# design 1

**Design 1: signal wires on met1**

Supply wires on this layer in gray.
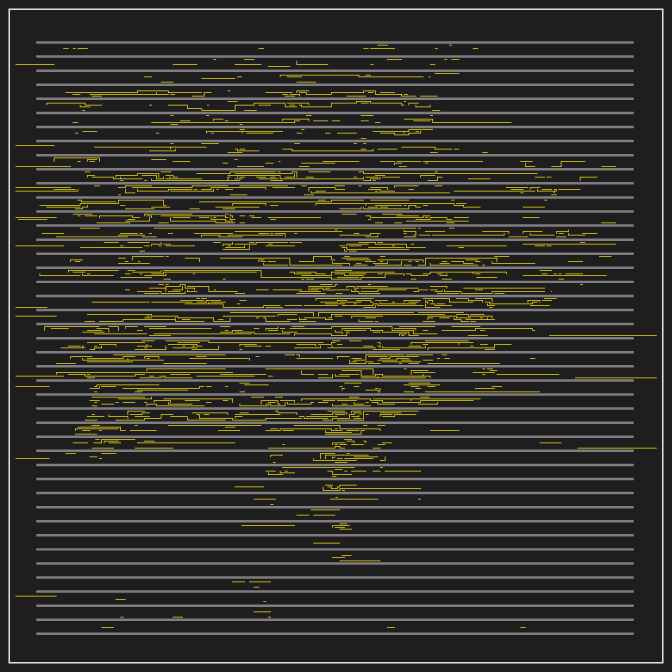

`config.mk`:
```
export PLATFORM = sky130hd
export DESIGN_NAME = instruction_loader
export DESIGN_NICKNAME = d
export VERILOG_FILES = /design/src/rtl/loader_pkg.sv /design/src/rtl/instruction_loader.sv
export SDC_FILE = /design/constraint.sdc
export NUM_CORES = 1
export LEC_CHECK = 0
export CAP_MARGIN = 40
export CELL_PAD_IN_SITES_DETAIL_PLACEMENT = 1
export CELL_PAD_IN_SITES_GLOBAL_PLACEMENT = 2
export CORE_MARGIN = 5
export CORE_UTILIZATION = 23
export CTS_CLUSTER_DIAMETER = 30
export DETAILED_ROUTE_END_ITERATION = 10
export PLACE_DENSITY = 0.85
export SETUP_SLACK_MARGIN = 0.2
export SLEW_MARGIN = 20
export SYNTH_ARGS = -nofsm -noshare
export SYNTH_HDL_FRONTEND = slang
export SYNTH_SLANG_ARGS = --single-unit
```
`constraint.sdc`:
```
create_clock -name i_clk -period 2.4 [get_ports i_clk]
set_clock_uncertainty 0.1 [all_clocks]
set_input_delay 0.24 -clock i_clk [delete_from_list [all_inputs] [get_ports i_clk]]
set_output_delay 0.24 -clock i_clk [all_outputs]
set_load 0.05 [all_outputs]
```
`src/rtl/loader_pkg.sv`:
```
// Shared types and constants for the instruction-memory loader.
// Holds the loader FSM state encoding and header/checksum constants.
package loader_pkg;

  typedef enum logic [2:0] {
    IDLE,
    HDR_HI,
    HDR_LO,
    DATA,
    CHK,
    DONE,
    ERR
  } loader_state_t;

  localparam int         LOADER_LEN_BYTES = 2;
  localparam logic [7:0] LOADER_CHK_SEED  = 8'h00;

endpackage

```
`src/rtl/instruction_loader.sv`:
```
// Instruction-memory loader: parses a big-endian length header from a
// valid/ready byte stream and writes the payload to addresses 0,1,2,...
// Ports: i_clk, i_reset (sync, active-high), i_start (arm pulse),
//   i_rx_data/i_rx_valid/o_rx_ready (byte stream), o_write_instruction_mem,
//   o_instruction_mem_addr/_data (write port), o_busy, o_done, o_error,
//   o_byte_count (payload bytes written).
// Build option: LOADER_CHECKSUM_EN adds a trailing XOR checksum byte.
module instruction_loader
  import loader_pkg::*;
#(
  parameter int ADDR_WIDTH = 12,
  parameter int LEN_WIDTH  = 16
) (
  input  logic                  i_clk,
  input  logic                  i_reset,
  input  logic                  i_start,
  input  logic [7:0]            i_rx_data,
  input  logic                  i_rx_valid,
  output logic                  o_rx_ready,
  output logic                  o_write_instruction_mem,
  output logic [31:0]           o_instruction_mem_addr,
  output logic [31:0]           o_instruction_mem_data,
  output logic                  o_busy,
  output logic                  o_done,
  output logic                  o_error,
  output logic [ADDR_WIDTH:0]   o_byte_count
);

  loader_state_t r_state;
  loader_state_t w_next;

  logic [LEN_WIDTH-1:0]  r_len;
  logic [ADDR_WIDTH:0]   r_cnt;
  logic                  r_we;
  logic [ADDR_WIDTH-1:0] r_addr;
  logic [7:0]            r_data;

  logic                  w_accept;
  logic                  w_arm;
  logic [LEN_WIDTH-1:0]  w_hdr_len;
  logic                  w_len_zero;
  logic                  w_len_over;
  logic                  w_last;
  loader_state_t         w_end_state;

  assign w_accept = i_rx_valid && o_rx_ready;

  assign w_arm = i_start &&
    (r_state == IDLE || r_state == DONE || r_state == ERR);

  // Header bytes shift in MSB first; this is the full length
  // as it will look once the byte now on the bus is taken.
  assign w_hdr_len  = {r_len[LEN_WIDTH-9:0], i_rx_data};
  assign w_len_zero = (w_hdr_len == '0);
  assign w_len_over =
    (32'(w_hdr_len) > (32'd1 << ADDR_WIDTH));

  // r_cnt is the number of bytes already taken, so the byte on
  // the bus is the last one when r_cnt + 1 reaches the length.
  assign w_last = (32'(r_cnt) + 32'd1) == 32'(r_len);

`ifdef LOADER_CHECKSUM_EN
  logic [7:0] r_chk;
  logic       w_chk_ok;
  assign w_chk_ok    = (i_rx_data == r_chk);
  assign w_end_state = CHK;
`else
  assign w_end_state = DONE;
`endif

  always_ff @(posedge i_clk) begin
    if (i_reset) r_state <= IDLE;
    else         r_state <= w_next;
  end

  always_comb begin
    w_next = r_state;
    unique case (r_state)
      IDLE, DONE, ERR: begin
        if (i_start) w_next = HDR_HI;
      end
      HDR_HI: begin
        if (w_accept) w_next = HDR_LO;
      end
      HDR_LO: begin
        if (w_accept) begin
          if (w_len_zero)      w_next = w_end_state;
          else if (w_len_over) w_next = ERR;
          else                 w_next = DATA;
        end
      end
      DATA: begin
        if (w_accept && w_last) w_next = w_end_state;
      end
`ifdef LOADER_CHECKSUM_EN
      CHK: begin
        if (w_accept) w_next = w_chk_ok ? DONE : ERR;
      end
`endif
      default: w_next = IDLE;
    endcase
  end

  always_ff @(posedge i_clk) begin
    if (i_reset) begin
      r_len  <= '0;
      r_cnt  <= '0;
      r_we   <= 1'b0;
      r_addr <= '0;
      r_data <= '0;
`ifdef LOADER_CHECKSUM_EN
      r_chk  <= LOADER_CHK_SEED;
`endif
    end else begin
      r_we <= 1'b0;
      if (w_arm) begin
        r_len <= '0;
        r_cnt <= '0;
`ifdef LOADER_CHECKSUM_EN
        r_chk <= LOADER_CHK_SEED;
`endif
      end
      if (w_accept) begin
        if (r_state == HDR_HI || r_state == HDR_LO) begin
          r_len <= w_hdr_len;
        end else if (r_state == DATA) begin
          r_we   <= 1'b1;
          r_addr <= r_cnt[ADDR_WIDTH-1:0];
          r_data <= i_rx_data;
          r_cnt  <= r_cnt + 1'b1;
`ifdef LOADER_CHECKSUM_EN
          r_chk  <= r_chk ^ i_rx_data;
`endif
        end
      end
    end
  end

  assign o_rx_ready = (r_state == HDR_HI) || (r_state == HDR_LO) ||
                      (r_state == DATA)   || (r_state == CHK);

  assign o_busy = o_rx_ready || r_we;
  assign o_done  = (r_state == DONE);
  assign o_error = (r_state == ERR);
  assign o_byte_count = r_cnt;

  assign o_write_instruction_mem = r_we;
  assign o_instruction_mem_addr  =
    {{(32-ADDR_WIDTH){1'b0}}, r_addr};
  assign o_instruction_mem_data  = {24'h0, r_data};

endmodule
```
# design 2

===== config.mk =====
export PLATFORM = sky130hd
export DESIGN_NAME = ps2_keyboard_rx
export DESIGN_NICKNAME = d
export VERILOG_FILES = /design/src/rtl/ps2_pkg.sv /design/src/rtl/ps2_frame_rx.sv /design/src/rtl/ps2_keyboard_rx.sv
export SDC_FILE = /design/constraint.sdc
export NUM_CORES = 1
export LEC_CHECK = 0
export ABC_AREA = 0
export CORE_MARGIN = 2
export CORE_UTILIZATION = 37
export DETAILED_ROUTE_END_ITERATION = 6
export GPL_TIMING_DRIVEN = 0
export PLACE_DENSITY = 0.53
export SETUP_SLACK_MARGIN = 0.3
export SLEW_MARGIN = 25
export SYNTH_ARGS = -nofsm -noshare
export SYNTH_HDL_FRONTEND = slang
export SYNTH_SLANG_ARGS = --single-unit
export TNS_END_PERCENT = 1

===== constraint.sdc =====
create_clock -name clk -period 1.48 [get_ports clk]
set_input_delay 0.222 -clock clk [delete_from_list [all_inputs] [get_ports clk]]
set_output_delay 0.222 -clock clk [all_outputs]
set_load 0.01 [all_outputs]

===== src/rtl/ps2_pkg.sv =====
// ps2_pkg
//   Shared types and constants for the PS/2 keyboard receiver.
//   - frame_state_t : receive-frame FSM states (IDLE, DATA, PARITY, STOP)
//   - SC_*          : scan-code prefixes and the extended arrow-key codes
package ps2_pkg;

  typedef enum logic [1:0] {
    IDLE   = 2'd0,
    DATA   = 2'd1,
    PARITY = 2'd2,
    STOP   = 2'd3
  } frame_state_t;

  localparam logic [7:0] SC_EXT   = 8'hE0;
  localparam logic [7:0] SC_BRK   = 8'hF0;
  localparam logic [7:0] SC_LEFT  = 8'h6B;
  localparam logic [7:0] SC_RIGHT = 8'h74;
  localparam logic [7:0] SC_UP    = 8'h75;
  localparam logic [7:0] SC_DOWN  = 8'h72;

endpackage


===== src/rtl/ps2_frame_rx.sv =====
// ps2_frame_rx
//   Receives one 11-bit PS/2 frame (start, 8 data LSB first, odd parity, stop)
//   from the raw pins. Pins are synchronised into the clk domain; the frame FSM
//   advances only on a detected falling edge of the synchronised PS/2 clock.
//   A partial frame with no clock fall for TIMEOUT_CYCLES cycles is aborted.
// Ports
//   clk, resetn  : system clock, asynchronous active-low reset
//   ps2_clk      : raw PS/2 clock pin (async)
//   ps2_dat      : raw PS/2 data pin (async)
//   rx_byte      : received data byte, valid while byte_ok is high
//   byte_ok      : 1-cycle pulse, frame received with good parity and stop
//   err_parity   : 1-cycle pulse, odd-parity check failed
//   err_frame    : 1-cycle pulse, stop bit was 0 or the frame timed out
//   state        : current frame FSM state (debug / checker visibility)
// Handshake: the three pulses are mutually exclusive and are not back-pressured;
//   the consumer must take rx_byte in the same cycle byte_ok is high.
module ps2_frame_rx
  import ps2_pkg::*;
#(
  parameter int SYNC_STAGES    = 2,
  parameter int TIMEOUT_CYCLES = 10000,
  parameter int TMR_W          = 14
) (
  input  logic         clk,
  input  logic         resetn,
  input  logic         ps2_clk,
  input  logic         ps2_dat,
  output logic [7:0]   rx_byte,
  output logic         byte_ok,
  output logic         err_parity,
  output logic         err_frame,
  output frame_state_t state
);

  localparam logic [TMR_W-1:0] TMR_LAST = TMR_W'(TIMEOUT_CYCLES - 1);

  logic [SYNC_STAGES-1:0] clk_sync;
  logic [SYNC_STAGES-1:0] dat_sync;
  logic                   prev_sync_clk;
  logic                   sync_clk;
  logic                   sync_dat;
  logic                   fall;

  logic [7:0]       shreg;
  logic [2:0]       bit_cnt;
  logic             par;
  logic [TMR_W-1:0] timer;

  assign sync_clk = clk_sync[SYNC_STAGES-1];
  assign sync_dat = dat_sync[SYNC_STAGES-1];
  assign fall     = prev_sync_clk & ~sync_clk;
  assign rx_byte  = shreg;

  // Synchronisers reset to 1 (idle-high bus) so reset release never looks like a fall.
  always_ff @(posedge clk or negedge resetn) begin
    if (!resetn) begin
      clk_sync      <= '1;
      dat_sync      <= '1;
      prev_sync_clk <= 1'b1;
    end else begin
      clk_sync      <= {clk_sync[SYNC_STAGES-2:0], ps2_clk};
      dat_sync      <= {dat_sync[SYNC_STAGES-2:0], ps2_dat};
      prev_sync_clk <= sync_clk;
    end
  end

  always_ff @(posedge clk or negedge resetn) begin
    if (!resetn) begin
      state      <= IDLE;
      shreg      <= '0;
      bit_cnt    <= '0;
      par        <= 1'b0;
      timer      <= '0;
      byte_ok    <= 1'b0;
      err_parity <= 1'b0;
      err_frame  <= 1'b0;
    end else begin
      byte_ok    <= 1'b0;
      err_parity <= 1'b0;
      err_frame  <= 1'b0;
      if (fall) begin
        // A fall always restarts the timeout, even in the cycle it would expire.
        timer <= '0;
        case (state)
          IDLE: begin
            // A high data line on a fall is treated as a glitch, not an error.
            if (!sync_dat) begin
              state   <= DATA;
              bit_cnt <= '0;
            end
          end
          DATA: begin
            shreg   <= {sync_dat, shreg[7:1]};
            bit_cnt <= bit_cnt + 3'd1;
            if (bit_cnt == 3'd7) state <= PARITY;
          end
          PARITY: begin
            par   <= sync_dat;
            state <= STOP;
          end
          STOP: begin
            // A bad stop bit outranks a parity failure.
            if (!sync_dat)            err_frame  <= 1'b1;
            else if (^{shreg, par})   byte_ok    <= 1'b1;
            else                      err_parity <= 1'b1;
            state <= IDLE;
          end
          default: state <= IDLE;
        endcase
      end else if (state == IDLE) begin
        timer <= '0;
      end else if (timer == TMR_LAST) begin
        timer     <= '0;
        state     <= IDLE;
        err_frame <= 1'b1;
      end else begin
        timer <= timer + 1'b1;
      end
    end
  end

endmodule


===== src/rtl/ps2_keyboard_rx.sv =====
// ps2_keyboard_rx
//   PS/2 keyboard receiver: frame reception plus scan-code prefix decode
//   (E0 = extended, F0 = break) and held-direction levels for the four
//   extended arrow keys.
// Ports
//   clk, resetn  : system clock, asynchronous active-low reset
//   PS2_CLK      : raw PS/2 clock pin (input only, never driven)
//   PS2_DAT      : raw PS/2 data pin
//   code         : last decoded scan code with prefixes stripped
//   code_valid   : 1-cycle pulse, code/code_ext/code_brk just updated
//   code_ext     : code was preceded by E0
//   code_brk     : code was preceded by F0 (key release)
//   err_parity   : 1-cycle pulse, parity error
//   err_frame    : 1-cycle pulse, stop-bit error or timeout abort
//   dir_left/right/up/down : levels, extended arrow key currently held
module ps2_keyboard_rx
  import ps2_pkg::*;
#(
  parameter int SYNC_STAGES    = 2,
  parameter int TIMEOUT_CYCLES = 10000,
  parameter int TMR_W          = 14
) (
  input  logic       clk,
  input  logic       resetn,
  input  logic       PS2_CLK,
  input  logic       PS2_DAT,
  output logic [7:0] code,
  output logic       code_valid,
  output logic       code_ext,
  output logic       code_brk,
  output logic       err_parity,
  output logic       err_frame,
  output logic       dir_left,
  output logic       dir_right,
  output logic       dir_up,
  output logic       dir_down
);

  logic [7:0]   rx_byte;
  logic         byte_ok;
  logic         rx_err_parity;
  logic         rx_err_frame;
  logic         ext_pend;
  logic         brk_pend;
  frame_state_t frame_state;

  ps2_frame_rx #(
    .SYNC_STAGES   (SYNC_STAGES),
    .TIMEOUT_CYCLES(TIMEOUT_CYCLES),
    .TMR_W         (TMR_W)
  ) u_frame (
    .clk       (clk),
    .resetn    (resetn),
    .ps2_clk   (PS2_CLK),
    .ps2_dat   (PS2_DAT),
    .rx_byte   (rx_byte),
    .byte_ok   (byte_ok),
    .err_parity(rx_err_parity),
    .err_frame (rx_err_frame),
    .state     (frame_state)
  );

  // Error pulses are already registered in the frame receiver.
  assign err_parity = rx_err_parity;
  assign err_frame  = rx_err_frame;

  always_ff @(posedge clk or negedge resetn) begin
    if (!resetn) begin
      code       <= '0;
      code_valid <= 1'b0;
      code_ext   <= 1'b0;
      code_brk   <= 1'b0;
      ext_pend   <= 1'b0;
      brk_pend   <= 1'b0;
      dir_left   <= 1'b0;
      dir_right  <= 1'b0;
      dir_up     <= 1'b0;
      dir_down   <= 1'b0;
    end else begin
      code_valid <= 1'b0;
      if (rx_err_parity || rx_err_frame) begin
        // A damaged frame may have been part of a prefixed sequence; drop it.
        ext_pend <= 1'b0;
        brk_pend <= 1'b0;
      end else if (byte_ok) begin
        case (rx_byte)
          SC_EXT: ext_pend <= 1'b1;
          SC_BRK: brk_pend <= 1'b1;
          default: begin
            code       <= rx_byte;
            code_ext   <= ext_pend;
            code_brk   <= brk_pend;
            code_valid <= 1'b1;
            ext_pend   <= 1'b0;
            brk_pend   <= 1'b0;
            // Only extended codes move the direction levels; make sets, break clears.
            if (ext_pend) begin
              case (rx_byte)
                SC_LEFT:  dir_left  <= ~brk_pend;
                SC_RIGHT: dir_right <= ~brk_pend;
                SC_UP:    dir_up    <= ~brk_pend;
                SC_DOWN:  dir_down  <= ~brk_pend;
                default:  ;
              endcase
            end
          end
        endcase
      end
    end
  end

  // The frame state is kept visible for hierarchical checkers; nothing here consumes it.
  logic frame_state_unused;
  assign frame_state_unused = ^frame_state;

endmodule

# design 3

### config.mk
export PLATFORM = sky130hd
export DESIGN_NAME = run_pattern_gen_flat
export DESIGN_NICKNAME = d
export VERILOG_FILES = /design/src/rtl/run_pattern_gen_if.sv /design/src/rtl/run_pattern_gen.sv /design/src/flat_wrapper.sv
export SDC_FILE = /design/constraint.sdc
export NUM_CORES = 1
export LEC_CHECK = 0
export CAP_MARGIN = 20
export CORE_MARGIN = 3
export CORE_UTILIZATION = 37
export CTS_CLUSTER_SIZE = 10
export DETAILED_ROUTE_END_ITERATION = 10
export PLACE_DENSITY = 0.64
export SLEW_MARGIN = 25
export SYNTH_ARGS = -nofsm -noshare
export SYNTH_HDL_FRONTEND = slang
export SYNTH_SLANG_ARGS = --single-unit
### constraint.sdc
create_clock -name clk -period 3.05 [get_ports clk]
set_input_delay 0.61 -clock clk [delete_from_list [all_inputs] [get_ports clk]]
set_output_delay 0.61 -clock clk [all_outputs]
set_load 0.1 [all_outputs]
### src/rtl/run_pattern_gen_if.sv
// Command and observation bundle between a stimulus driver and the run pattern generator.
// The generator connects through the slave modport and the driver through the master modport.
interface run_pattern_gen_if #(
    parameter int LEN_W = 4,
    parameter int CNT_W = 8
);
    logic             cmd_valid;
    logic             cmd_ready;
    logic [LEN_W-1:0] cmd_len;
    logic [LEN_W-1:0] cmd_gap;
    logic             X;
    logic             busy;
    logic             done;
    logic             pred_z1;
    logic             pred_z2;
    logic [CNT_W-1:0] run_count;

    modport master (
        output cmd_valid, cmd_len, cmd_gap,
        input  cmd_ready, X, busy, done, pred_z1, pred_z2, run_count
    );

    modport slave (
        input  cmd_valid, cmd_len, cmd_gap,
        output cmd_ready, X, busy, done, pred_z1, pred_z2, run_count
    );
endinterface

### src/rtl/run_pattern_gen.sv
// Drives serial X runs (LEN high, then max(GAP,1) low) and shadows the detector's
// two-high-cycle rule to predict its Z1/Z2 outputs in step with X.
module run_pattern_gen #(
    parameter int LEN_W = 4,
    parameter int CNT_W = 8
) (
    input  logic              clk,
    input  logic              reset,
    run_pattern_gen_if.slave  bus
);

    typedef enum logic [1:0] {
        ST_IDLE = 2'd0,
        ST_HIGH = 2'd1,
        ST_LOW  = 2'd2
    } state_t;

    state_t           r_state;
    state_t           w_state_nxt;
    logic [LEN_W-1:0] r_cnt;
    logic [LEN_W-1:0] w_cnt_nxt;
    logic [LEN_W-1:0] r_gap;
    logic [LEN_W-1:0] w_gap_nxt;
    logic             r_x;
    logic             r_busy;
    logic             r_done;
    logic             w_done_nxt;
    logic             r_h1;
    logic             r_h2;
    logic [CNT_W-1:0] r_run_count;
    logic             w_ready;
    logic             w_accept;
    logic             w_pred_z1;
    logic             w_pred_z2;

    // A zero gap still costs one LOW cycle, so the reload value floors at zero.
    function automatic logic [LEN_W-1:0] gap_reload(input logic [LEN_W-1:0] gap);
        logic [LEN_W-1:0] reload;
        if (gap == {LEN_W{1'b0}}) begin
            reload = {LEN_W{1'b0}};
        end else begin
            reload = gap - {{(LEN_W-1){1'b0}}, 1'b1};
        end
        return reload;
    endfunction

    assign w_ready  = (r_state == ST_IDLE) && !reset;
    assign w_accept = bus.cmd_valid && w_ready;

    // Next-state, counter reload and completion decode.
    always_comb begin
        w_state_nxt = r_state;
        w_cnt_nxt   = r_cnt;
        w_gap_nxt   = r_gap;
        w_done_nxt  = 1'b0;
        case (r_state)
            ST_IDLE: begin
                if (w_accept) begin
                    w_gap_nxt = bus.cmd_gap;
                    if (bus.cmd_len != {LEN_W{1'b0}}) begin
                        w_state_nxt = ST_HIGH;
                        w_cnt_nxt   = bus.cmd_len - {{(LEN_W-1){1'b0}}, 1'b1};
                    end else begin
                        w_state_nxt = ST_LOW;
                        w_cnt_nxt   = gap_reload(bus.cmd_gap);
                    end
                end else begin
                    w_state_nxt = ST_IDLE;
                end
            end
            ST_HIGH: begin
                if (r_cnt == {LEN_W{1'b0}}) begin
                    w_state_nxt = ST_LOW;
                    w_cnt_nxt   = gap_reload(r_gap);
                end else begin
                    w_cnt_nxt = r_cnt - {{(LEN_W-1){1'b0}}, 1'b1};
                end
            end
            ST_LOW: begin
                if (r_cnt == {LEN_W{1'b0}}) begin
                    w_state_nxt = ST_IDLE;
                    w_done_nxt  = 1'b1;
                end else begin
                    w_cnt_nxt = r_cnt - {{(LEN_W-1){1'b0}}, 1'b1};
                end
            end
            default: begin
                w_state_nxt = ST_IDLE;
                w_cnt_nxt   = {LEN_W{1'b0}};
            end
        endcase
    end

    // State register; X and busy are registered copies of the next-state decode.
    always_ff @(posedge clk) begin
        if (reset) begin
            r_state <= ST_IDLE;
            r_cnt   <= {LEN_W{1'b0}};
            r_gap   <= {LEN_W{1'b0}};
            r_x     <= 1'b0;
            r_busy  <= 1'b0;
            r_done  <= 1'b0;
        end else begin
            r_state <= w_state_nxt;
            r_cnt   <= w_cnt_nxt;
            r_gap   <= w_gap_nxt;
            r_x     <= (w_state_nxt == ST_HIGH);
            r_busy  <= (w_state_nxt != ST_IDLE);
            r_done  <= w_done_nxt;
        end
    end

    // Detector outputs are Mealy on X, so the predictions stay combinational from registers.
    assign w_pred_z2 = r_h1 & r_h2 & r_x;
    assign w_pred_z1 = r_h1 & r_h2 & ~r_x;

    // Shadow X history and saturating count of predicted Z1 events.
    always_ff @(posedge clk) begin
        if (reset) begin
            r_h1        <= 1'b0;
            r_h2        <= 1'b0;
            r_run_count <= {CNT_W{1'b0}};
        end else begin
            r_h1 <= r_x;
            r_h2 <= r_h1;
            if (w_pred_z1 && (r_run_count != {CNT_W{1'b1}})) begin
                r_run_count <= r_run_count + {{(CNT_W-1){1'b0}}, 1'b1};
            end else begin
                r_run_count <= r_run_count;
            end
        end
    end

    assign bus.cmd_ready = w_ready;
    assign bus.X         = r_x;
    assign bus.busy      = r_busy;
    assign bus.done      = r_done;
    assign bus.pred_z1   = w_pred_z1;
    assign bus.pred_z2   = w_pred_z2;
    assign bus.run_count = r_run_count;

endmodule

### src/flat_wrapper.sv
// flat-port wrapper written by rule: the top's interface ports become plain ports
module run_pattern_gen_flat 
#(
    parameter int LEN_W = 4,
    parameter int CNT_W = 8
)
  (clk, reset, bus_cmd_valid, bus_cmd_len, bus_cmd_gap, bus_cmd_ready, bus_X, bus_busy, bus_done, bus_pred_z1, bus_pred_z2, bus_run_count);
  run_pattern_gen_if #(.LEN_W(LEN_W), .CNT_W(CNT_W)) bus_i ();
  input  logic clk;
  input  logic reset;
  input wire logic [$bits(bus_i.cmd_valid)-1:0] bus_cmd_valid;
  input wire logic [$bits(bus_i.cmd_len)-1:0] bus_cmd_len;
  input wire logic [$bits(bus_i.cmd_gap)-1:0] bus_cmd_gap;
  output wire logic [$bits(bus_i.cmd_ready)-1:0] bus_cmd_ready;
  output wire logic [$bits(bus_i.X)-1:0] bus_X;
  output wire logic [$bits(bus_i.busy)-1:0] bus_busy;
  output wire logic [$bits(bus_i.done)-1:0] bus_done;
  output wire logic [$bits(bus_i.pred_z1)-1:0] bus_pred_z1;
  output wire logic [$bits(bus_i.pred_z2)-1:0] bus_pred_z2;
  output wire logic [$bits(bus_i.run_count)-1:0] bus_run_count;
  assign bus_i.cmd_valid = bus_cmd_valid;
  assign bus_i.cmd_len = bus_cmd_len;
  assign bus_i.cmd_gap = bus_cmd_gap;
  assign bus_cmd_ready = bus_i.cmd_ready;
  assign bus_X = bus_i.X;
  assign bus_busy = bus_i.busy;
  assign bus_done = bus_i.done;
  assign bus_pred_z1 = bus_i.pred_z1;
  assign bus_pred_z2 = bus_i.pred_z2;
  assign bus_run_count = bus_i.run_count;
  run_pattern_gen #(.LEN_W(LEN_W), .CNT_W(CNT_W)) u_core (.clk(clk), .reset(reset), .bus(bus_i));
endmodule
# design 4

File: src/rtl/game_2048_pkg.sv
// Shared types and constants for the 2048 turn controller and its datapath.
package game_2048_pkg;

  localparam int unsigned TILE_W = 12;

  // board[row][col], row 0 at the top, col 0 on the left
  typedef logic [3:0][3:0][TILE_W-1:0] board_t;

  localparam logic [3:0] DIR_RIGHT = 4'b0001;
  localparam logic [3:0] DIR_LEFT  = 4'b0010;
  localparam logic [3:0] DIR_DOWN  = 4'b0100;
  localparam logic [3:0] DIR_UP    = 4'b1000;

  typedef enum logic [2:0] {
    ST_IDLE,
    ST_INIT,
    ST_WAIT_DIR,
    ST_RUN,
    ST_COMMIT,
    ST_CHECK,
    ST_RELEASE,
    ST_OVER
  } state_t;

endpackage

File: src/rtl/game_turn_controller_if.sv
// Handshake between the turn controller (master) and the game_logic datapath (slave).
interface game_turn_controller_if;
  import game_2048_pkg::*;

  logic       logic_enable;
  logic [3:0] logic_direction;
  board_t     logic_matrix;
  logic [3:0] logic_rand_pos;
  logic       logic_ready;
  board_t     logic_matrix_D;

  modport master (
    output logic_enable, logic_direction, logic_matrix, logic_rand_pos,
    input  logic_ready, logic_matrix_D
  );

  modport slave (
    input  logic_enable, logic_direction, logic_matrix, logic_rand_pos,
    output logic_ready, logic_matrix_D
  );

endinterface

File: src/rtl/game_turn_controller_rand_lfsr.sv
// 8-bit Fibonacci LFSR (x^8+x^6+x^5+x^4+1, seed 8'hA5), free-running; exposes the low nibble.
module rand_lfsr #(
  parameter logic [7:0] SEED = 8'hA5
) (
  input  logic       clk,
  input  logic       rst_n,
  output logic [3:0] rand_pos
);

  logic [7:0] q;

  always_ff @(posedge clk or negedge rst_n) begin
    if (!rst_n) q <= SEED;
    else        q <= {q[6:0], q[7] ^ q[5] ^ q[4] ^ q[3]};
  end

  assign rand_pos = q[3:0];

endmodule

File: src/rtl/game_turn_controller.sv
// 2048 turn sequencer: owns the board, runs one game_logic pass per button press, flags win/lose.
// Optional ready watchdog in RUN enabled by defining GAME_CTRL_TIMEOUT_EN.
module game_turn_controller
  import game_2048_pkg::*;
#(
  parameter int unsigned WIN_VALUE     = 2048,
  parameter int unsigned READY_TIMEOUT = 32
) (
  input  logic                          clk,
  input  logic                          rst,
  input  logic                          start,
  input  logic [3:0]                    btn_dir,
  game_turn_controller_if.master        gl,
  output board_t                        board,
  output logic [15:0]                   moves,
  output logic                          busy,
  output logic                          win,
  output logic                          lose,
  output logic                          timeout_err
);

  state_t     state_q, state_d;
  logic       en_q;
  logic [3:0] dir_q;
  logic [3:0] rand_pos;
  logic       dir_valid;
  logic       timeout_hit;
  logic       win_now, lose_now, has_zero, has_pair;
  board_t     init_board;

  rand_lfsr #(.SEED(8'hA5)) u_lfsr (
    .clk      (clk),
    .rst_n    (rst),
    .rand_pos (rand_pos)
  );

  assign dir_valid          = btn_dir inside {DIR_RIGHT, DIR_LEFT, DIR_DOWN, DIR_UP};
  assign busy               = state_q inside {ST_RUN, ST_COMMIT, ST_CHECK};
  assign gl.logic_enable    = en_q;
  assign gl.logic_direction = dir_q;
  assign gl.logic_matrix    = board;
  assign gl.logic_rand_pos  = rand_pos;

  always_comb begin
    init_board = '0;
    init_board[rand_pos[3:2]][rand_pos[1:0]] = TILE_W'(2);
  end

  always_comb begin
    win_now  = 1'b0;
    has_zero = 1'b0;
    has_pair = 1'b0;
    for (int unsigned r = 0; r < 4; r++) begin
      for (int unsigned c = 0; c < 4; c++) begin
        if (board[r][c] == TILE_W'(WIN_VALUE)) win_now  = 1'b1;
        if (board[r][c] == '0)                 has_zero = 1'b1;
      end
    end
    for (int unsigned r = 0; r < 4; r++)
      for (int unsigned c = 0; c < 3; c++)
        if (board[r][c] == board[r][c+1]) has_pair = 1'b1;
    for (int unsigned r = 0; r < 3; r++)
      for (int unsigned c = 0; c < 4; c++)
        if (board[r][c] == board[r+1][c]) has_pair = 1'b1;
    lose_now = !has_zero && !has_pair;
  end

  always_comb begin
    state_d = state_q;
    case (state_q)
      ST_IDLE:     state_d = ST_IDLE;
      ST_INIT:     state_d = ST_WAIT_DIR;
      ST_WAIT_DIR: if (dir_valid) state_d = ST_RUN;
      ST_RUN: begin
        if (gl.logic_ready)   state_d = ST_COMMIT;
        else if (timeout_hit) state_d = ST_RELEASE;
      end
      ST_COMMIT:   state_d = ST_CHECK;
      ST_CHECK:    state_d = (win_now || lose_now) ? ST_OVER : ST_RELEASE;
      ST_RELEASE:  if (btn_dir == '0) state_d = ST_WAIT_DIR;
      ST_OVER:     state_d = ST_OVER;
      default:     state_d = ST_IDLE;
    endcase
    if (start) state_d = ST_INIT;
  end

  always_ff @(posedge clk or negedge rst) begin
    if (!rst) state_q <= ST_IDLE;
    else      state_q <= state_d;
  end

  always_ff @(posedge clk or negedge rst) begin
    if (!rst) begin
      board <= '0;
      moves <= '0;
      win   <= 1'b0;
      lose  <= 1'b0;
      en_q  <= 1'b0;
      dir_q <= '0;
    end else begin
      en_q <= (state_d == ST_RUN);
      if (start) begin
        moves <= '0;
        win   <= 1'b0;
        lose  <= 1'b0;
      end else begin
        case (state_q)
          ST_INIT:     board <= init_board;
          ST_WAIT_DIR: if (dir_valid) dir_q <= btn_dir;
          ST_COMMIT: begin
            // an unchanged result is an illegal move and does not count
            if (gl.logic_matrix_D != board) begin
              board <= gl.logic_matrix_D;
              if (moves != 16'hFFFF) moves <= moves + 16'd1;
            end
          end
          ST_CHECK: begin
            if (win_now)  win  <= 1'b1;
            if (lose_now) lose <= 1'b1;
          end
          default: ;
        endcase
      end
    end
  end

`ifdef GAME_CTRL_TIMEOUT_EN
  localparam int unsigned CNT_W = $clog2(READY_TIMEOUT) + 1;

  logic [CNT_W-1:0] run_cnt;
  logic             terr_q;

  assign timeout_hit = (state_q == ST_RUN) && (run_cnt == CNT_W'(READY_TIMEOUT - 1));
  assign timeout_err = terr_q;

  always_ff @(posedge clk or negedge rst) begin
    if (!rst) begin
      run_cnt <= '0;
      terr_q  <= 1'b0;
    end else begin
      run_cnt <= (state_q == ST_RUN) ? run_cnt + 1'b1 : '0;
      if (start)                              terr_q <= 1'b0;
      else if (timeout_hit && !gl.logic_ready) terr_q <= 1'b1;
    end
  end
`else
  logic unused_timeout_cfg;
  assign unused_timeout_cfg = (READY_TIMEOUT != 0);
  assign timeout_hit        = 1'b0;
  assign timeout_err        = 1'b0;
`endif

endmodule

File: src/flat_wrapper.sv
// flat-port wrapper written by rule: the top's interface ports become plain ports
module game_turn_controller_flat import game_2048_pkg::*;
#(
  parameter int unsigned WIN_VALUE     = 2048,
  parameter int unsigned READY_TIMEOUT = 32
)
  (clk, rst, start, btn_dir, board, moves, busy, win, lose, timeout_err, gl_logic_enable, gl_logic_direction, gl_logic_matrix, gl_logic_rand_pos, gl_logic_ready, gl_logic_matrix_D);
  game_turn_controller_if gl_i ();
  input  logic clk;
  input  logic rst;
  input  logic start;
  input  logic [3:0] btn_dir;
  output board_t board;
  output logic [15:0] moves;
  output logic busy;
  output logic win;
  output logic lose;
  output logic timeout_err;
  output wire logic [$bits(gl_i.logic_enable)-1:0] gl_logic_enable;
  output wire logic [$bits(gl_i.logic_direction)-1:0] gl_logic_direction;
  output wire logic [$bits(gl_i.logic_matrix)-1:0] gl_logic_matrix;
  output wire logic [$bits(gl_i.logic_rand_pos)-1:0] gl_logic_rand_pos;
  input wire logic [$bits(gl_i.logic_ready)-1:0] gl_logic_ready;
  input wire logic [$bits(gl_i.logic_matrix_D)-1:0] gl_logic_matrix_D;
  assign gl_logic_enable = gl_i.logic_enable;
  assign gl_logic_direction = gl_i.logic_direction;
  assign gl_logic_matrix = gl_i.logic_matrix;
  assign gl_logic_rand_pos = gl_i.logic_rand_pos;
  assign gl_i.logic_ready = gl_logic_ready;
  assign gl_i.logic_matrix_D = gl_logic_matrix_D;
  game_turn_controller #(.WIN_VALUE(WIN_VALUE), .READY_TIMEOUT(READY_TIMEOUT)) u_core (.clk(clk), .rst(rst), .start(start), .btn_dir(btn_dir), .gl(gl_i), .board(board), .moves(moves), .busy(busy), .win(win), .lose(lose), .timeout_err(timeout_err));
endmodule
File: config.mk
export PLATFORM = sky130hd
export DESIGN_NAME = game_turn_controller_flat
export DESIGN_NICKNAME = d
export VERILOG_FILES = /design/src/rtl/game_2048_pkg.sv /design/src/rtl/game_turn_controller_if.sv /design/src/rtl/game_turn_controller_rand_lfsr.sv /design/src/rtl/game_turn_controller.sv /design/src/flat_wrapper.sv
export SDC_FILE = /design/constraint.sdc
export NUM_CORES = 1
export LEC_CHECK = 0
export CAP_MARGIN = 10
export CORE_AREA = 2 2 238 240
export CTS_BUF_LIST = sky130_fd_sc_hd__clkbuf_8
export DETAILED_ROUTE_END_ITERATION = 10
export DIE_AREA = 0 0 240 242
export HOLD_SLACK_MARGIN = 0.08
export PLACE_DENSITY_LB_ADDON = 0.1
export SYNTH_ARGS = -nofsm -noshare
export SYNTH_HDL_FRONTEND = slang
export SYNTH_SLANG_ARGS = --single-unit
export TNS_END_PERCENT = 5
File: constraint.sdc
create_clock -name clk -period 2.9 [get_ports clk]
set_input_delay 0.58 -clock clk [delete_from_list [all_inputs] [get_ports clk]]
set_output_delay 0.58 -clock clk [all_outputs]
set_load 0.01 [all_outputs]
**Design 2: placed cells, one color a class**

Scale bar: 20 µm. Fill, decap, tap and diode cells in gray.
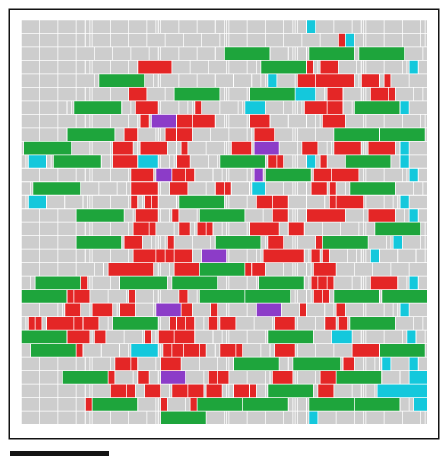
Key: cyan = other buffers and delay cells [cells 30, share of their area 7.9%]; red = all other logic [cells 150, share of their area 42%]; purple = clock drivers and dummy loads [cells 8, share of their area 3.3%]; green = flip-flops [cells 53, share of their area 46%]

**Design 2: wire density map**

17 x 17 tiles, from black (low) to pale yellow (high), scaled to the fullest tile. Values are wire area over tile area, all layers added.
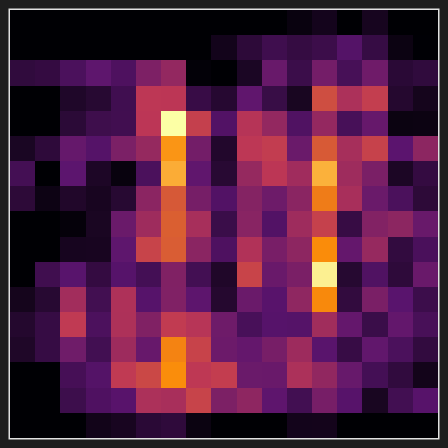
The emptiest ninth of the die: north-west. 10% of the tiles are over half the peak. 17% of the tiles are nearly empty. The mean over all tiles is 0.097. The fullest tile reaches 0.41.

==> impl_metrics.json, design 2 <==
{
  "holdPathStages": 1,
  "topCellsByArea": "dfrtp_1 48%, dfstp_2 5.2%, ha_1 4.5%, mux2_4 4.2%, xor2_1 3.1%",
  "ys_sh_xor_pct": 6.84,
  "syn_area_mm2": 0.00251,
  "worst-path-buf-inv": 2,
  "failed_checks": "negative setup slack",
  "status": "complete, but fails checks",
  "pg_seq_w": 0.00189,
  "worst_slack_ns": -0.238,
  "clock_latency_ns": 0.31,
  "ys_ff": 53,
  "worst_slew_margin_rel_pct": 80.2,
  "simple_gate_share_pct": 15.2,
  "postSynthSeqShare_pct": 53.1,
  "setup_viol": 31,
  "comb_area_share_pct": 39.0,
  "wl_per_cell_um": 14.5,
  "h-tree-depth": 2,
  "ir_drop_v": 0.000443,
  "groute.usage.overall_pct": 13.7
}
## design 2: synthesized netlist by cell type, types with 2 or more instances
cell type and instances:
xnor2_1 8, buf_6 2, a21oi_1 4, buf_2 6
mux2_4 7, nand3_1 6, o21ai_0 9, nor4_1 2
and3_1 3, and4_1 4, dfrtp_1 48, inv_1 13
nand4_1 2, or3_1 2, mux2i_1 5, xor2_1 9
ha_1 9, dfstp_2 5, mux2_2 6, nand2_1 11
a32o_1 3, nor2_1 19, nand4b_1 4, o22a_1 3
## design 2: worst max-delay path by stage
stage | from | to | slack [ns] | cells after the start
detailed placement | u_frame.timer[0] | u_frame.timer[8] | -0.30 | 6
global placement | resetn | u_frame.bit_cnt[2] | -1.47 | 1
global route | u_frame.rx_byte[2] | code[1] | -0.29 | 6
floorplan | u_frame.rx_byte[2] | code[0] | -0.08 | 6
CTS | u_frame.rx_byte[2] | code[1] | -0.25 | 6
finish | u_frame.rx_byte[2] | code[1] | -0.24 | 6
## design 2: repair_timing
item | 4_1_cts | 5_1_grt
pin swaps | 10 | 4
resized | 61 | 28
hold endpoints to repair | 48 | 0
endpoints found under the setup margin | 65 | 63
hold buffers | 1 | 0
**Design 1: wire density map**

25 x 25 tiles, from black (low) to pale yellow (high), scaled to the fullest tile. Values are wire area over tile area, all layers added.
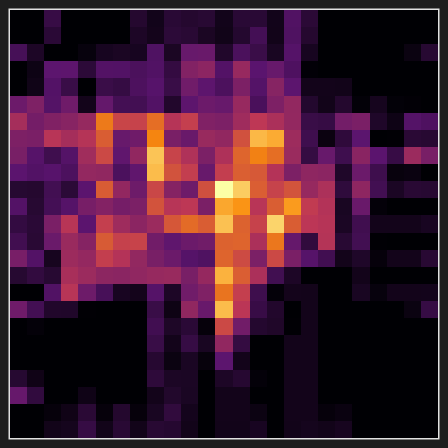
31% of the tiles are nearly empty. The densest ninth of the die: center. The emptiest ninth of the die: south-east. 9.9% of the tiles are over half the peak. The mean over all tiles is 0.098. The fullest tile reaches 0.52.

**Design 1: placement view**

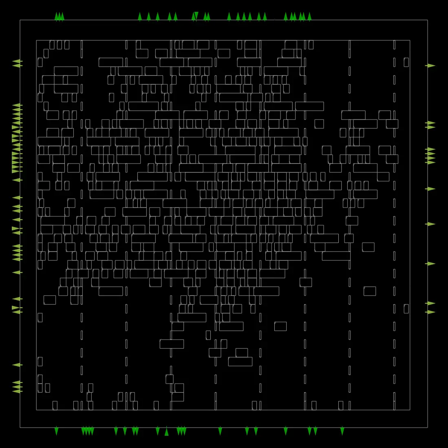
Well Taps: 176
FP Rows: 42
seq_cells: 53

## Picture notes: 'signal wires on met1' of design 1
The layer holds 44% of the routed length. The layer carries 4390 µm of wire. The wires run mostly horizontal. 418 nets have wire on it.

==> impl_metrics.json, design 1 <==
{
  "status": "finished clean",
  "power_frac_clock_pct": 25.3,
  "logic_gate_count": 320,
  "fillers": 1568,
  "drv_slew": 0,
  "period_needed_ns": 2.21,
  "yosys_area_mm2": 0.00309,
  "rr_worst_depth": 7,
  "min-delay-start": "r_addr[5]",
  "final_layout_size_suffix_gt1_share_pct": 17.4,
  "fin_tns_setup_ns": 0,
  "hold_path.class": "reg -> reg",
  "swShare_pct": 42.9,
  "grt_pass1_vias": 3028,
  "ys_ff": 53,
  "openroad.warnings": 28
}
design 1: power by group through the flow:
stage                     combinational (W)  sequential [W]  clock (W)
final                               0.00119         0.00106   0.000762
after global routing                0.00128         0.00107   0.000827
after CTS                           0.00120         0.00105   0.000789
after detailed placement            0.00118         0.00108          0
after global placement              0.00116         0.00107          0
after floorplan                    0.000922         0.00101          0
design 1: per-layer routing:
layer | vias up | track usage, % | share of wire, %
met3 | 6 | 2.79 | 4.3
met5 | - | 0 | 0
met4 | 0 | 2.33 | 0.60
met2 | 75 | 21.8 | 52
met1 | 1442 | 14.6 | 44
li1 | 1441 | - | -
design 1: placed cells by master (no fill, tap or decap), drive strengths merged, types with 7 or more instances in the layout:
cell / instances
xnor2: 7
conb: 44
nor2b: 10
inv: 7
a21oi: 43
nand3: 23
nor2: 15
o21ai: 21
clkdlybuf4s50: 45
buf: 39
nor3: 10
nand2: 73
dfxtp: 53
design 1: sequential cells by signal (all words and copies together), names as in the netlist:
register / cells
o_byte_count: 13
o_write_instruction_mem: 1
r_addr: 12
r_data: 8
r_len: 16
r_state: 3
design 1: what timing repair did:
action                                  in CTS  in global routing
endpoints found under the setup margin       2                  3
gates resized                                3                 12
buffers inserted                             9                 10
pin swaps                                    4                  6
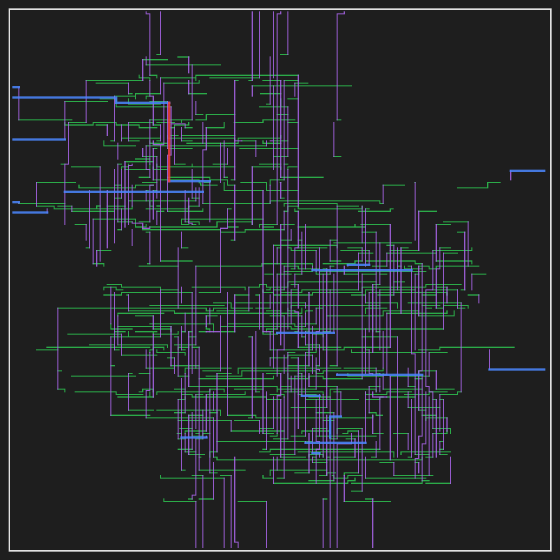
**Above:** design 3 (routed metal, one color a layer).
Key: blue = met3 [wire length 121 µm]; green = met1 [wire length 1840 µm]; purple = met2 [wire length 1780 µm]; red = met4 [wire length 10.2 µm]

==> impl_metrics.json, design 3 <==
{
  "antenna_found_initial": 0,
  "use_met3_pct": 1.87,
  "cts_resized": 0,
  "globalRouteMet1Util_pct": 21.4,
  "status": "finished clean",
  "logic_gate_count": 139,
  "ys_sh_xor_pct": 4.02,
  "final_cells": 250,
  "clkTransAtPathRegs_ns": 0.08,
  "pin_count": 25,
  "postRouteAntennaNets": 0,
  "grt-busiest-layer": "met2",
  "yosys.area_share.adder_pct": 7.38,
  "dpl.cell_count": 246,
  "syn_inst": 179,
  "openroad.warnings": 30
}
==> design 3: power by group <==
part	internal, W	switching [W]	total [W]	leakage (nW)
Combinational	0.000172	0.000249	0.000421	0.490
Sequential	0.000332	0.0000528	0.000385	0.188
Clock	0.0000930	0.0000945	0.000188	0.0228
Total	0.000597	0.000397	0.000994	0.700
==> design 3: synth_stat cells (all sizes together), types with 4 or more instances <==
| master | instances |
|---|---|
| nand3 | 4 |
| a21oi | 11 |
| ha | 9 |
| inv | 10 |
| o31a | 4 |
| nor3b | 6 |
| mux2i | 4 |
| clkbuf | 4 |
| nor3 | 15 |
| xnor2 | 4 |
| dfxtp | 23 |
| nand2 | 6 |
| nor2b | 6 |
| nand2b | 4 |
| nor2 | 16 |
==> design 3: per-layer routing <==
layer	wire, µm	share of wire, %
met5	0	0
met1	1840	49
met4	10	0.27
met3	120	3.2
met2	1780	48
==> design 3: worst max-delay path: cells and delay by family <==
kind                   cells  cell delay (ns)
buffers and inverters      3             0.79
AND/OR/NAND/NOR            1             0.19
==> design 3: logic make-up after synthesis <==
logic type / after synthesis
and+or+nand+nor: 74
AOI/OAI and AO/OA: 45
DFF: 23
buffers and inverters: 17
adders and majority gates: 9
xor gates and xnor gates: 7
muxes: 4
**Design 4: signal wires on met1**

Supply wires on this layer in gray.
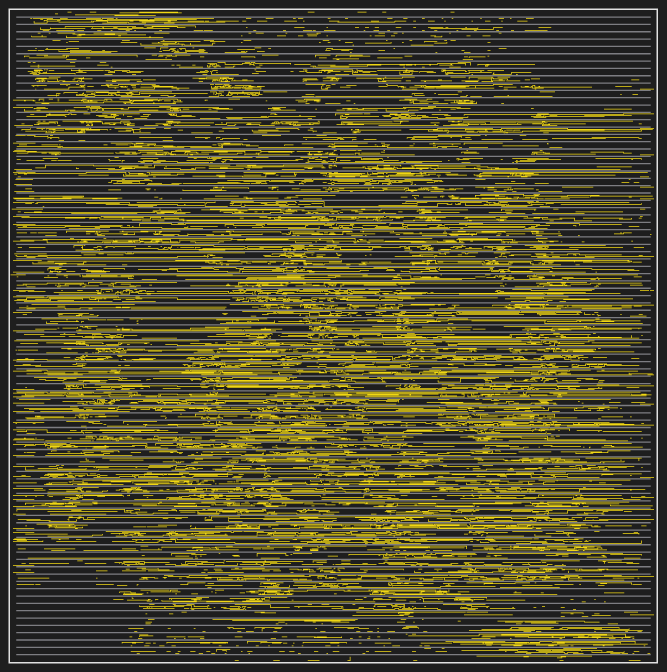
The layer carries 39.0 mm of wire. 2219 nets have wire on it. The layer holds 43% of the routed length. The wires run mostly horizontal. The longest straight run is 105 µm.

==> impl_metrics.json, design 4 <==
{
  "status": "complete, but fails checks",
  "failed_checks": "negative setup slack",
  "tap_cells": 756,
  "fp.coreArea_mm2": 0.0557,
  "start_kind": "input port",
  "holdWs_ns": 0.298,
  "pin_count": 613,
  "firstDrtPassIters": 5,
  "r2r-end": "u_core.board[73]",
  "grt-busiest-layer": "met2",
  "worst_slack_ns": -0.113,
  "setup_viol": 201,
  "path_delay_family": "buffers and inverters",
  "antenna_found_initial": 12,
  "endpoint": "u_core.board[73]"
}
==> design 4: metrics by stage <==
stage	setup slack [ns]	setup TNS [ns]	cell area (µm²)
6_report	-0.113	-11.09	25400
5_1_grt	-0.114	-11.96	25400
4_1_cts	-0.102	-6.70	25200
3_3_place_gp	-0.992	-192.71	24000
3_5_place_dp	-1.01	-196.34	24000
2_1_floorplan	0.490	0	17100
==> design 4: routing by layer <==
metal	wire [µm]	up-vias
li1	-	7108
met1	39000	8253
met2	41800	808
met3	6480	134
met4	2900	14
met5	91	-
==> design 4: what timing repair did <==
item,CTS,global route
gates resized,25,19
pin swaps,5,7
hold endpoints to repair,59,0
buffers inserted,3,2
setup endpoints to repair,209,208
gates cloned,1,0
hold buffers,1,0
==> design 4: power breakdown <==
part	internal (W)	switching [W]	leakage, nW
logic	0.00215	0.00242	7.33
clock network	0.00206	0.00159	0.566
registers	0.00334	0.000143	3.11
total	0.00755	0.00416	11.0
==> design 4: state kept, by name, summed over array words and instances (netlist names) <==
name and flops:
u_core.gl.logic_enable 1, u_core.u_lfsr.q 8, u_core.board 192, u_core.win 1
u_core.state_q 3, u_core.gl.logic_direction 4, u_core.moves 16, u_core.lose 1

# design 5

**Design 5: placement view**

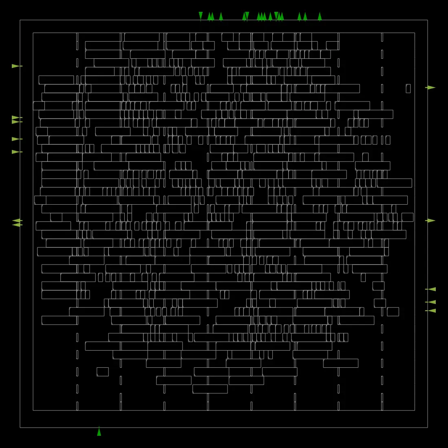

===== config.mk =====
export PLATFORM = sky130hd
export DESIGN_NAME = pipe_catch_fifo
export DESIGN_NICKNAME = d
export VERILOG_FILES = /design/src/rtl/pipe_catch_fifo.sv
export SDC_FILE = /design/constraint.sdc
export NUM_CORES = 1
export LEC_CHECK = 0
export ABC_AREA = 1
export CORE_MARGIN = 4
export CORE_UTILIZATION = 45
export DETAILED_ROUTE_END_ITERATION = 8
export PLACE_DENSITY = 0.67
export SYNTH_ARGS = -nofsm -noshare
export SYNTH_HDL_FRONTEND = slang
export SYNTH_SLANG_ARGS = --single-unit

===== constraint.sdc =====
create_clock -name clk -period 4.3 [get_ports clk]
set_clock_uncertainty 0.1 [all_clocks]
set_input_delay 0.86 -clock clk [delete_from_list [all_inputs] [get_ports clk]]
set_output_delay 0.86 -clock clk [all_outputs]
set_load 0.1 [all_outputs]

===== src/rtl/pipe_catch_fifo.sv =====
// Catch buffer for the output of a fixed-latency, non-stallable pipeline. slowDown warns upstream early enough that in-flight words always fit.
// Optional sticky write-when-full detection: define PIPE_CATCH_OVERFLOW_CHECK_EN.
module pipe_catch_fifo #(
  parameter int WIDTH        = 8,
  parameter int DEPTH        = 16,
  parameter int PIPE_LATENCY = 2
) (
  input  logic                         clk,
  input  logic                         rst_n,
  input  logic                         writeValid,
  input  logic [WIDTH-1:0]             dataIn,
  output logic                         slowDown,
  input  logic                         readRequest,
  output logic [WIDTH-1:0]             dataOut,
  output logic                         dataOutValid,
  output logic                         empty,
  output logic [$clog2(DEPTH+1)-1:0]   usedw,
  output logic                         overflow
);

  localparam int AW = $clog2(DEPTH);
  localparam int CW = $clog2(DEPTH+1);
  localparam logic [CW-1:0] FULL   = CW'(DEPTH);
  localparam logic [CW-1:0] THRESH = CW'(DEPTH - PIPE_LATENCY - 1);

  logic [WIDTH-1:0] r_mem [DEPTH];
  logic [AW-1:0]    r_wptr;
  logic [AW-1:0]    r_rptr;
  logic [CW-1:0]    r_count;
  logic             r_slow;
  logic [WIDTH-1:0] r_dout_p1;
  logic             r_vld_p1;

  logic             w_rd_acc;
  logic             w_wr_acc;
  logic [CW-1:0]    w_count_nxt;

  // A full buffer still accepts a write when a read frees a slot in the same cycle.
  assign w_rd_acc    = readRequest && (r_count != '0);
  assign w_wr_acc    = writeValid && ((r_count != FULL) || w_rd_acc);
  assign w_count_nxt = r_count + CW'(w_wr_acc) - CW'(w_rd_acc);

  always_ff @(posedge clk) begin
    if (w_wr_acc) begin
      r_mem[r_wptr] <= dataIn;
    end
  end

  always_ff @(posedge clk) begin
    if (!rst_n) begin
      r_wptr    <= '0;
      r_rptr    <= '0;
      r_count   <= '0;
      r_slow    <= 1'b0;
      r_dout_p1 <= '0;
      r_vld_p1  <= 1'b0;
    end else begin
      if (w_wr_acc) begin
        r_wptr <= r_wptr + AW'(1);
      end
      if (w_rd_acc) begin
        r_rptr    <= r_rptr + AW'(1);
        r_dout_p1 <= r_mem[r_rptr];
      end
      r_vld_p1 <= w_rd_acc;
      r_count  <= w_count_nxt;
      r_slow   <= (w_count_nxt >= THRESH);
    end
  end

`ifdef PIPE_CATCH_OVERFLOW_CHECK_EN
  logic r_ovf;

  always_ff @(posedge clk) begin
    if (!rst_n) begin
      r_ovf <= 1'b0;
    end else if (writeValid && !w_wr_acc) begin
      r_ovf <= 1'b1;
    end
  end

  assign overflow = r_ovf;
`else
  assign overflow = 1'b0;
`endif

  assign slowDown     = r_slow;
  assign dataOut      = r_dout_p1;
  assign dataOutValid = r_vld_p1;
  assign usedw        = r_count;
  assign empty        = (r_count == '0);

endmodule

# design 6

File: src/rtl/cpu_bus_pkg.sv
`default_nettype none
// +----------------------------------------------------------------------+
// | cpu_bus_pkg : bus index map, request kinds, sequencer state codes    |
// | Revision    : 1.0                                                    |
// +----------------------------------------------------------------------+
package cpu_bus_pkg;

  localparam int IDX_R0     = 0;
  localparam int IDX_R15    = 15;
  localparam int IDX_HI     = 16;
  localparam int IDX_LO     = 17;
  localparam int IDX_ZH     = 18;
  localparam int IDX_ZL     = 19;
  localparam int IDX_PC     = 20;
  localparam int IDX_MDR    = 21;
  localparam int IDX_INPORT = 22;
  localparam int IDX_CSE    = 23;

  localparam logic [1:0] KIND_MOVE = 2'd0;
  localparam logic [1:0] KIND_ALU  = 2'd1;
  localparam logic [1:0] KIND_WIDE = 2'd2;
  localparam logic [1:0] KIND_BAD  = 2'd3;

  localparam int STATE_W = 3;
  localparam logic [STATE_W-1:0] IDLE = 3'd0;
  localparam logic [STATE_W-1:0] S_MV = 3'd1;
  localparam logic [STATE_W-1:0] S_A  = 3'd2;
  localparam logic [STATE_W-1:0] S_B  = 3'd3;
  localparam logic [STATE_W-1:0] S_WL = 3'd4;
  localparam logic [STATE_W-1:0] S_WH = 3'd5;

  function automatic logic src_ok(input int idx);
    return (idx >= IDX_R0) && (idx <= IDX_CSE);
  endfunction

  // Z halves, InPort and the sign-extend constant are read-only bus sources.
  function automatic logic dst_ok(input int idx);
    return ((idx >= IDX_R0) && (idx <= IDX_LO)) || (idx == IDX_PC) || (idx == IDX_MDR);
  endfunction

endpackage
`default_nettype wire

File: src/rtl/bus_onehot_dec.sv
`default_nettype none
// +----------------------------------------------------------------------+
// | bus_onehot_dec : index + enable to one-hot vector (zero if disabled) |
// | Revision       : 1.0                                                 |
// +----------------------------------------------------------------------+
module bus_onehot_dec #(
  parameter int IDX_W = 5,
  parameter int VEC_W = 32
) (
  input  logic [IDX_W-1:0] idx,
  input  logic             en,
  output logic [VEC_W-1:0] vec
);

  // Out-of-range indices match no bit, so the vector stays zero.
  for (genvar i = 0; i < VEC_W; i++) begin : g_bit
    assign vec[i] = en && (int'(idx) == i);
  end

endmodule
`default_nettype wire

File: src/rtl/bus_microseq.sv
`default_nettype none
// +----------------------------------------------------------------------+
// | bus_microseq : expands bus transfer requests into per-cycle selects  |
// | Revision     : 1.0                                                   |
// +----------------------------------------------------------------------+
module bus_microseq
  import cpu_bus_pkg::*;
#(
  parameter int IDX_W = 5,
  parameter int VEC_W = 32,
  parameter int OP_W  = 5
) (
  input  logic             clock,
  input  logic             clear,
  input  logic             req_valid,
  output logic             req_ready,
  input  logic [1:0]       req_kind,
  input  logic [IDX_W-1:0] req_src_a,
  input  logic [IDX_W-1:0] req_src_b,
  input  logic [IDX_W-1:0] req_dst,
  input  logic [OP_W-1:0]  req_aluop,
  output logic [VEC_W-1:0] Rout,
  output logic [VEC_W-1:0] Rin,
  output logic             Yin,
  output logic             Zin,
  output logic [OP_W-1:0]  alu_op,
  output logic             busy,
  output logic             done,
  output logic             err
);

  logic [STATE_W-1:0] r_state;
  logic [STATE_W-1:0] w_nextState;
  logic [1:0]         r_kind;
  logic [IDX_W-1:0]   r_srcA, r_srcB, r_dst;
  logic [OP_W-1:0]    r_aluop;

  logic               w_finalStep, w_accept, w_illegal;
  logic [1:0]         w_kind;
  logic [IDX_W-1:0]   w_srcA, w_srcB, w_dst;
  logic [OP_W-1:0]    w_aluop;
  logic [IDX_W-1:0]   w_routIdx, w_rinIdx;
  logic               w_routEn, w_rinEn, w_yin, w_zin, w_done;
  logic [VEC_W-1:0]   w_routVec, w_rinVec;

  assign w_finalStep = (r_state == S_MV) || (r_state == S_WH) ||
                       ((r_state == S_WL) && (r_kind != KIND_WIDE));
  assign req_ready   = (r_state == IDLE) || w_finalStep;
  assign w_accept    = req_valid && req_ready;

  assign w_illegal = (req_kind == KIND_BAD) ||
                     !src_ok(int'(req_src_a)) ||
                     ((req_kind != KIND_MOVE) && !src_ok(int'(req_src_b))) ||
                     ((req_kind != KIND_WIDE) && !dst_ok(int'(req_dst)));

  // Outputs are registered from the next step, so a fresh accept must see the live fields.
  assign w_kind  = w_accept ? req_kind  : r_kind;
  assign w_srcA  = w_accept ? req_src_a : r_srcA;
  assign w_srcB  = w_accept ? req_src_b : r_srcB;
  assign w_dst   = w_accept ? req_dst   : r_dst;
  assign w_aluop = w_accept ? req_aluop : r_aluop;

  always_comb begin
    w_nextState = IDLE;
    if (w_accept) begin
      if (w_illegal)
        w_nextState = IDLE;
      else if (req_kind == KIND_MOVE)
        w_nextState = S_MV;
      else
        w_nextState = S_A;
    end else begin
      case (r_state)
        S_A:     w_nextState = S_B;
        S_B:     w_nextState = S_WL;
        S_WL:    w_nextState = (r_kind == KIND_WIDE) ? S_WH : IDLE;
        default: w_nextState = IDLE;
      endcase
    end
  end

  always_comb begin
    w_routEn  = 1'b0;
    w_routIdx = '0;
    w_rinEn   = 1'b0;
    w_rinIdx  = '0;
    w_yin     = 1'b0;
    w_zin     = 1'b0;
    w_done    = 1'b0;
    case (w_nextState)
      S_MV: begin
        w_routEn  = 1'b1;
        w_routIdx = w_srcA;
        w_rinEn   = 1'b1;
        w_rinIdx  = w_dst;
        w_done    = 1'b1;
      end
      S_A: begin
        w_routEn  = 1'b1;
        w_routIdx = w_srcA;
        w_yin     = 1'b1;
      end
      S_B: begin
        w_routEn  = 1'b1;
        w_routIdx = w_srcB;
        w_zin     = 1'b1;
      end
      S_WL: begin
        w_routEn  = 1'b1;
        w_routIdx = IDX_W'(IDX_ZL);
        w_rinEn   = 1'b1;
        w_rinIdx  = (w_kind == KIND_WIDE) ? IDX_W'(IDX_LO) : w_dst;
        w_done    = (w_kind != KIND_WIDE);
      end
      S_WH: begin
        w_routEn  = 1'b1;
        w_routIdx = IDX_W'(IDX_ZH);
        w_rinEn   = 1'b1;
        w_rinIdx  = IDX_W'(IDX_HI);
        w_done    = 1'b1;
      end
      default: begin
        w_routEn = 1'b0;
      end
    endcase
  end

  bus_onehot_dec #(.IDX_W(IDX_W), .VEC_W(VEC_W)) u_routDec (
    .idx (w_routIdx),
    .en  (w_routEn),
    .vec (w_routVec)
  );

  bus_onehot_dec #(.IDX_W(IDX_W), .VEC_W(VEC_W)) u_rinDec (
    .idx (w_rinIdx),
    .en  (w_rinEn),
    .vec (w_rinVec)
  );

  always_ff @(posedge clock or posedge clear) begin
    if (clear) begin
      r_state <= IDLE;
      r_kind  <= KIND_MOVE;
      r_srcA  <= '0;
      r_srcB  <= '0;
      r_dst   <= '0;
      r_aluop <= '0;
      Rout    <= '0;
      Rin     <= '0;
      Yin     <= 1'b0;
      Zin     <= 1'b0;
      alu_op  <= '0;
      busy    <= 1'b0;
      done    <= 1'b0;
      err     <= 1'b0;
    end else begin
      r_state <= w_nextState;
      if (w_accept) begin
        r_kind  <= req_kind;
        r_srcA  <= req_src_a;
        r_srcB  <= req_src_b;
        r_dst   <= req_dst;
        r_aluop <= req_aluop;
      end
      Rout <= w_routVec;
      Rin  <= w_rinVec;
      Yin  <= w_yin;
      Zin  <= w_zin;
      busy <= (w_nextState != IDLE);
      done <= w_done;
      err  <= w_accept && w_illegal;
      if (w_nextState == S_B)
        alu_op <= w_aluop;
    end
  end

endmodule
`default_nettype wire

File: config.mk
export PLATFORM = sky130hd
export DESIGN_NAME = bus_microseq
export DESIGN_NICKNAME = d
export VERILOG_FILES = /design/src/rtl/cpu_bus_pkg.sv /design/src/rtl/bus_onehot_dec.sv /design/src/rtl/bus_microseq.sv
export SDC_FILE = /design/constraint.sdc
export NUM_CORES = 1
export LEC_CHECK = 0
export ABC_AREA = 0
export ABC_CLOCK_PERIOD_IN_PS = 7950
export CAP_MARGIN = 0
export CORE_MARGIN = 4
export CORE_UTILIZATION = 55
export CTS_BUF_LIST = sky130_fd_sc_hd__clkbuf_16
export DETAILED_ROUTE_END_ITERATION = 10
export DONT_BUFFER_PORTS = 1
export HOLD_SLACK_MARGIN = 0.12
export PLACE_DENSITY_LB_ADDON = 0.3
export SLEW_MARGIN = 40
export SYNTH_ARGS = -nofsm -noshare
export SYNTH_HDL_FRONTEND = slang
export SYNTH_SLANG_ARGS = --single-unit
File: constraint.sdc
create_clock -name clock -period 7.95 [get_ports clock]
set_input_delay 2.385 -clock clock [delete_from_list [all_inputs] [get_ports clock]]
set_output_delay 2.385 -clock clock [all_outputs]
set_load 0.02 [all_outputs]
**Design 5: placed cells, one color a class**

Scale bar: 50 µm. Fill, decap, tap and diode cells in gray.
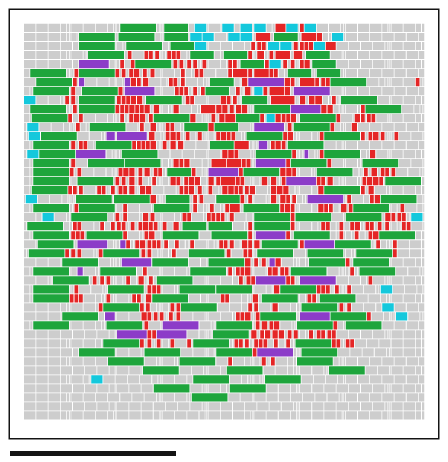
Key: cyan = other buffers and delay cells [cells 29, share of their area 3.9%]; green = flip-flops [cells 151, share of their area 58%]; red = all other logic [cells 490, share of their area 29%]; purple = clock drivers and dummy loads [cells 32, share of their area 8.9%]

**Design 5: routed metal, one color a layer**

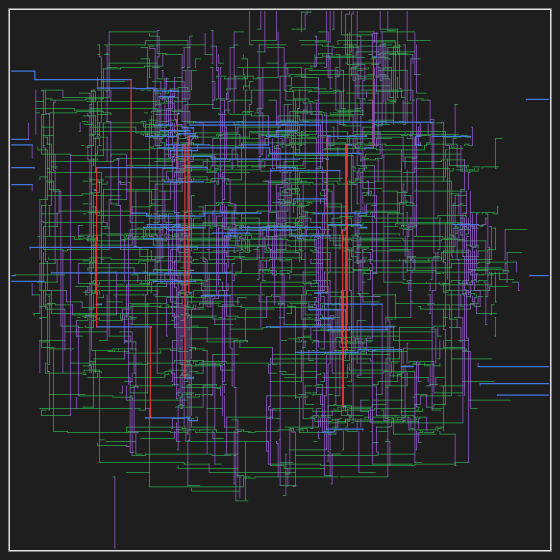
Key: red = met4 [wire length 348 µm]; blue = met3 [wire length 858 µm]; purple = met2 [wire length 7040 µm]; green = met1 [wire length 6250 µm]

Notes on 'placement view' of design 5 above:
FP Rows: 44
Filler cells: 1293
Final Core Density: 52.5%
Seq area share: 56.6%

==> impl_metrics.json, design 5 <==
{
  "postSynthSeqShare_pct": 65.1,
  "cts_tree": "done",
  "topCellsByArea": "edfxtp_1 58%, nand2_1 13%, nand3_1 7.0%, dfxtp_1 7.0%, inv_1 5.4%",
  "synth_nets": 695,
  "hpwlAfterDp_um": 9120,
  "die_area_mm2": 0.0167,
  "largest_register_ff_count": 128,
  "status": "finished clean",
  "worst_slew_pin_slew_ns": 1.12,
  "logic_area_mm2": 0.00176,
  "clock_area_share_pct": 8.65,
  "final-seq-area_mm2": 0.00431,
  "finalPower_w": 0.00484,
  "fmax_mhz": 292,
  "hold_path.class": "reg -> reg",
  "power.leakage_nw": 3.20,
  "holdWs_ns": 0.454,
  "drv_slew": 0,
  "ir_drop_v": 0.000304,
  "diodes": 0,
  "ys_sh_xor_pct": 0.530,
  "grt_max_degree": 67,
  "ys_ff": 151,
  "pin_count": 29,
  "grt_setup_unrepaired": "false",
  "top_cell_area_share_pct": 58.2,
  "rrSetupSlack_ns": 1.11,
  "grt-ovfl-total": 0,
  "rr_worst_depth": 15,
  "r2r-end": "slowDown"
}
design 5: critical path, cell delays in order (launching register included):
cell	delay, ns
dfxtp_1	0.33
inv_1	0.09
ha_1	0.16
nor3b_2	0.18
nand2_1	0.10
inv_1	0.06
clkdlybuf4s50_1	1.12
design 5: power breakdown:
group / internal [W] / switching [W]
registers: 0.00168 / 0.0000600
clock network: 0.00108 / 0.000571
logic: 0.000366 / 0.00108
design 5: stage by stage:
step	area [µm²]	std cells
after floorplan	6610	671
after global placement	6950	854
after detailed placement	6950	854
after CTS	7610	886
after global routing	7610	886
final	7610	886
design 5: routing by layer:
layer | global-route usage (%) | up-vias
met1 | 24.7 | 2087
met3 | 4.66 | 28
met2 | 29.5 | 141
met4 | 7.16 | 0
met5 | 0 | -
li1 | - | 2191
design 5: placed cells by master, fill, tap and decap left out, drive strengths merged:
master	instances
a21oi	11
buf	2
bufinv	6
clkbuf	17
clkdlybuf4s50	27
clkinv	9
clkinvlp	2
conb	1
dfxtp	23
edfxtp	128
fa	1
ha	11
inv	97
nand2	222
nand3	93
nor2	39
nor3b	1
o21ai	6
o31ai	1
or2	1
xor2	4
**Design 6: placed cells, one color a class**

Scale bar: 20 µm. Fill, decap, tap and diode cells in gray.
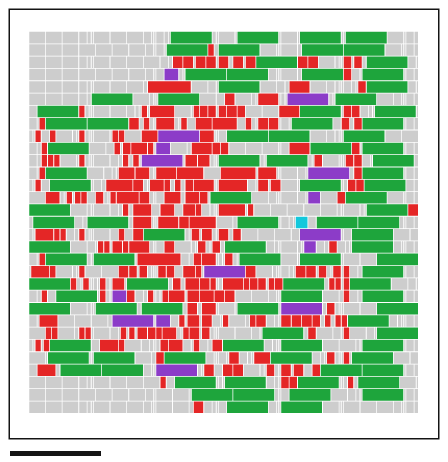
Key: green = flip-flops [cells 98, share of their area 57%]; cyan = other buffers and delay cells [cells 1, share of their area 0.18%]; red = all other logic [cells 241, share of their area 36%]; purple = clock drivers and dummy loads [cells 15, share of their area 6.4%]

==> impl_metrics.json, design 6 <==
{
  "top_regs": "Rin x32, Rout x32",
  "synth-edff-count": 0,
  "period_needed_ns": 4.09,
  "status": "finished clean",
  "ys_ff": 98,
  "clock_area_share_pct": 6.26,
  "die_h_um": 94.5,
  "top_logic_kind": "simple AND/OR/NAND/NOR gates",
  "synth_nets": 380,
  "r2r-start": "r_state[0]",
  "power_density_mw_per_mm2": 345,
  "rr_worst_depth": 5,
  "antenna_found_initial": 0,
  "drc_errors": 0,
  "cts_setup_buffers": 0,
  "ff_type": "dfrtp_1",
  "criticalPathCategory": "reg -> out",
  "worst_slew_margin_rel_pct": 49.4,
  "worst-path-buf-inv": 0,
  "hold_buffers": 0,
  "cp.depth": 2,
  "ir_drop_v": 0.000161,
  "synth_area_per_cell_um2": 11.6,
  "pin_count": 100
}
design 6: through the flow:
step | instance area (µm²) | total power, W | hold WS, ns | std cells | utilization (%)
2_1_floorplan | 4120 | 0.00105 | 0.436 | 355 | -
3_3_place_gp | 4120 | 0.00111 | 0.452 | 439 | 56.8
3_5_place_dp | 4120 | 0.00112 | 0.460 | 439 | 56.8
4_1_cts | 4400 | 0.00152 | 0.476 | 454 | 60.6
5_1_grt | 4400 | 0.00161 | 0.492 | 454 | 60.6
6_report | 4400 | 0.00152 | 0.472 | 454 | 60.6
design 6: synthesized netlist by cell type, types with 3 or more instances:
library cell  number  area, µm²
mux2_2             6       67.6
nor3_1            27        135
or3_1              3       18.8
o21ai_1            7       35.0
buf_6              8       90.1
nor2_1            22       82.6
nand2b_1           4       25.0
dfrtp_1           98       2450
o21ai_4            3       48.8
nand2_1           52        195
nor4_2             4       50.1
inv_1              7       26.3
a31oi_1            5       31.3
buf_2              4       20.0
nor2b_1            3       18.8
nand3_1            8       40.0
nor4_1            22        138
o21ai_0           12       60.1

# design 7

**src/rtl/riscv_pkg.sv**
```systemverilog
// Shared fetch-stage definitions: datapath width, bubble instruction, reset PC and fetch FSM states.
package riscv_pkg;

  localparam int          XLEN      = 32;
  localparam logic [31:0] NOP_INSTR = 32'h0000_0013;
  localparam logic [31:0] RESET_PC  = 32'h0000_0000;

  typedef enum logic {
    BOOT = 1'b0,
    RUN  = 1'b1
  } fetch_state_e;

endpackage

```
**src/rtl/pc_fetch_stage_if_id_reg.sv**
```systemverilog
// IF/ID pipeline register. A flush loads a bubble and overrides a stall; a stall holds every field.
module if_id_reg #(
  parameter int               XLEN      = riscv_pkg::XLEN,
  parameter logic [XLEN-1:0]  NOP_INSTR = riscv_pkg::NOP_INSTR
) (
  input  logic            clk,
  input  logic            rst,
  input  logic            flush_i,
  input  logic            stall_i,
  input  logic [XLEN-1:0] instr_i,
  input  logic [XLEN-1:0] pc_i,
  input  logic [XLEN-1:0] pc_plus4_i,
  output logic [XLEN-1:0] instr_o,
  output logic [XLEN-1:0] pc_o,
  output logic [XLEN-1:0] pc_plus4_o,
  output logic            valid_o
);

  logic [XLEN-1:0] instr_q, instr_d;
  logic [XLEN-1:0] pc_q, pc_d;
  logic [XLEN-1:0] pcPlus4_q, pcPlus4_d;
  logic            valid_q, valid_d;

  always_comb begin
    instr_d   = instr_q;
    pc_d      = pc_q;
    pcPlus4_d = pcPlus4_q;
    valid_d   = valid_q;
    if (flush_i) begin
      instr_d   = NOP_INSTR;
      pc_d      = '0;
      pcPlus4_d = '0;
      valid_d   = 1'b0;
    end else if (!stall_i) begin
      instr_d   = instr_i;
      pc_d      = pc_i;
      pcPlus4_d = pc_plus4_i;
      valid_d   = 1'b1;
    end
  end

  always_ff @(posedge clk or posedge rst) begin
    if (rst) begin
      instr_q   <= NOP_INSTR;
      pc_q      <= '0;
      pcPlus4_q <= '0;
      valid_q   <= 1'b0;
    end else begin
      instr_q   <= instr_d;
      pc_q      <= pc_d;
      pcPlus4_q <= pcPlus4_d;
      valid_q   <= valid_d;
    end
  end

  assign instr_o    = instr_q;
  assign pc_o       = pc_q;
  assign pc_plus4_o = pcPlus4_q;
  assign valid_o    = valid_q;

endmodule

```
**src/rtl/pc_fetch_stage.sv**
```systemverilog
// Instruction-fetch stage: PC register, next-PC mux, BOOT/RUN FSM and IF/ID register.
// Optional redirect/bubble statistics counters are built when FETCH_STAT_EN is defined.
module pc_fetch_stage #(
  parameter int              XLEN      = riscv_pkg::XLEN,
  parameter logic [XLEN-1:0] RESET_PC  = riscv_pkg::RESET_PC,
  parameter logic [XLEN-1:0] NOP_INSTR = riscv_pkg::NOP_INSTR
) (
  input  logic            clk,
  input  logic            rst,
  input  logic            PCSrc,
  input  logic [XLEN-1:0] PCTargetE,
  input  logic            StallF,
  input  logic            StallD,
  output logic [XLEN-1:0] imem_addr,
  input  logic [XLEN-1:0] imem_rdata,
  output logic [XLEN-1:0] PCF,
  output logic [XLEN-1:0] InstrD,
  output logic [XLEN-1:0] PCD,
  output logic [XLEN-1:0] PCPlus4D,
`ifdef FETCH_STAT_EN
  output logic [31:0]     redirect_cnt,
  output logic [31:0]     bubble_cnt,
`endif
  output logic            ValidD
);

  import riscv_pkg::*;

  fetch_state_e    state_q, state_d;
  logic [XLEN-1:0] pc_q, pc_d;
  logic [XLEN-1:0] pcPlus4;
  logic            runActive;
  logic            ifIdFlush;

  assign runActive = (state_q == RUN);
  assign pcPlus4   = pc_q + {{(XLEN-3){1'b0}}, 3'd4};

  // BOOT lasts exactly one clock after reset releases, then RUN until the next reset.
  always_comb begin
    state_d = state_q;
    case (state_q)
      BOOT:    state_d = RUN;
      RUN:     state_d = RUN;
      default: state_d = BOOT;
    endcase
  end

  always_ff @(posedge clk or posedge rst) begin
    if (rst) state_q <= BOOT;
    else     state_q <= state_d;
  end

  // Redirect outranks a stall so a taken branch is never lost behind a hazard hold.
  always_comb begin
    pc_d = pc_q;
    if (runActive) begin
      if (PCSrc)        pc_d = PCTargetE & {{(XLEN-2){1'b1}}, 2'b00};
      else if (!StallF) pc_d = pcPlus4;
    end
  end

  always_ff @(posedge clk or posedge rst) begin
    if (rst) pc_q <= RESET_PC;
    else     pc_q <= pc_d;
  end

  assign PCF       = pc_q;
  assign imem_addr = pc_q;

  // During BOOT the decode stage sees a bubble, same as a flush.
  assign ifIdFlush = !runActive || PCSrc;

  if_id_reg #(
    .XLEN      (XLEN),
    .NOP_INSTR (NOP_INSTR)
  ) u_if_id_reg (
    .clk        (clk),
    .rst        (rst),
    .flush_i    (ifIdFlush),
    .stall_i    (StallD),
    .instr_i    (imem_rdata),
    .pc_i       (pc_q),
    .pc_plus4_i (pcPlus4),
    .instr_o    (InstrD),
    .pc_o       (PCD),
    .pc_plus4_o (PCPlus4D),
    .valid_o    (ValidD)
  );

`ifdef FETCH_STAT_EN
  logic [31:0] redirectCnt_q, redirectCnt_d;
  logic [31:0] bubbleCnt_q, bubbleCnt_d;
  logic        bubbleLoad;

  // In RUN the only way ValidD is loaded low is a flush.
  assign bubbleLoad = runActive && PCSrc;

  always_comb begin
    redirectCnt_d = redirectCnt_q;
    bubbleCnt_d   = bubbleCnt_q;
    if (runActive && PCSrc && (redirectCnt_q != 32'hFFFF_FFFF))
      redirectCnt_d = redirectCnt_q + 32'd1;
    if (bubbleLoad && (bubbleCnt_q != 32'hFFFF_FFFF))
      bubbleCnt_d = bubbleCnt_q + 32'd1;
  end

  always_ff @(posedge clk or posedge rst) begin
    if (rst) begin
      redirectCnt_q <= '0;
      bubbleCnt_q   <= '0;
    end else begin
      redirectCnt_q <= redirectCnt_d;
      bubbleCnt_q   <= bubbleCnt_d;
    end
  end

  assign redirect_cnt = redirectCnt_q;
  assign bubble_cnt   = bubbleCnt_q;
`endif

endmodule

```
**config.mk**
```make
export PLATFORM = sky130hd
export DESIGN_NAME = pc_fetch_stage
export DESIGN_NICKNAME = d
export VERILOG_FILES = /design/src/rtl/riscv_pkg.sv /design/src/rtl/pc_fetch_stage_if_id_reg.sv /design/src/rtl/pc_fetch_stage.sv
export SDC_FILE = /design/constraint.sdc
export NUM_CORES = 1
export LEC_CHECK = 0
export CORE_MARGIN = 2
export CORE_UTILIZATION = 45
export CTS_BUF_LIST = sky130_fd_sc_hd__clkbuf_2
export CTS_CLUSTER_DIAMETER = 50
export DETAILED_ROUTE_END_ITERATION = 6
export GPL_TIMING_DRIVEN = 0
export PLACE_DENSITY = 0.78
export SETUP_SLACK_MARGIN = 0.1
export SLEW_MARGIN = 20
export SYNTH_ARGS = -nofsm -noshare
export SYNTH_HDL_FRONTEND = slang
export SYNTH_SLANG_ARGS = --single-unit
```
**constraint.sdc**
```tcl
create_clock -name clk -period 4.8 [get_ports clk]
set_clock_uncertainty 0.15 [all_clocks]
set_input_delay 0.48 -clock clk [delete_from_list [all_inputs] [get_ports clk]]
set_output_delay 0.48 -clock clk [all_outputs]
set_load 0.01 [all_outputs]
```
# design 8

### src/rtl/adt7301_scanner.sv
// adt7301_scanner: round-robin SPI poller for three ADT7301 temperature sensors.
// Each scan selects sensors 0..2 in turn, shifts in one 16-bit frame per sensor,
// stores the 14-bit reading when the two leading bits are zero, and otherwise
// flags a sticky frame error. Scans repeat POLL_PERIOD cycles after the last gap.
// Optional feature: define ADT_ALARM_EN to enable the per-sensor threshold alarm.
module adt7301_scanner #(
  parameter int CLK_DIV     = 4,
  parameter int POLL_PERIOD = 40000
) (
  input  logic             dtc_clk,
  input  logic             rst_n,
  input  logic             enable,
  output logic [2:0]       adt_cs_b,
  output logic             adt_sclk,
  output logic             adt_din,
  input  logic             adt_dout,
  output logic [2:0][13:0] temp,
  output logic             temp_vld,
  output logic [1:0]       temp_idx,
  output logic [2:0]       frame_err,
  output logic             busy,
  input  logic [13:0]      thr,
  input  logic             alarm_clr,
  output logic [2:0]       alarm
);

  // One shared counter times every phase, so it must hold the longest of them.
  localparam int CW_RAW = $clog2(POLL_PERIOD + 2 * CLK_DIV + 1);
  localparam int CW     = (CW_RAW < 2) ? 2 : CW_RAW;
  localparam logic [CW-1:0] DIV     = CW'(CLK_DIV);
  localparam logic [CW-1:0] DIV_M1  = CW'(CLK_DIV - 1);
  localparam logic [CW-1:0] PER_M1  = CW'(2 * CLK_DIV - 1);
  localparam logic [CW-1:0] POLL_M1 = CW'(POLL_PERIOD - 1);

  typedef enum logic [2:0] {IDLE, CS_SETUP, SHIFT, CS_HOLD, GAP, WAIT} state_t;

  state_t        state, state_nxt;
  logic [CW-1:0] cnt;
  logic [3:0]    bit_cnt;
  logic [15:0]   shift_reg;
  logic [1:0]    idx;

  logic short_done, period_done, release_now, frame_ok;

  assign short_done  = (cnt == DIV_M1);
  assign period_done = (cnt == PER_M1);
  assign release_now = (state == CS_HOLD) && short_done;
  assign frame_ok    = (shift_reg[15:14] == 2'b00);
  assign adt_din     = 1'b0;

  // State register.
  always_ff @(posedge dtc_clk or negedge rst_n) begin
    if (!rst_n) state <= IDLE;
    else        state <= state_nxt;
  end

  // Next-state logic; a dropped enable only takes effect at the end of a gap.
  always_comb begin
    state_nxt = state;
    case (state)
      IDLE:     if (enable) state_nxt = CS_SETUP;
      CS_SETUP: if (short_done) state_nxt = SHIFT;
      SHIFT:    if (period_done && bit_cnt == 4'd15) state_nxt = CS_HOLD;
      CS_HOLD:  if (short_done) state_nxt = GAP;
      GAP: begin
        if (short_done) begin
          if (!enable)          state_nxt = IDLE;
          else if (idx < 2'd2)  state_nxt = CS_SETUP;
          else                  state_nxt = WAIT;
        end
      end
      WAIT:     if (cnt == POLL_M1) state_nxt = IDLE;
      default:  state_nxt = IDLE;
    endcase
  end

  // Output decode: chip select and SCLK come straight from registered state.
  always_comb begin
    adt_cs_b = 3'b111;
    adt_sclk = 1'b1;
    busy     = 1'b0;
    case (state)
      CS_SETUP, CS_HOLD: begin
        adt_cs_b[idx] = 1'b0;
        busy          = 1'b1;
      end
      SHIFT: begin
        adt_cs_b[idx] = 1'b0;
        busy          = 1'b1;
        adt_sclk      = (cnt >= DIV);
      end
      GAP:     busy = 1'b1;
      default: ;
    endcase
  end

  // Phase timing, bit counting, serial capture and sensor index.
  always_ff @(posedge dtc_clk or negedge rst_n) begin
    if (!rst_n) begin
      cnt       <= '0;
      bit_cnt   <= '0;
      shift_reg <= '0;
      idx       <= '0;
    end else begin
      if (state == IDLE || state_nxt != state || (state == SHIFT && period_done))
        cnt <= '0;
      else
        cnt <= cnt + CW'(1);

      if (state != SHIFT)   bit_cnt <= '0;
      else if (period_done) bit_cnt <= bit_cnt + 4'd1;

      if (state == SHIFT && cnt == DIV)
        shift_reg <= {shift_reg[14:0], adt_dout};

      if (state == IDLE)
        idx <= '0;
      else if (state == GAP && short_done && state_nxt == CS_SETUP)
        idx <= idx + 2'd1;
    end
  end

  // Readout on CS release: store a good frame and pulse valid, else flag an error.
  always_ff @(posedge dtc_clk or negedge rst_n) begin
    if (!rst_n) begin
      temp      <= '0;
      temp_vld  <= 1'b0;
      temp_idx  <= '0;
      frame_err <= '0;
    end else begin
      temp_vld <= release_now && frame_ok;
      if (release_now) begin
        if (frame_ok) begin
          temp[idx] <= shift_reg[13:0];
          temp_idx  <= idx;
        end else begin
          frame_err[idx] <= 1'b1;
        end
      end
    end
  end

`ifdef ADT_ALARM_EN
  logic [2:0] alarm_set;

  // A good frame above the signed threshold raises that sensor's alarm.
  always_comb begin
    alarm_set = '0;
    if (release_now && frame_ok && ($signed(shift_reg[13:0]) > $signed(thr)))
      alarm_set[idx] = 1'b1;
  end

  // Sticky alarms; a new exceed wins over a simultaneous clear.
  always_ff @(posedge dtc_clk or negedge rst_n) begin
    if (!rst_n) alarm <= '0;
    else        alarm <= (alarm & {3{~alarm_clr}}) | alarm_set;
  end
`else
  logic unused_alarm_inputs;
  assign unused_alarm_inputs = ^{thr, alarm_clr};
  assign alarm = '0;
`endif

endmodule

### config.mk
export PLATFORM = sky130hd
export DESIGN_NAME = adt7301_scanner
export DESIGN_NICKNAME = d
export VERILOG_FILES = /design/src/rtl/adt7301_scanner.sv
export SDC_FILE = /design/constraint.sdc
export NUM_CORES = 1
export LEC_CHECK = 0
export CORE_MARGIN = 2
export CORE_UTILIZATION = 50
export CTS_BUF_LIST = sky130_fd_sc_hd__clkbuf_8
export DETAILED_ROUTE_END_ITERATION = 12
export PLACE_DENSITY_LB_ADDON = 0.25
export SYNTH_ARGS = -nofsm -noshare
export SYNTH_HDL_FRONTEND = slang
export SYNTH_SLANG_ARGS = --single-unit
### constraint.sdc
create_clock -name dtc_clk -period 2.8 [get_ports dtc_clk]
set_clock_uncertainty 0.1 [all_clocks]
set_input_delay 0.28 -clock dtc_clk [delete_from_list [all_inputs] [get_ports dtc_clk]]
set_output_delay 0.28 -clock dtc_clk [all_outputs]
set_load 0.02 [all_outputs]
# design 9

<file path="config.mk">
export PLATFORM = sky130hd
export DESIGN_NAME = alu_result_stage_flat
export DESIGN_NICKNAME = d
export VERILOG_FILES = /design/src/rtl/alu_result_stage_if.sv /design/src/rtl/alu_result_stage.sv /design/src/flat_wrapper.sv
export SDC_FILE = /design/constraint.sdc
export NUM_CORES = 1
export LEC_CHECK = 0
export ABC_AREA = 1
export ABC_CLOCK_PERIOD_IN_PS = 2900
export CORE_MARGIN = 2
export CORE_UTILIZATION = 50
export DETAILED_ROUTE_END_ITERATION = 16
export PLACE_DENSITY = 0.77
export SETUP_SLACK_MARGIN = 0.3
export SYNTH_ARGS = -nofsm -noshare
export SYNTH_HDL_FRONTEND = slang
export SYNTH_SLANG_ARGS = --single-unit
</file>
<file path="constraint.sdc">
create_clock -name i_clk -period 2.9 [get_ports i_clk]
set_input_delay 0.29 -clock i_clk [delete_from_list [all_inputs] [get_ports i_clk]]
set_output_delay 0.29 -clock i_clk [all_outputs]
set_load 0.005 [all_outputs]
</file>
<file path="src/rtl/alu_result_stage_if.sv">
// Handshake/result bundle between the adder/subtractor and its registered output stage.
// master drives the upstream beat and the downstream ready; slave is the stage itself.
interface alu_result_stage_if #(
    parameter int DATAW = 2,
    parameter int CNTW  = 8
);
    logic             i_valid;
    logic             o_ready;
    logic [DATAW:0]   i_result;
    logic             i_sat;
    logic             o_valid;
    logic             i_ready;
    logic [DATAW-1:0] o_data;
    logic             o_zero;
    logic             o_neg;
    logic             o_ovf;
    logic             i_clr;
    logic [CNTW-1:0]  o_ovf_cnt;

    modport master (
        output i_valid, i_result, i_sat, i_ready, i_clr,
        input  o_ready, o_valid, o_data, o_zero, o_neg, o_ovf, o_ovf_cnt
    );
    modport slave (
        input  i_valid, i_result, i_sat, i_ready, i_clr,
        output o_ready, o_valid, o_data, o_zero, o_neg, o_ovf, o_ovf_cnt
    );
endinterface

</file>
<file path="src/rtl/alu_result_stage.sv">
// Registered result stage: wrap/saturate the (DATAW+1)-bit exact result to DATAW bits,
// derive flags, buffer through a 2-entry skid buffer and count overflowing beats.
module alu_result_stage #(
    parameter int DATAW = 2,
    parameter int CNTW  = 8
) (
    input  logic i_clk,
    input  logic i_rst_n,
    alu_result_stage_if.slave bus
);
    typedef struct packed {
        logic [DATAW-1:0] data;
        logic             zero;
        logic             neg;
        logic             ovf;
    } entry_t;

    typedef enum logic [1:0] {EMPTY, ONE, FULL} state_t;

    state_t          state;
    entry_t          main_q, skid_q, in_e;
    logic            vld_q, rdy_q;
    logic [CNTW-1:0] cnt_q;
    logic            accept, xfer;

    // Format the incoming beat once; both buffer slots store the finished result.
    always_comb begin
        in_e      = '0;
        in_e.ovf  = bus.i_result[DATAW] ^ bus.i_result[DATAW-1];
        in_e.neg  = bus.i_result[DATAW];
        if (in_e.ovf && bus.i_sat)
            in_e.data = in_e.neg ? {1'b1, {(DATAW-1){1'b0}}} : {1'b0, {(DATAW-1){1'b1}}};
        else
            in_e.data = bus.i_result[DATAW-1:0];
        in_e.zero = (in_e.data == '0);
    end

    assign accept = bus.i_valid && rdy_q;
    assign xfer   = vld_q && bus.i_ready;

    always_ff @(posedge i_clk) begin
        if (!i_rst_n) begin
            state  <= EMPTY;
            vld_q  <= 1'b0;
            rdy_q  <= 1'b1;
            main_q <= '0;
            skid_q <= '0;
            cnt_q  <= '0;
        end else begin
            case (state)
                EMPTY: if (accept) begin
                    main_q <= in_e;
                    state  <= ONE;
                    vld_q  <= 1'b1;
                end
                ONE: begin
                    if (accept && xfer) begin
                        main_q <= in_e;
                    end else if (accept) begin
                        skid_q <= in_e;
                        state  <= FULL;
                        rdy_q  <= 1'b0;
                    end else if (xfer) begin
                        state  <= EMPTY;
                        vld_q  <= 1'b0;
                    end
                end
                FULL: if (xfer) begin
                    main_q <= skid_q;
                    skid_q <= '0;
                    state  <= ONE;
                    rdy_q  <= 1'b1;
                end
                default: begin
                    state <= EMPTY;
                    vld_q <= 1'b0;
                    rdy_q <= 1'b1;
                end
            endcase

            // Clear wins over a coincident overflow; count sticks at all-ones.
            if (bus.i_clr)
                cnt_q <= '0;
            else if (accept && in_e.ovf && (cnt_q != '1))
                cnt_q <= cnt_q + 1'b1;
        end
    end

    assign bus.o_valid   = vld_q;
    assign bus.o_ready   = rdy_q;
    assign bus.o_data    = main_q.data;
    assign bus.o_zero    = main_q.zero;
    assign bus.o_neg     = main_q.neg;
    assign bus.o_ovf     = main_q.ovf;
    assign bus.o_ovf_cnt = cnt_q;
endmodule

</file>
<file path="src/flat_wrapper.sv">
// flat-port wrapper written by rule: the top's interface ports become plain ports
module alu_result_stage_flat 
#(
    parameter int DATAW = 2,
    parameter int CNTW  = 8
)
  (i_clk, i_rst_n, bus_i_valid, bus_i_result, bus_i_sat, bus_i_ready, bus_i_clr, bus_o_ready, bus_o_valid, bus_o_data, bus_o_zero, bus_o_neg, bus_o_ovf, bus_o_ovf_cnt);
  alu_result_stage_if #(.DATAW(DATAW), .CNTW(CNTW)) bus_i ();
  input  logic i_clk;
  input  logic i_rst_n;
  input wire logic [$bits(bus_i.i_valid)-1:0] bus_i_valid;
  input wire logic [$bits(bus_i.i_result)-1:0] bus_i_result;
  input wire logic [$bits(bus_i.i_sat)-1:0] bus_i_sat;
  input wire logic [$bits(bus_i.i_ready)-1:0] bus_i_ready;
  input wire logic [$bits(bus_i.i_clr)-1:0] bus_i_clr;
  output wire logic [$bits(bus_i.o_ready)-1:0] bus_o_ready;
  output wire logic [$bits(bus_i.o_valid)-1:0] bus_o_valid;
  output wire logic [$bits(bus_i.o_data)-1:0] bus_o_data;
  output wire logic [$bits(bus_i.o_zero)-1:0] bus_o_zero;
  output wire logic [$bits(bus_i.o_neg)-1:0] bus_o_neg;
  output wire logic [$bits(bus_i.o_ovf)-1:0] bus_o_ovf;
  output wire logic [$bits(bus_i.o_ovf_cnt)-1:0] bus_o_ovf_cnt;
  assign bus_i.i_valid = bus_i_valid;
  assign bus_i.i_result = bus_i_result;
  assign bus_i.i_sat = bus_i_sat;
  assign bus_i.i_ready = bus_i_ready;
  assign bus_i.i_clr = bus_i_clr;
  assign bus_o_ready = bus_i.o_ready;
  assign bus_o_valid = bus_i.o_valid;
  assign bus_o_data = bus_i.o_data;
  assign bus_o_zero = bus_i.o_zero;
  assign bus_o_neg = bus_i.o_neg;
  assign bus_o_ovf = bus_i.o_ovf;
  assign bus_o_ovf_cnt = bus_i.o_ovf_cnt;
  alu_result_stage #(.DATAW(DATAW), .CNTW(CNTW)) u_core (.i_clk(i_clk), .i_rst_n(i_rst_n), .bus(bus_i));
endmodule
</file>
# design 10

File: src/rtl/sram_seq_pkg.sv
// Shared types and constants for the external SRAM access sequencer.
// Pin idle levels live here so every state that parks the bus agrees on them.
package sram_seq_pkg;

  typedef enum logic [1:0] {
    IDLE   = 2'd0,
    ACCESS = 2'd1,
    DONE   = 2'd2
  } state_e;

  typedef enum logic {
    OP_READ  = 1'b0,
    OP_WRITE = 1'b1
  } op_e;

  localparam int HW_PER_BLOCK = 4;
  localparam int HW_PER_WORD  = 2;

  localparam logic CE_N_IDLE  = 1'b1;
  localparam logic WE_N_IDLE  = 1'b1;
  localparam logic OE_N_IDLE  = 1'b1;
  localparam logic DQ_OE_IDLE = 1'b0;

endpackage

File: src/rtl/sram_access_sequencer_counter.sv
// Nested wait/halfword counter: wait runs 0..WAIT_CYCLES per halfword, halfword runs 0..hw_last_i.
// Both clear whenever en_i is low, so every access starts from zero.
module sram_seq_counter #(
  parameter int WAIT_CYCLES = 1
) (
  input  logic       clk,
  input  logic       rst,
  input  logic       en_i,
  input  logic [1:0] hw_last_i,
  output logic [1:0] hw_cnt_o,
  output logic       hw_end_o,
  output logic       last_o
);

  localparam logic [2:0] WAIT_LAST = 3'(WAIT_CYCLES);

  logic [2:0] wait_q, wait_d;
  logic [1:0] hw_q, hw_d;

  assign hw_end_o = en_i && (wait_q == WAIT_LAST);
  assign last_o   = hw_end_o && (hw_q == hw_last_i);
  assign hw_cnt_o = hw_q;

  always_comb begin
    wait_d = wait_q;
    hw_d   = hw_q;
    if (!en_i) begin
      wait_d = '0;
      hw_d   = '0;
    end else if (hw_end_o) begin
      wait_d = '0;
      hw_d   = last_o ? 2'd0 : hw_q + 2'd1;
    end else begin
      wait_d = wait_q + 3'd1;
    end
  end

  always_ff @(posedge clk) begin
    if (rst) begin
      wait_q <= '0;
      hw_q   <= '0;
    end else begin
      wait_q <= wait_d;
      hw_q   <= hw_d;
    end
  end

endmodule

File: src/rtl/sram_access_sequencer.sv
// Drives the async 16-bit SRAM for the cache: 64-bit block reads as 4 halfwords, 32-bit writes as 2.
// Pins decode from registered state only, so address/data hold steady across each halfword.
module sram_access_sequencer
  import sram_seq_pkg::*;
#(
  parameter int WAIT_CYCLES = 1,
  parameter int SRAM_ADDR_W = 18
) (
  input  logic                   clk,
  input  logic                   rst,
  input  logic [31:0]            addr_in,
  input  logic [31:0]            wdata_in,
  input  logic                   r_en_in,
  input  logic                   w_en_in,
  output logic [63:0]            rdata_out,
  output logic                   ready_out,
  output logic [SRAM_ADDR_W-1:0] sram_addr,
  output logic [15:0]            sram_dq_out,
  output logic                   sram_dq_oe,
  input  logic [15:0]            sram_dq_in,
  output logic                   sram_we_n,
  output logic                   sram_oe_n,
  output logic                   sram_ce_n,
  output logic                   sram_ub_n,
  output logic                   sram_lb_n
);

  state_e      state_q, state_d;
  op_e         op_q, op_d;
  logic [16:0] addr_q, addr_d;
  logic [31:0] wdata_q, wdata_d;
  logic [63:0] rdata_q, rdata_d;

  logic        access;
  logic        hw_end;
  logic        last;
  logic [1:0]  hw_cnt;
  logic [1:0]  hw_last;
  logic [17:0] hw_addr;
  logic        unused_addr;

  // Only the low 17 word-address bits reach an 18-bit halfword address.
  assign unused_addr = ^addr_in[31:17];

  assign access  = (state_q == ACCESS);
  assign hw_last = (op_q == OP_READ) ? 2'(HW_PER_BLOCK - 1) : 2'(HW_PER_WORD - 1);

  sram_seq_counter #(
    .WAIT_CYCLES(WAIT_CYCLES)
  ) u_cnt (
    .clk      (clk),
    .rst      (rst),
    .en_i     (access),
    .hw_last_i(hw_last),
    .hw_cnt_o (hw_cnt),
    .hw_end_o (hw_end),
    .last_o   (last)
  );

  always_comb begin
    state_d = state_q;
    op_d    = op_q;
    addr_d  = addr_q;
    wdata_d = wdata_q;
    rdata_d = rdata_q;
    case (state_q)
      IDLE: begin
        if (w_en_in || r_en_in) begin
          state_d = ACCESS;
          op_d    = w_en_in ? OP_WRITE : OP_READ;
          addr_d  = addr_in[16:0];
          wdata_d = wdata_in;
        end
      end
      ACCESS: begin
        // Sample the pad on the final cycle of each read halfword.
        if (op_q == OP_READ && hw_end) begin
          rdata_d[{hw_cnt, 4'b0000} +: 16] = sram_dq_in;
        end
        if (last) begin
          state_d = DONE;
        end
      end
      DONE:    state_d = IDLE;
      default: state_d = IDLE;
    endcase
  end

  always_ff @(posedge clk) begin
    if (rst) begin
      state_q <= IDLE;
      op_q    <= OP_READ;
      addr_q  <= '0;
      wdata_q <= '0;
      rdata_q <= '0;
    end else begin
      state_q <= state_d;
      op_q    <= op_d;
      addr_q  <= addr_d;
      wdata_q <= wdata_d;
      rdata_q <= rdata_d;
    end
  end

  assign hw_addr = (op_q == OP_READ) ? {addr_q[16:1], hw_cnt} : {addr_q, hw_cnt[0]};

  always_comb begin
    sram_ce_n   = CE_N_IDLE;
    sram_we_n   = WE_N_IDLE;
    sram_oe_n   = OE_N_IDLE;
    sram_dq_oe  = DQ_OE_IDLE;
    sram_addr   = '0;
    sram_dq_out = 16'h0000;
    if (access) begin
      sram_ce_n = 1'b0;
      sram_addr = SRAM_ADDR_W'(hw_addr);
      if (op_q == OP_WRITE) begin
        sram_we_n   = 1'b0;
        sram_dq_oe  = 1'b1;
        sram_dq_out = hw_cnt[0] ? wdata_q[31:16] : wdata_q[15:0];
      end else begin
        sram_oe_n = 1'b0;
      end
    end
  end

  assign ready_out = (state_q == DONE);
  assign rdata_out = rdata_q;
  assign sram_ub_n = 1'b0;
  assign sram_lb_n = 1'b0;

endmodule
File: config.mk
export PLATFORM = sky130hd
export DESIGN_NAME = sram_access_sequencer
export DESIGN_NICKNAME = d
export VERILOG_FILES = /design/src/rtl/sram_seq_pkg.sv /design/src/rtl/sram_access_sequencer_counter.sv /design/src/rtl/sram_access_sequencer.sv
export SDC_FILE = /design/constraint.sdc
export NUM_CORES = 1
export LEC_CHECK = 0
export ABC_AREA = 1
export CAP_MARGIN = 10
export CORE_MARGIN = 3
export CORE_UTILIZATION = 46
export DETAILED_ROUTE_END_ITERATION = 12
export PLACE_DENSITY = 0.78
export SLEW_MARGIN = 10
export SYNTH_ARGS = -nofsm -noshare
export SYNTH_HDL_FRONTEND = slang
export SYNTH_SLANG_ARGS = --single-unit
File: constraint.sdc
create_clock -name clk -period 2 [get_ports clk]
set_input_delay 0.6 -clock clk [delete_from_list [all_inputs] [get_ports clk]]
set_output_delay 0.6 -clock clk [all_outputs]
set_load 0.02 [all_outputs]
**Design 7: placed cells, one color a class**

Scale bar: 20 µm. Fill, decap, tap and diode cells in gray.
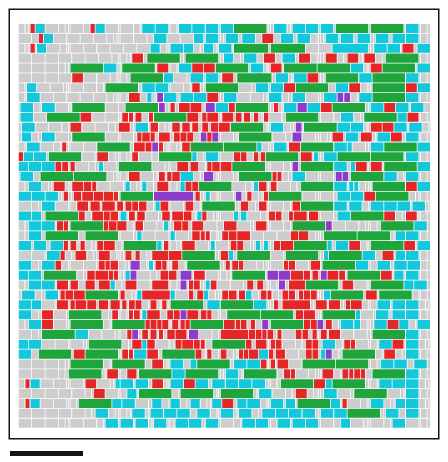
Key: green = flip-flops [cells 124, share of their area 37%]; purple = clock drivers and dummy loads [cells 32, share of their area 2.5%]; cyan = other buffers and delay cells [cells 304, share of their area 32%]; red = all other logic [cells 361, share of their area 28%]

**Design 7: signal wires on met1**

Supply wires on this layer in gray.
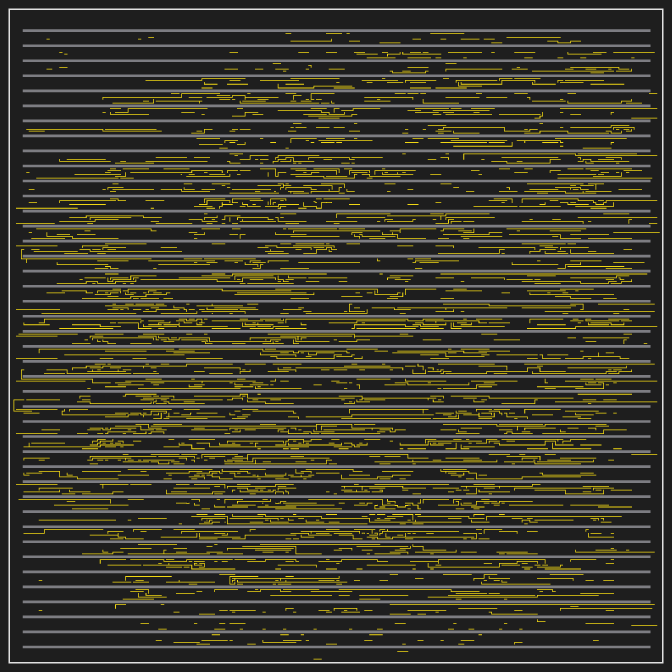
The longest straight run is 47.8 µm. The layer holds 40% of the routed length. The layer carries 7510 µm of wire. 770 nets have wire on it. The wires run mostly horizontal.

==> impl_metrics.json, design 7 <==
{
  "hold_buffers": 0,
  "ys_sh_xor_pct": 3.89,
  "largest_class": "flip-flops and latches",
  "setup_viol": 0,
  "cts_root_buf": "clkbuf_2",
  "port_buffers": 219,
  "hpwlAfterDp_um": 13900,
  "most_common_cell": "dfrtp_1",
  "die_h_um": 118,
  "wl_met2_um": 9070,
  "syn_to_final_growth_pct": 45.8,
  "fp.coreArea_mm2": 0.0127,
  "powerComb_w": 0.000710,
  "status": "finished clean",
  "initial_core_util_pct": 46.1,
  "pin_count": 230
}
==> design 7: through the flow <==
step           setup WS, ns  setup TNS (ns)  cell area [µm²]  cells  total power [W]
3_5_place_dp           1.77               0             8310    961          0.00195
4_1_cts                2.04               0             8520    993          0.00254
5_1_grt                1.75               0             8530    994          0.00265
2_1_floorplan         0.876               0             5870    569          0.00156
3_3_place_gp         -0.775          -92.65             8280    960          0.00193
6_report               2.02               0             8530    994          0.00253
==> design 7: worst paths after layout <==
check,slack [ns],start,end
hold / removal,0.10,rst,u_if_id_reg.instr_o[25]
hold reg to reg,0.36,u_if_id_reg.pc_plus4_o[5],u_if_id_reg.pc_plus4_o[5]
setup / recovery,2.02,PCF[2],PCF[22]
setup reg to reg,2.02,PCF[2],PCF[22]
max in group asynchronous,3.69,rst,u_if_id_reg.pc_plus4_o[9]
min in group clk,0.21,imem_rdata[4],u_if_id_reg.instr_o[4]
==> design 7: registers in the layout (all words and copies together) (netlist names) <==
register                count
u_if_id_reg.instr_o        32
PCF                        30
u_if_id_reg.valid_o         1
u_if_id_reg.pc_plus4_o     30
u_if_id_reg.pc_o           30
runActive                   1
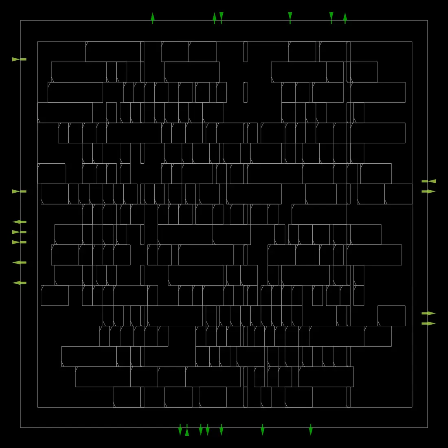
**Above:** design 9 (placement view).
seq_cells: 22
Core Region: 0.00245 mm²
Well Taps: 30
Seq area share: 27.9%
Final Core Density: 64.4%

**Design 9: routed metal, one color a layer**

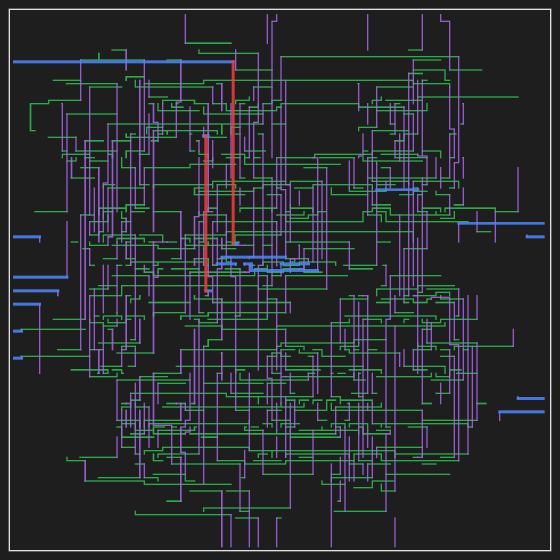
Key: red = met4 [wire length 34.0 µm]; purple = met2 [wire length 1360 µm]; green = met1 [wire length 1460 µm]; blue = met3 [wire length 79.1 µm]

==> impl_metrics.json, design 9 <==
{
  "logic_gate_count": 147,
  "criticalPathCategory": "reg -> out",
  "place.gp.congestion": 0.831,
  "fin_area_mm2": 0.00158,
  "diodes": 0,
  "nonClockInverterCount": 29,
  "hpwlAfterDp_um": 2290,
  "row_count": 18,
  "syn_area_mm2": 0.00128,
  "worst_path_largest_cell_delay_ns": 0.56,
  "pwr-share-seq_pct": 48.9,
  "status": "finished clean",
  "groute.usage.overall_pct": 22.7,
  "fin_tns_setup_ns": 0,
  "openroad.warnings": 26,
  "hold_path.class": "reg -> reg",
  "crit_fanout": 7
}
-- design 9: power by group through the flow --
stage	Clock, W	Sequential [W]	Combinational, W
5_1_grt	0.000189	0.000358	0.000227
3_3_place_gp	0	0.000360	0.000197
4_1_cts	0.000176	0.000355	0.000201
6_report	0.000169	0.000355	0.000201
3_5_place_dp	0	0.000362	0.000200
2_1_floorplan	0	0.000359	0.000123
-- design 9: cells by family after synthesis --
kind of cell    share of synthesized area, %
flops                                   34.5
compound gates                          11.8
simple gates                            43.3
xor+xnor                               0.686
fa+ha+maj                              0.980
buf+inv                                 8.73
-- design 9: cells in the mapped netlist (all sizes together) --
master / number / area (µm²)
inv: 28 / 108
xor2: 1 / 8.76
dfxtp: 22 / 440
a31oi: 1 / 6.26
nand2: 64 / 283
nand3: 18 / 108
ha: 1 / 12.5
nor2: 30 / 138
clkinv: 1 / 3.75
a21oi: 14 / 70.1
nand4: 4 / 25.0
o21ai: 14 / 73.8
-- design 9: layer usage --
metal  global-route usage [%]  part of all wire (%)
met5                        0                     0
met4                     8.75                   1.2
met3                     2.46                   2.7
met2                     35.7                    46
met1                     31.8                    50
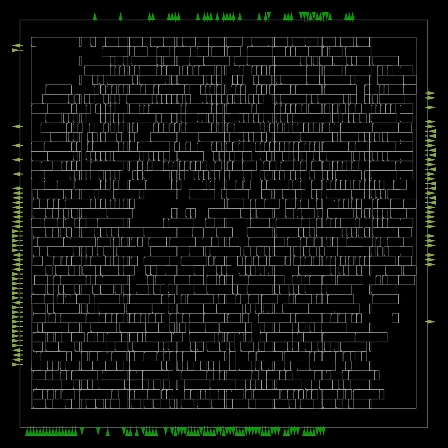
**Above:** design 10 (placement view).
Filler cells: 1038
Final Core Density: 68.9%
Seq area share: 30.2%
seq_cells: 121

==> impl_metrics.json, design 10 <==
{
  "endpoint": "sram_dq_out[12]",
  "drtIter0Drc": 407,
  "vias": 5622,
  "syn_to_final_growth_pct": 43.2,
  "finalHoldViolCount": 0,
  "crit_start": "u_cnt.hw_cnt_o[0]",
  "port_buffers": 171,
  "start_kind": "flop",
  "p_int_w": 0.00488,
  "status": "finished clean",
  "final_layout_size_suffix_gt1_share_pct": 11.9,
  "simple_gate_share_pct": 31.8,
  "cts_tree": "done",
  "critPathArrivalTime_ns": 1.37,
  "lay_top_count": "nor2_1",
  "n_clock_buffer": 27,
  "grt_pass1_wl_um": 24100
}
==> design 10: per-stage QoR <==
step / setup TNS [ns] / utilization [%] / instances / cell area (µm²)
2_1_floorplan: -0.305 / - / 847 / 5610
3_3_place_gp: -0.351 / 64.6 / 1141 / 7530
3_5_place_dp: -0.800 / 64.6 / 1141 / 7530
4_1_cts: -0.184 / 68.1 / 1170 / 7940
5_1_grt: -0.615 / 68.9 / 1170 / 8030
6_report: 0 / 68.9 / 1170 / 8030
==> design 10: critical path, stage by stage, from the launching register on <==
cell	delay [ns]
dfxtp_4	0.42
buf_6	0.15
nor2_1	0.05
a21oi_1	0.14
nor2_1	0.05
buf_2	0.16
==> design 10: power groups by stage <==
stage | Clock (W) | Sequential, W | Combinational [W]
2_1_floorplan | 0 | 0.00269 | 0.000595
3_3_place_gp | 0 | 0.00267 | 0.00104
3_5_place_dp | 0 | 0.00267 | 0.00105
4_1_cts | 0.00293 | 0.00262 | 0.00103
5_1_grt | 0.00305 | 0.00264 | 0.00116
6_report | 0.00289 | 0.00262 | 0.00105
**Design 8: routed metal, one color a layer**

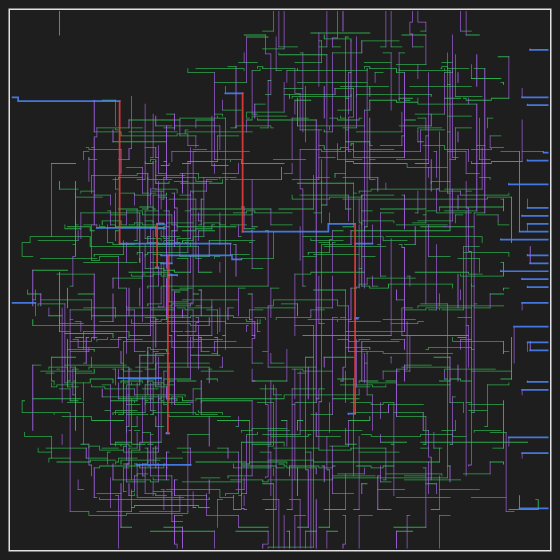
Key: red = met4 [wire length 119 µm]; blue = met3 [wire length 226 µm]; purple = met2 [wire length 3310 µm]; green = met1 [wire length 3390 µm]

**Design 8: placement view**

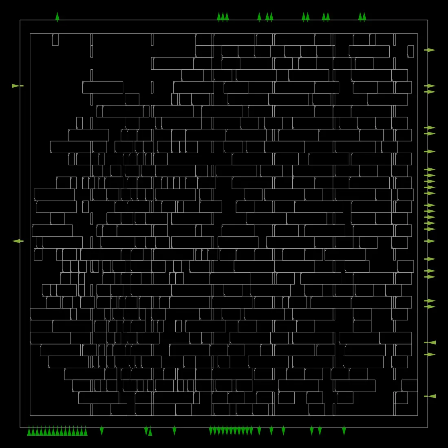
seq_cells: 89
Seq area share: 45.5%
Core Region: 0.00769 mm²

==> impl_metrics.json, design 8 <==
{
  "status": "finished clean",
  "top_layer_used": "met4",
  "hpwlAfterDp_um": 4830,
  "wirelength_um": 7050,
  "antenna_found_initial": 0,
  "synthArstFlopShare_pct": 100,
  "power.leakage_nw": 2.38,
  "final-seq-area_mm2": 0.00223,
  "fin_area_mm2": 0.00490,
  "lay_top_count": "dfrtp_1",
  "row_count": 32,
  "crit_fanout": 14,
  "h-tree-depth": 3,
  "placed_area_mm2": 0.00467,
  "buf_share_pct": 14.1,
  "top_cell_area_share_pct": 56.4,
  "openroad.warnings": 44,
  "met3_length_um": 226,
  "setup_viol": 0,
  "use_met3_pct": 3.17,
  "fillers": 604,
  "ys_ff": 89,
  "place.gp.congestion": 0.786,
  "critPathCaptureType": "flop"
}
==> design 8: power by group through the flow <==
stage | Combinational, W | Sequential, W | Clock (W)
2_1_floorplan | 0.0000133 | 0.00132 | 0
6_report | 0.0000417 | 0.00129 | 0.000979
5_1_grt | 0.0000494 | 0.00130 | 0.00105
3_5_place_dp | 0.0000431 | 0.00132 | 0
4_1_cts | 0.0000443 | 0.00129 | 0.00100
3_3_place_gp | 0.0000426 | 0.00132 | 0
==> design 8: kinds of logic after synthesis <==
kind of cell               Yosys count  share of synthesized area, %
and+or+nand+nor                     91                          12.9
DFF                                 89                          56.4
muxes                               60                          18.1
buffers and inverters               22                          3.36
xor gates and xnor gates            19                          4.21
AOI/OAI and AO/OA                   17                          3.04
adders and majority gates            6                          1.90
other                                1                        0.0950
==> design 8: worst paths after layout <==
| path | from | to | depth (start not counted) |
|---|---|---|---|
| setup / recovery | cnt[12] | temp[33] | 5 |
| hold / removal | rst_n | temp[14] | 2 |
| setup reg to reg | cnt[12] | temp[33] | 5 |
| hold reg to reg | frame_err[2] | frame_err[2] | 1 |
| max in group asynchronous | rst_n | cnt[4] | 3 |
| min in group dtc_clk | frame_err[2] | frame_err[2] | 1 |


==> notes/layouts.md <==
Pictures saved along the way, in no particular order.

Wire density map.
panel A
24 x 24 tiles, from black (low) to pale yellow (high), scaled to the fullest tile. Values are wire area over tile area, all layers added.
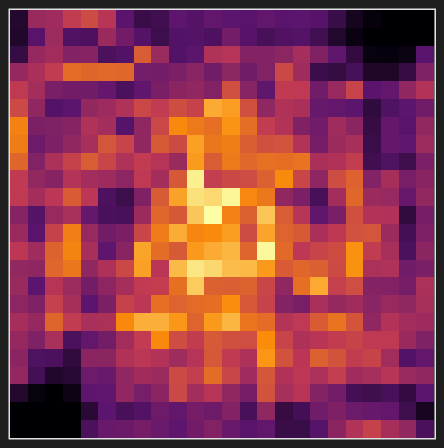
panel B
11 x 11 tiles, from black (low) to pale yellow (high), scaled to the fullest tile. Values are wire area over tile area, all layers added.
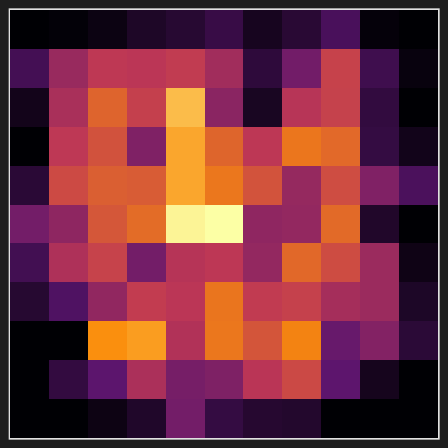
panel C
19 x 19 tiles, from black (low) to pale yellow (high), scaled to the fullest tile. Values are wire area over tile area, all layers added.
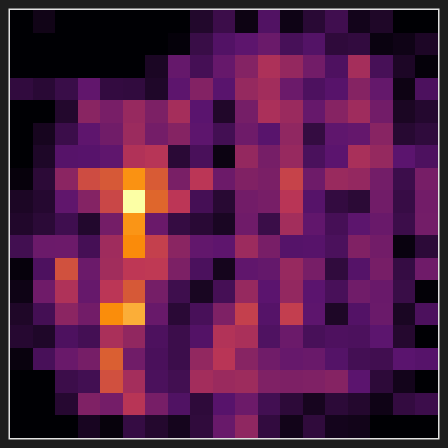
panel D
19 x 19 tiles, from black (low) to pale yellow (high), scaled to the fullest tile. Values are wire area over tile area, all layers added.
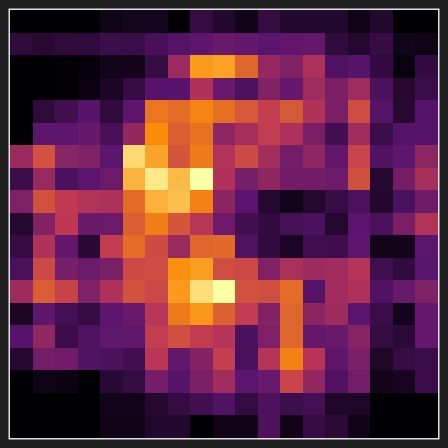
panel E
23 x 23 tiles, from black (low) to pale yellow (high), scaled to the fullest tile. Values are wire area over tile area, all layers added.
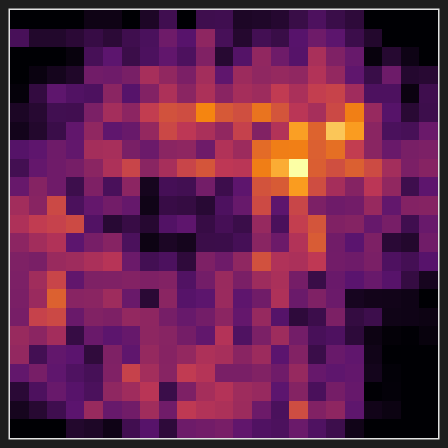
panel F
26 x 26 tiles, from black (low) to pale yellow (high), scaled to the fullest tile. Values are wire area over tile area, all layers added.
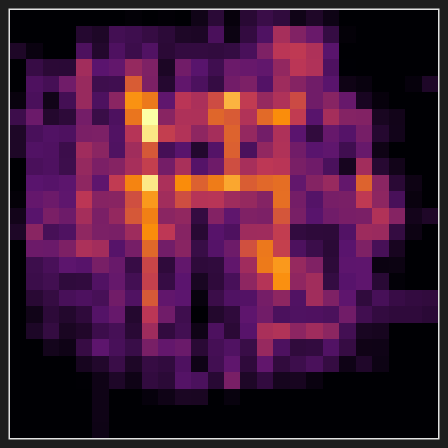
- design 4 = panel A
- design 9 = panel B
- design 10 = panel E
- design 8 = panel C
- design 5 = panel F
- design 6 = panel D

Key to panel B:
13% of the tiles are nearly empty. 31% of the tiles are over half the peak. The densest ninth of the die: center. The mean over all tiles is 0.15. The fullest tile reaches 0.45.


==> gallery <==
Placement view.
image #1
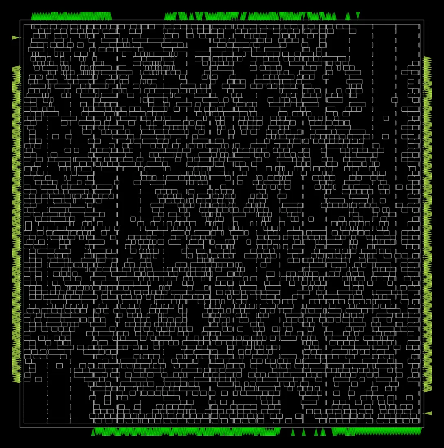
image #2
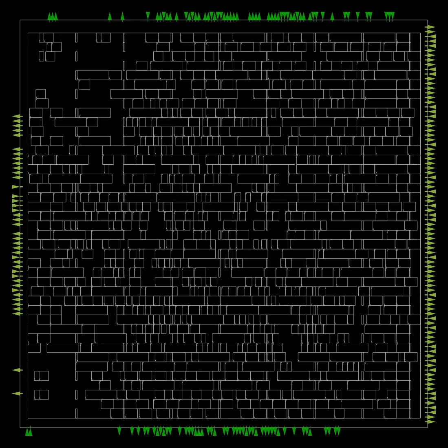
image #3
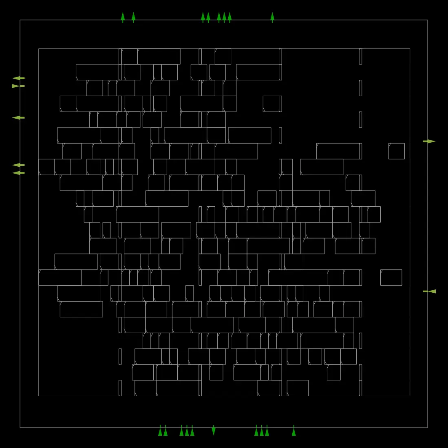
image #4
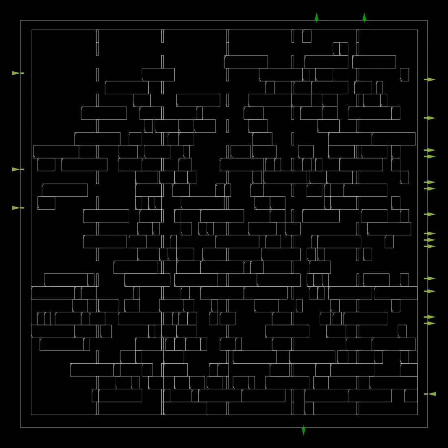
image #5
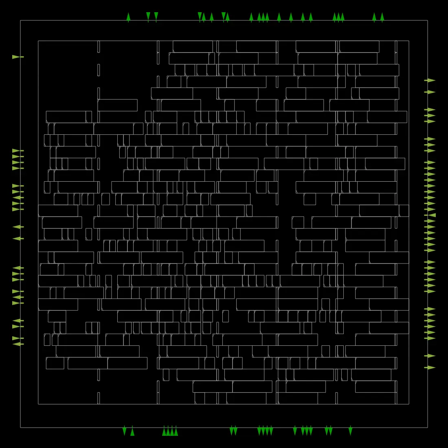
| from | picture |
|---|---|
| design 3 | image #3 |
| design 2 | image #4 |
| design 4 | image #1 |
| design 7 | image #2 |
| design 6 | image #5 |
- fewest cells: image #3
- most sequential cells: image #1

Power and IR drop assume default switching activity.
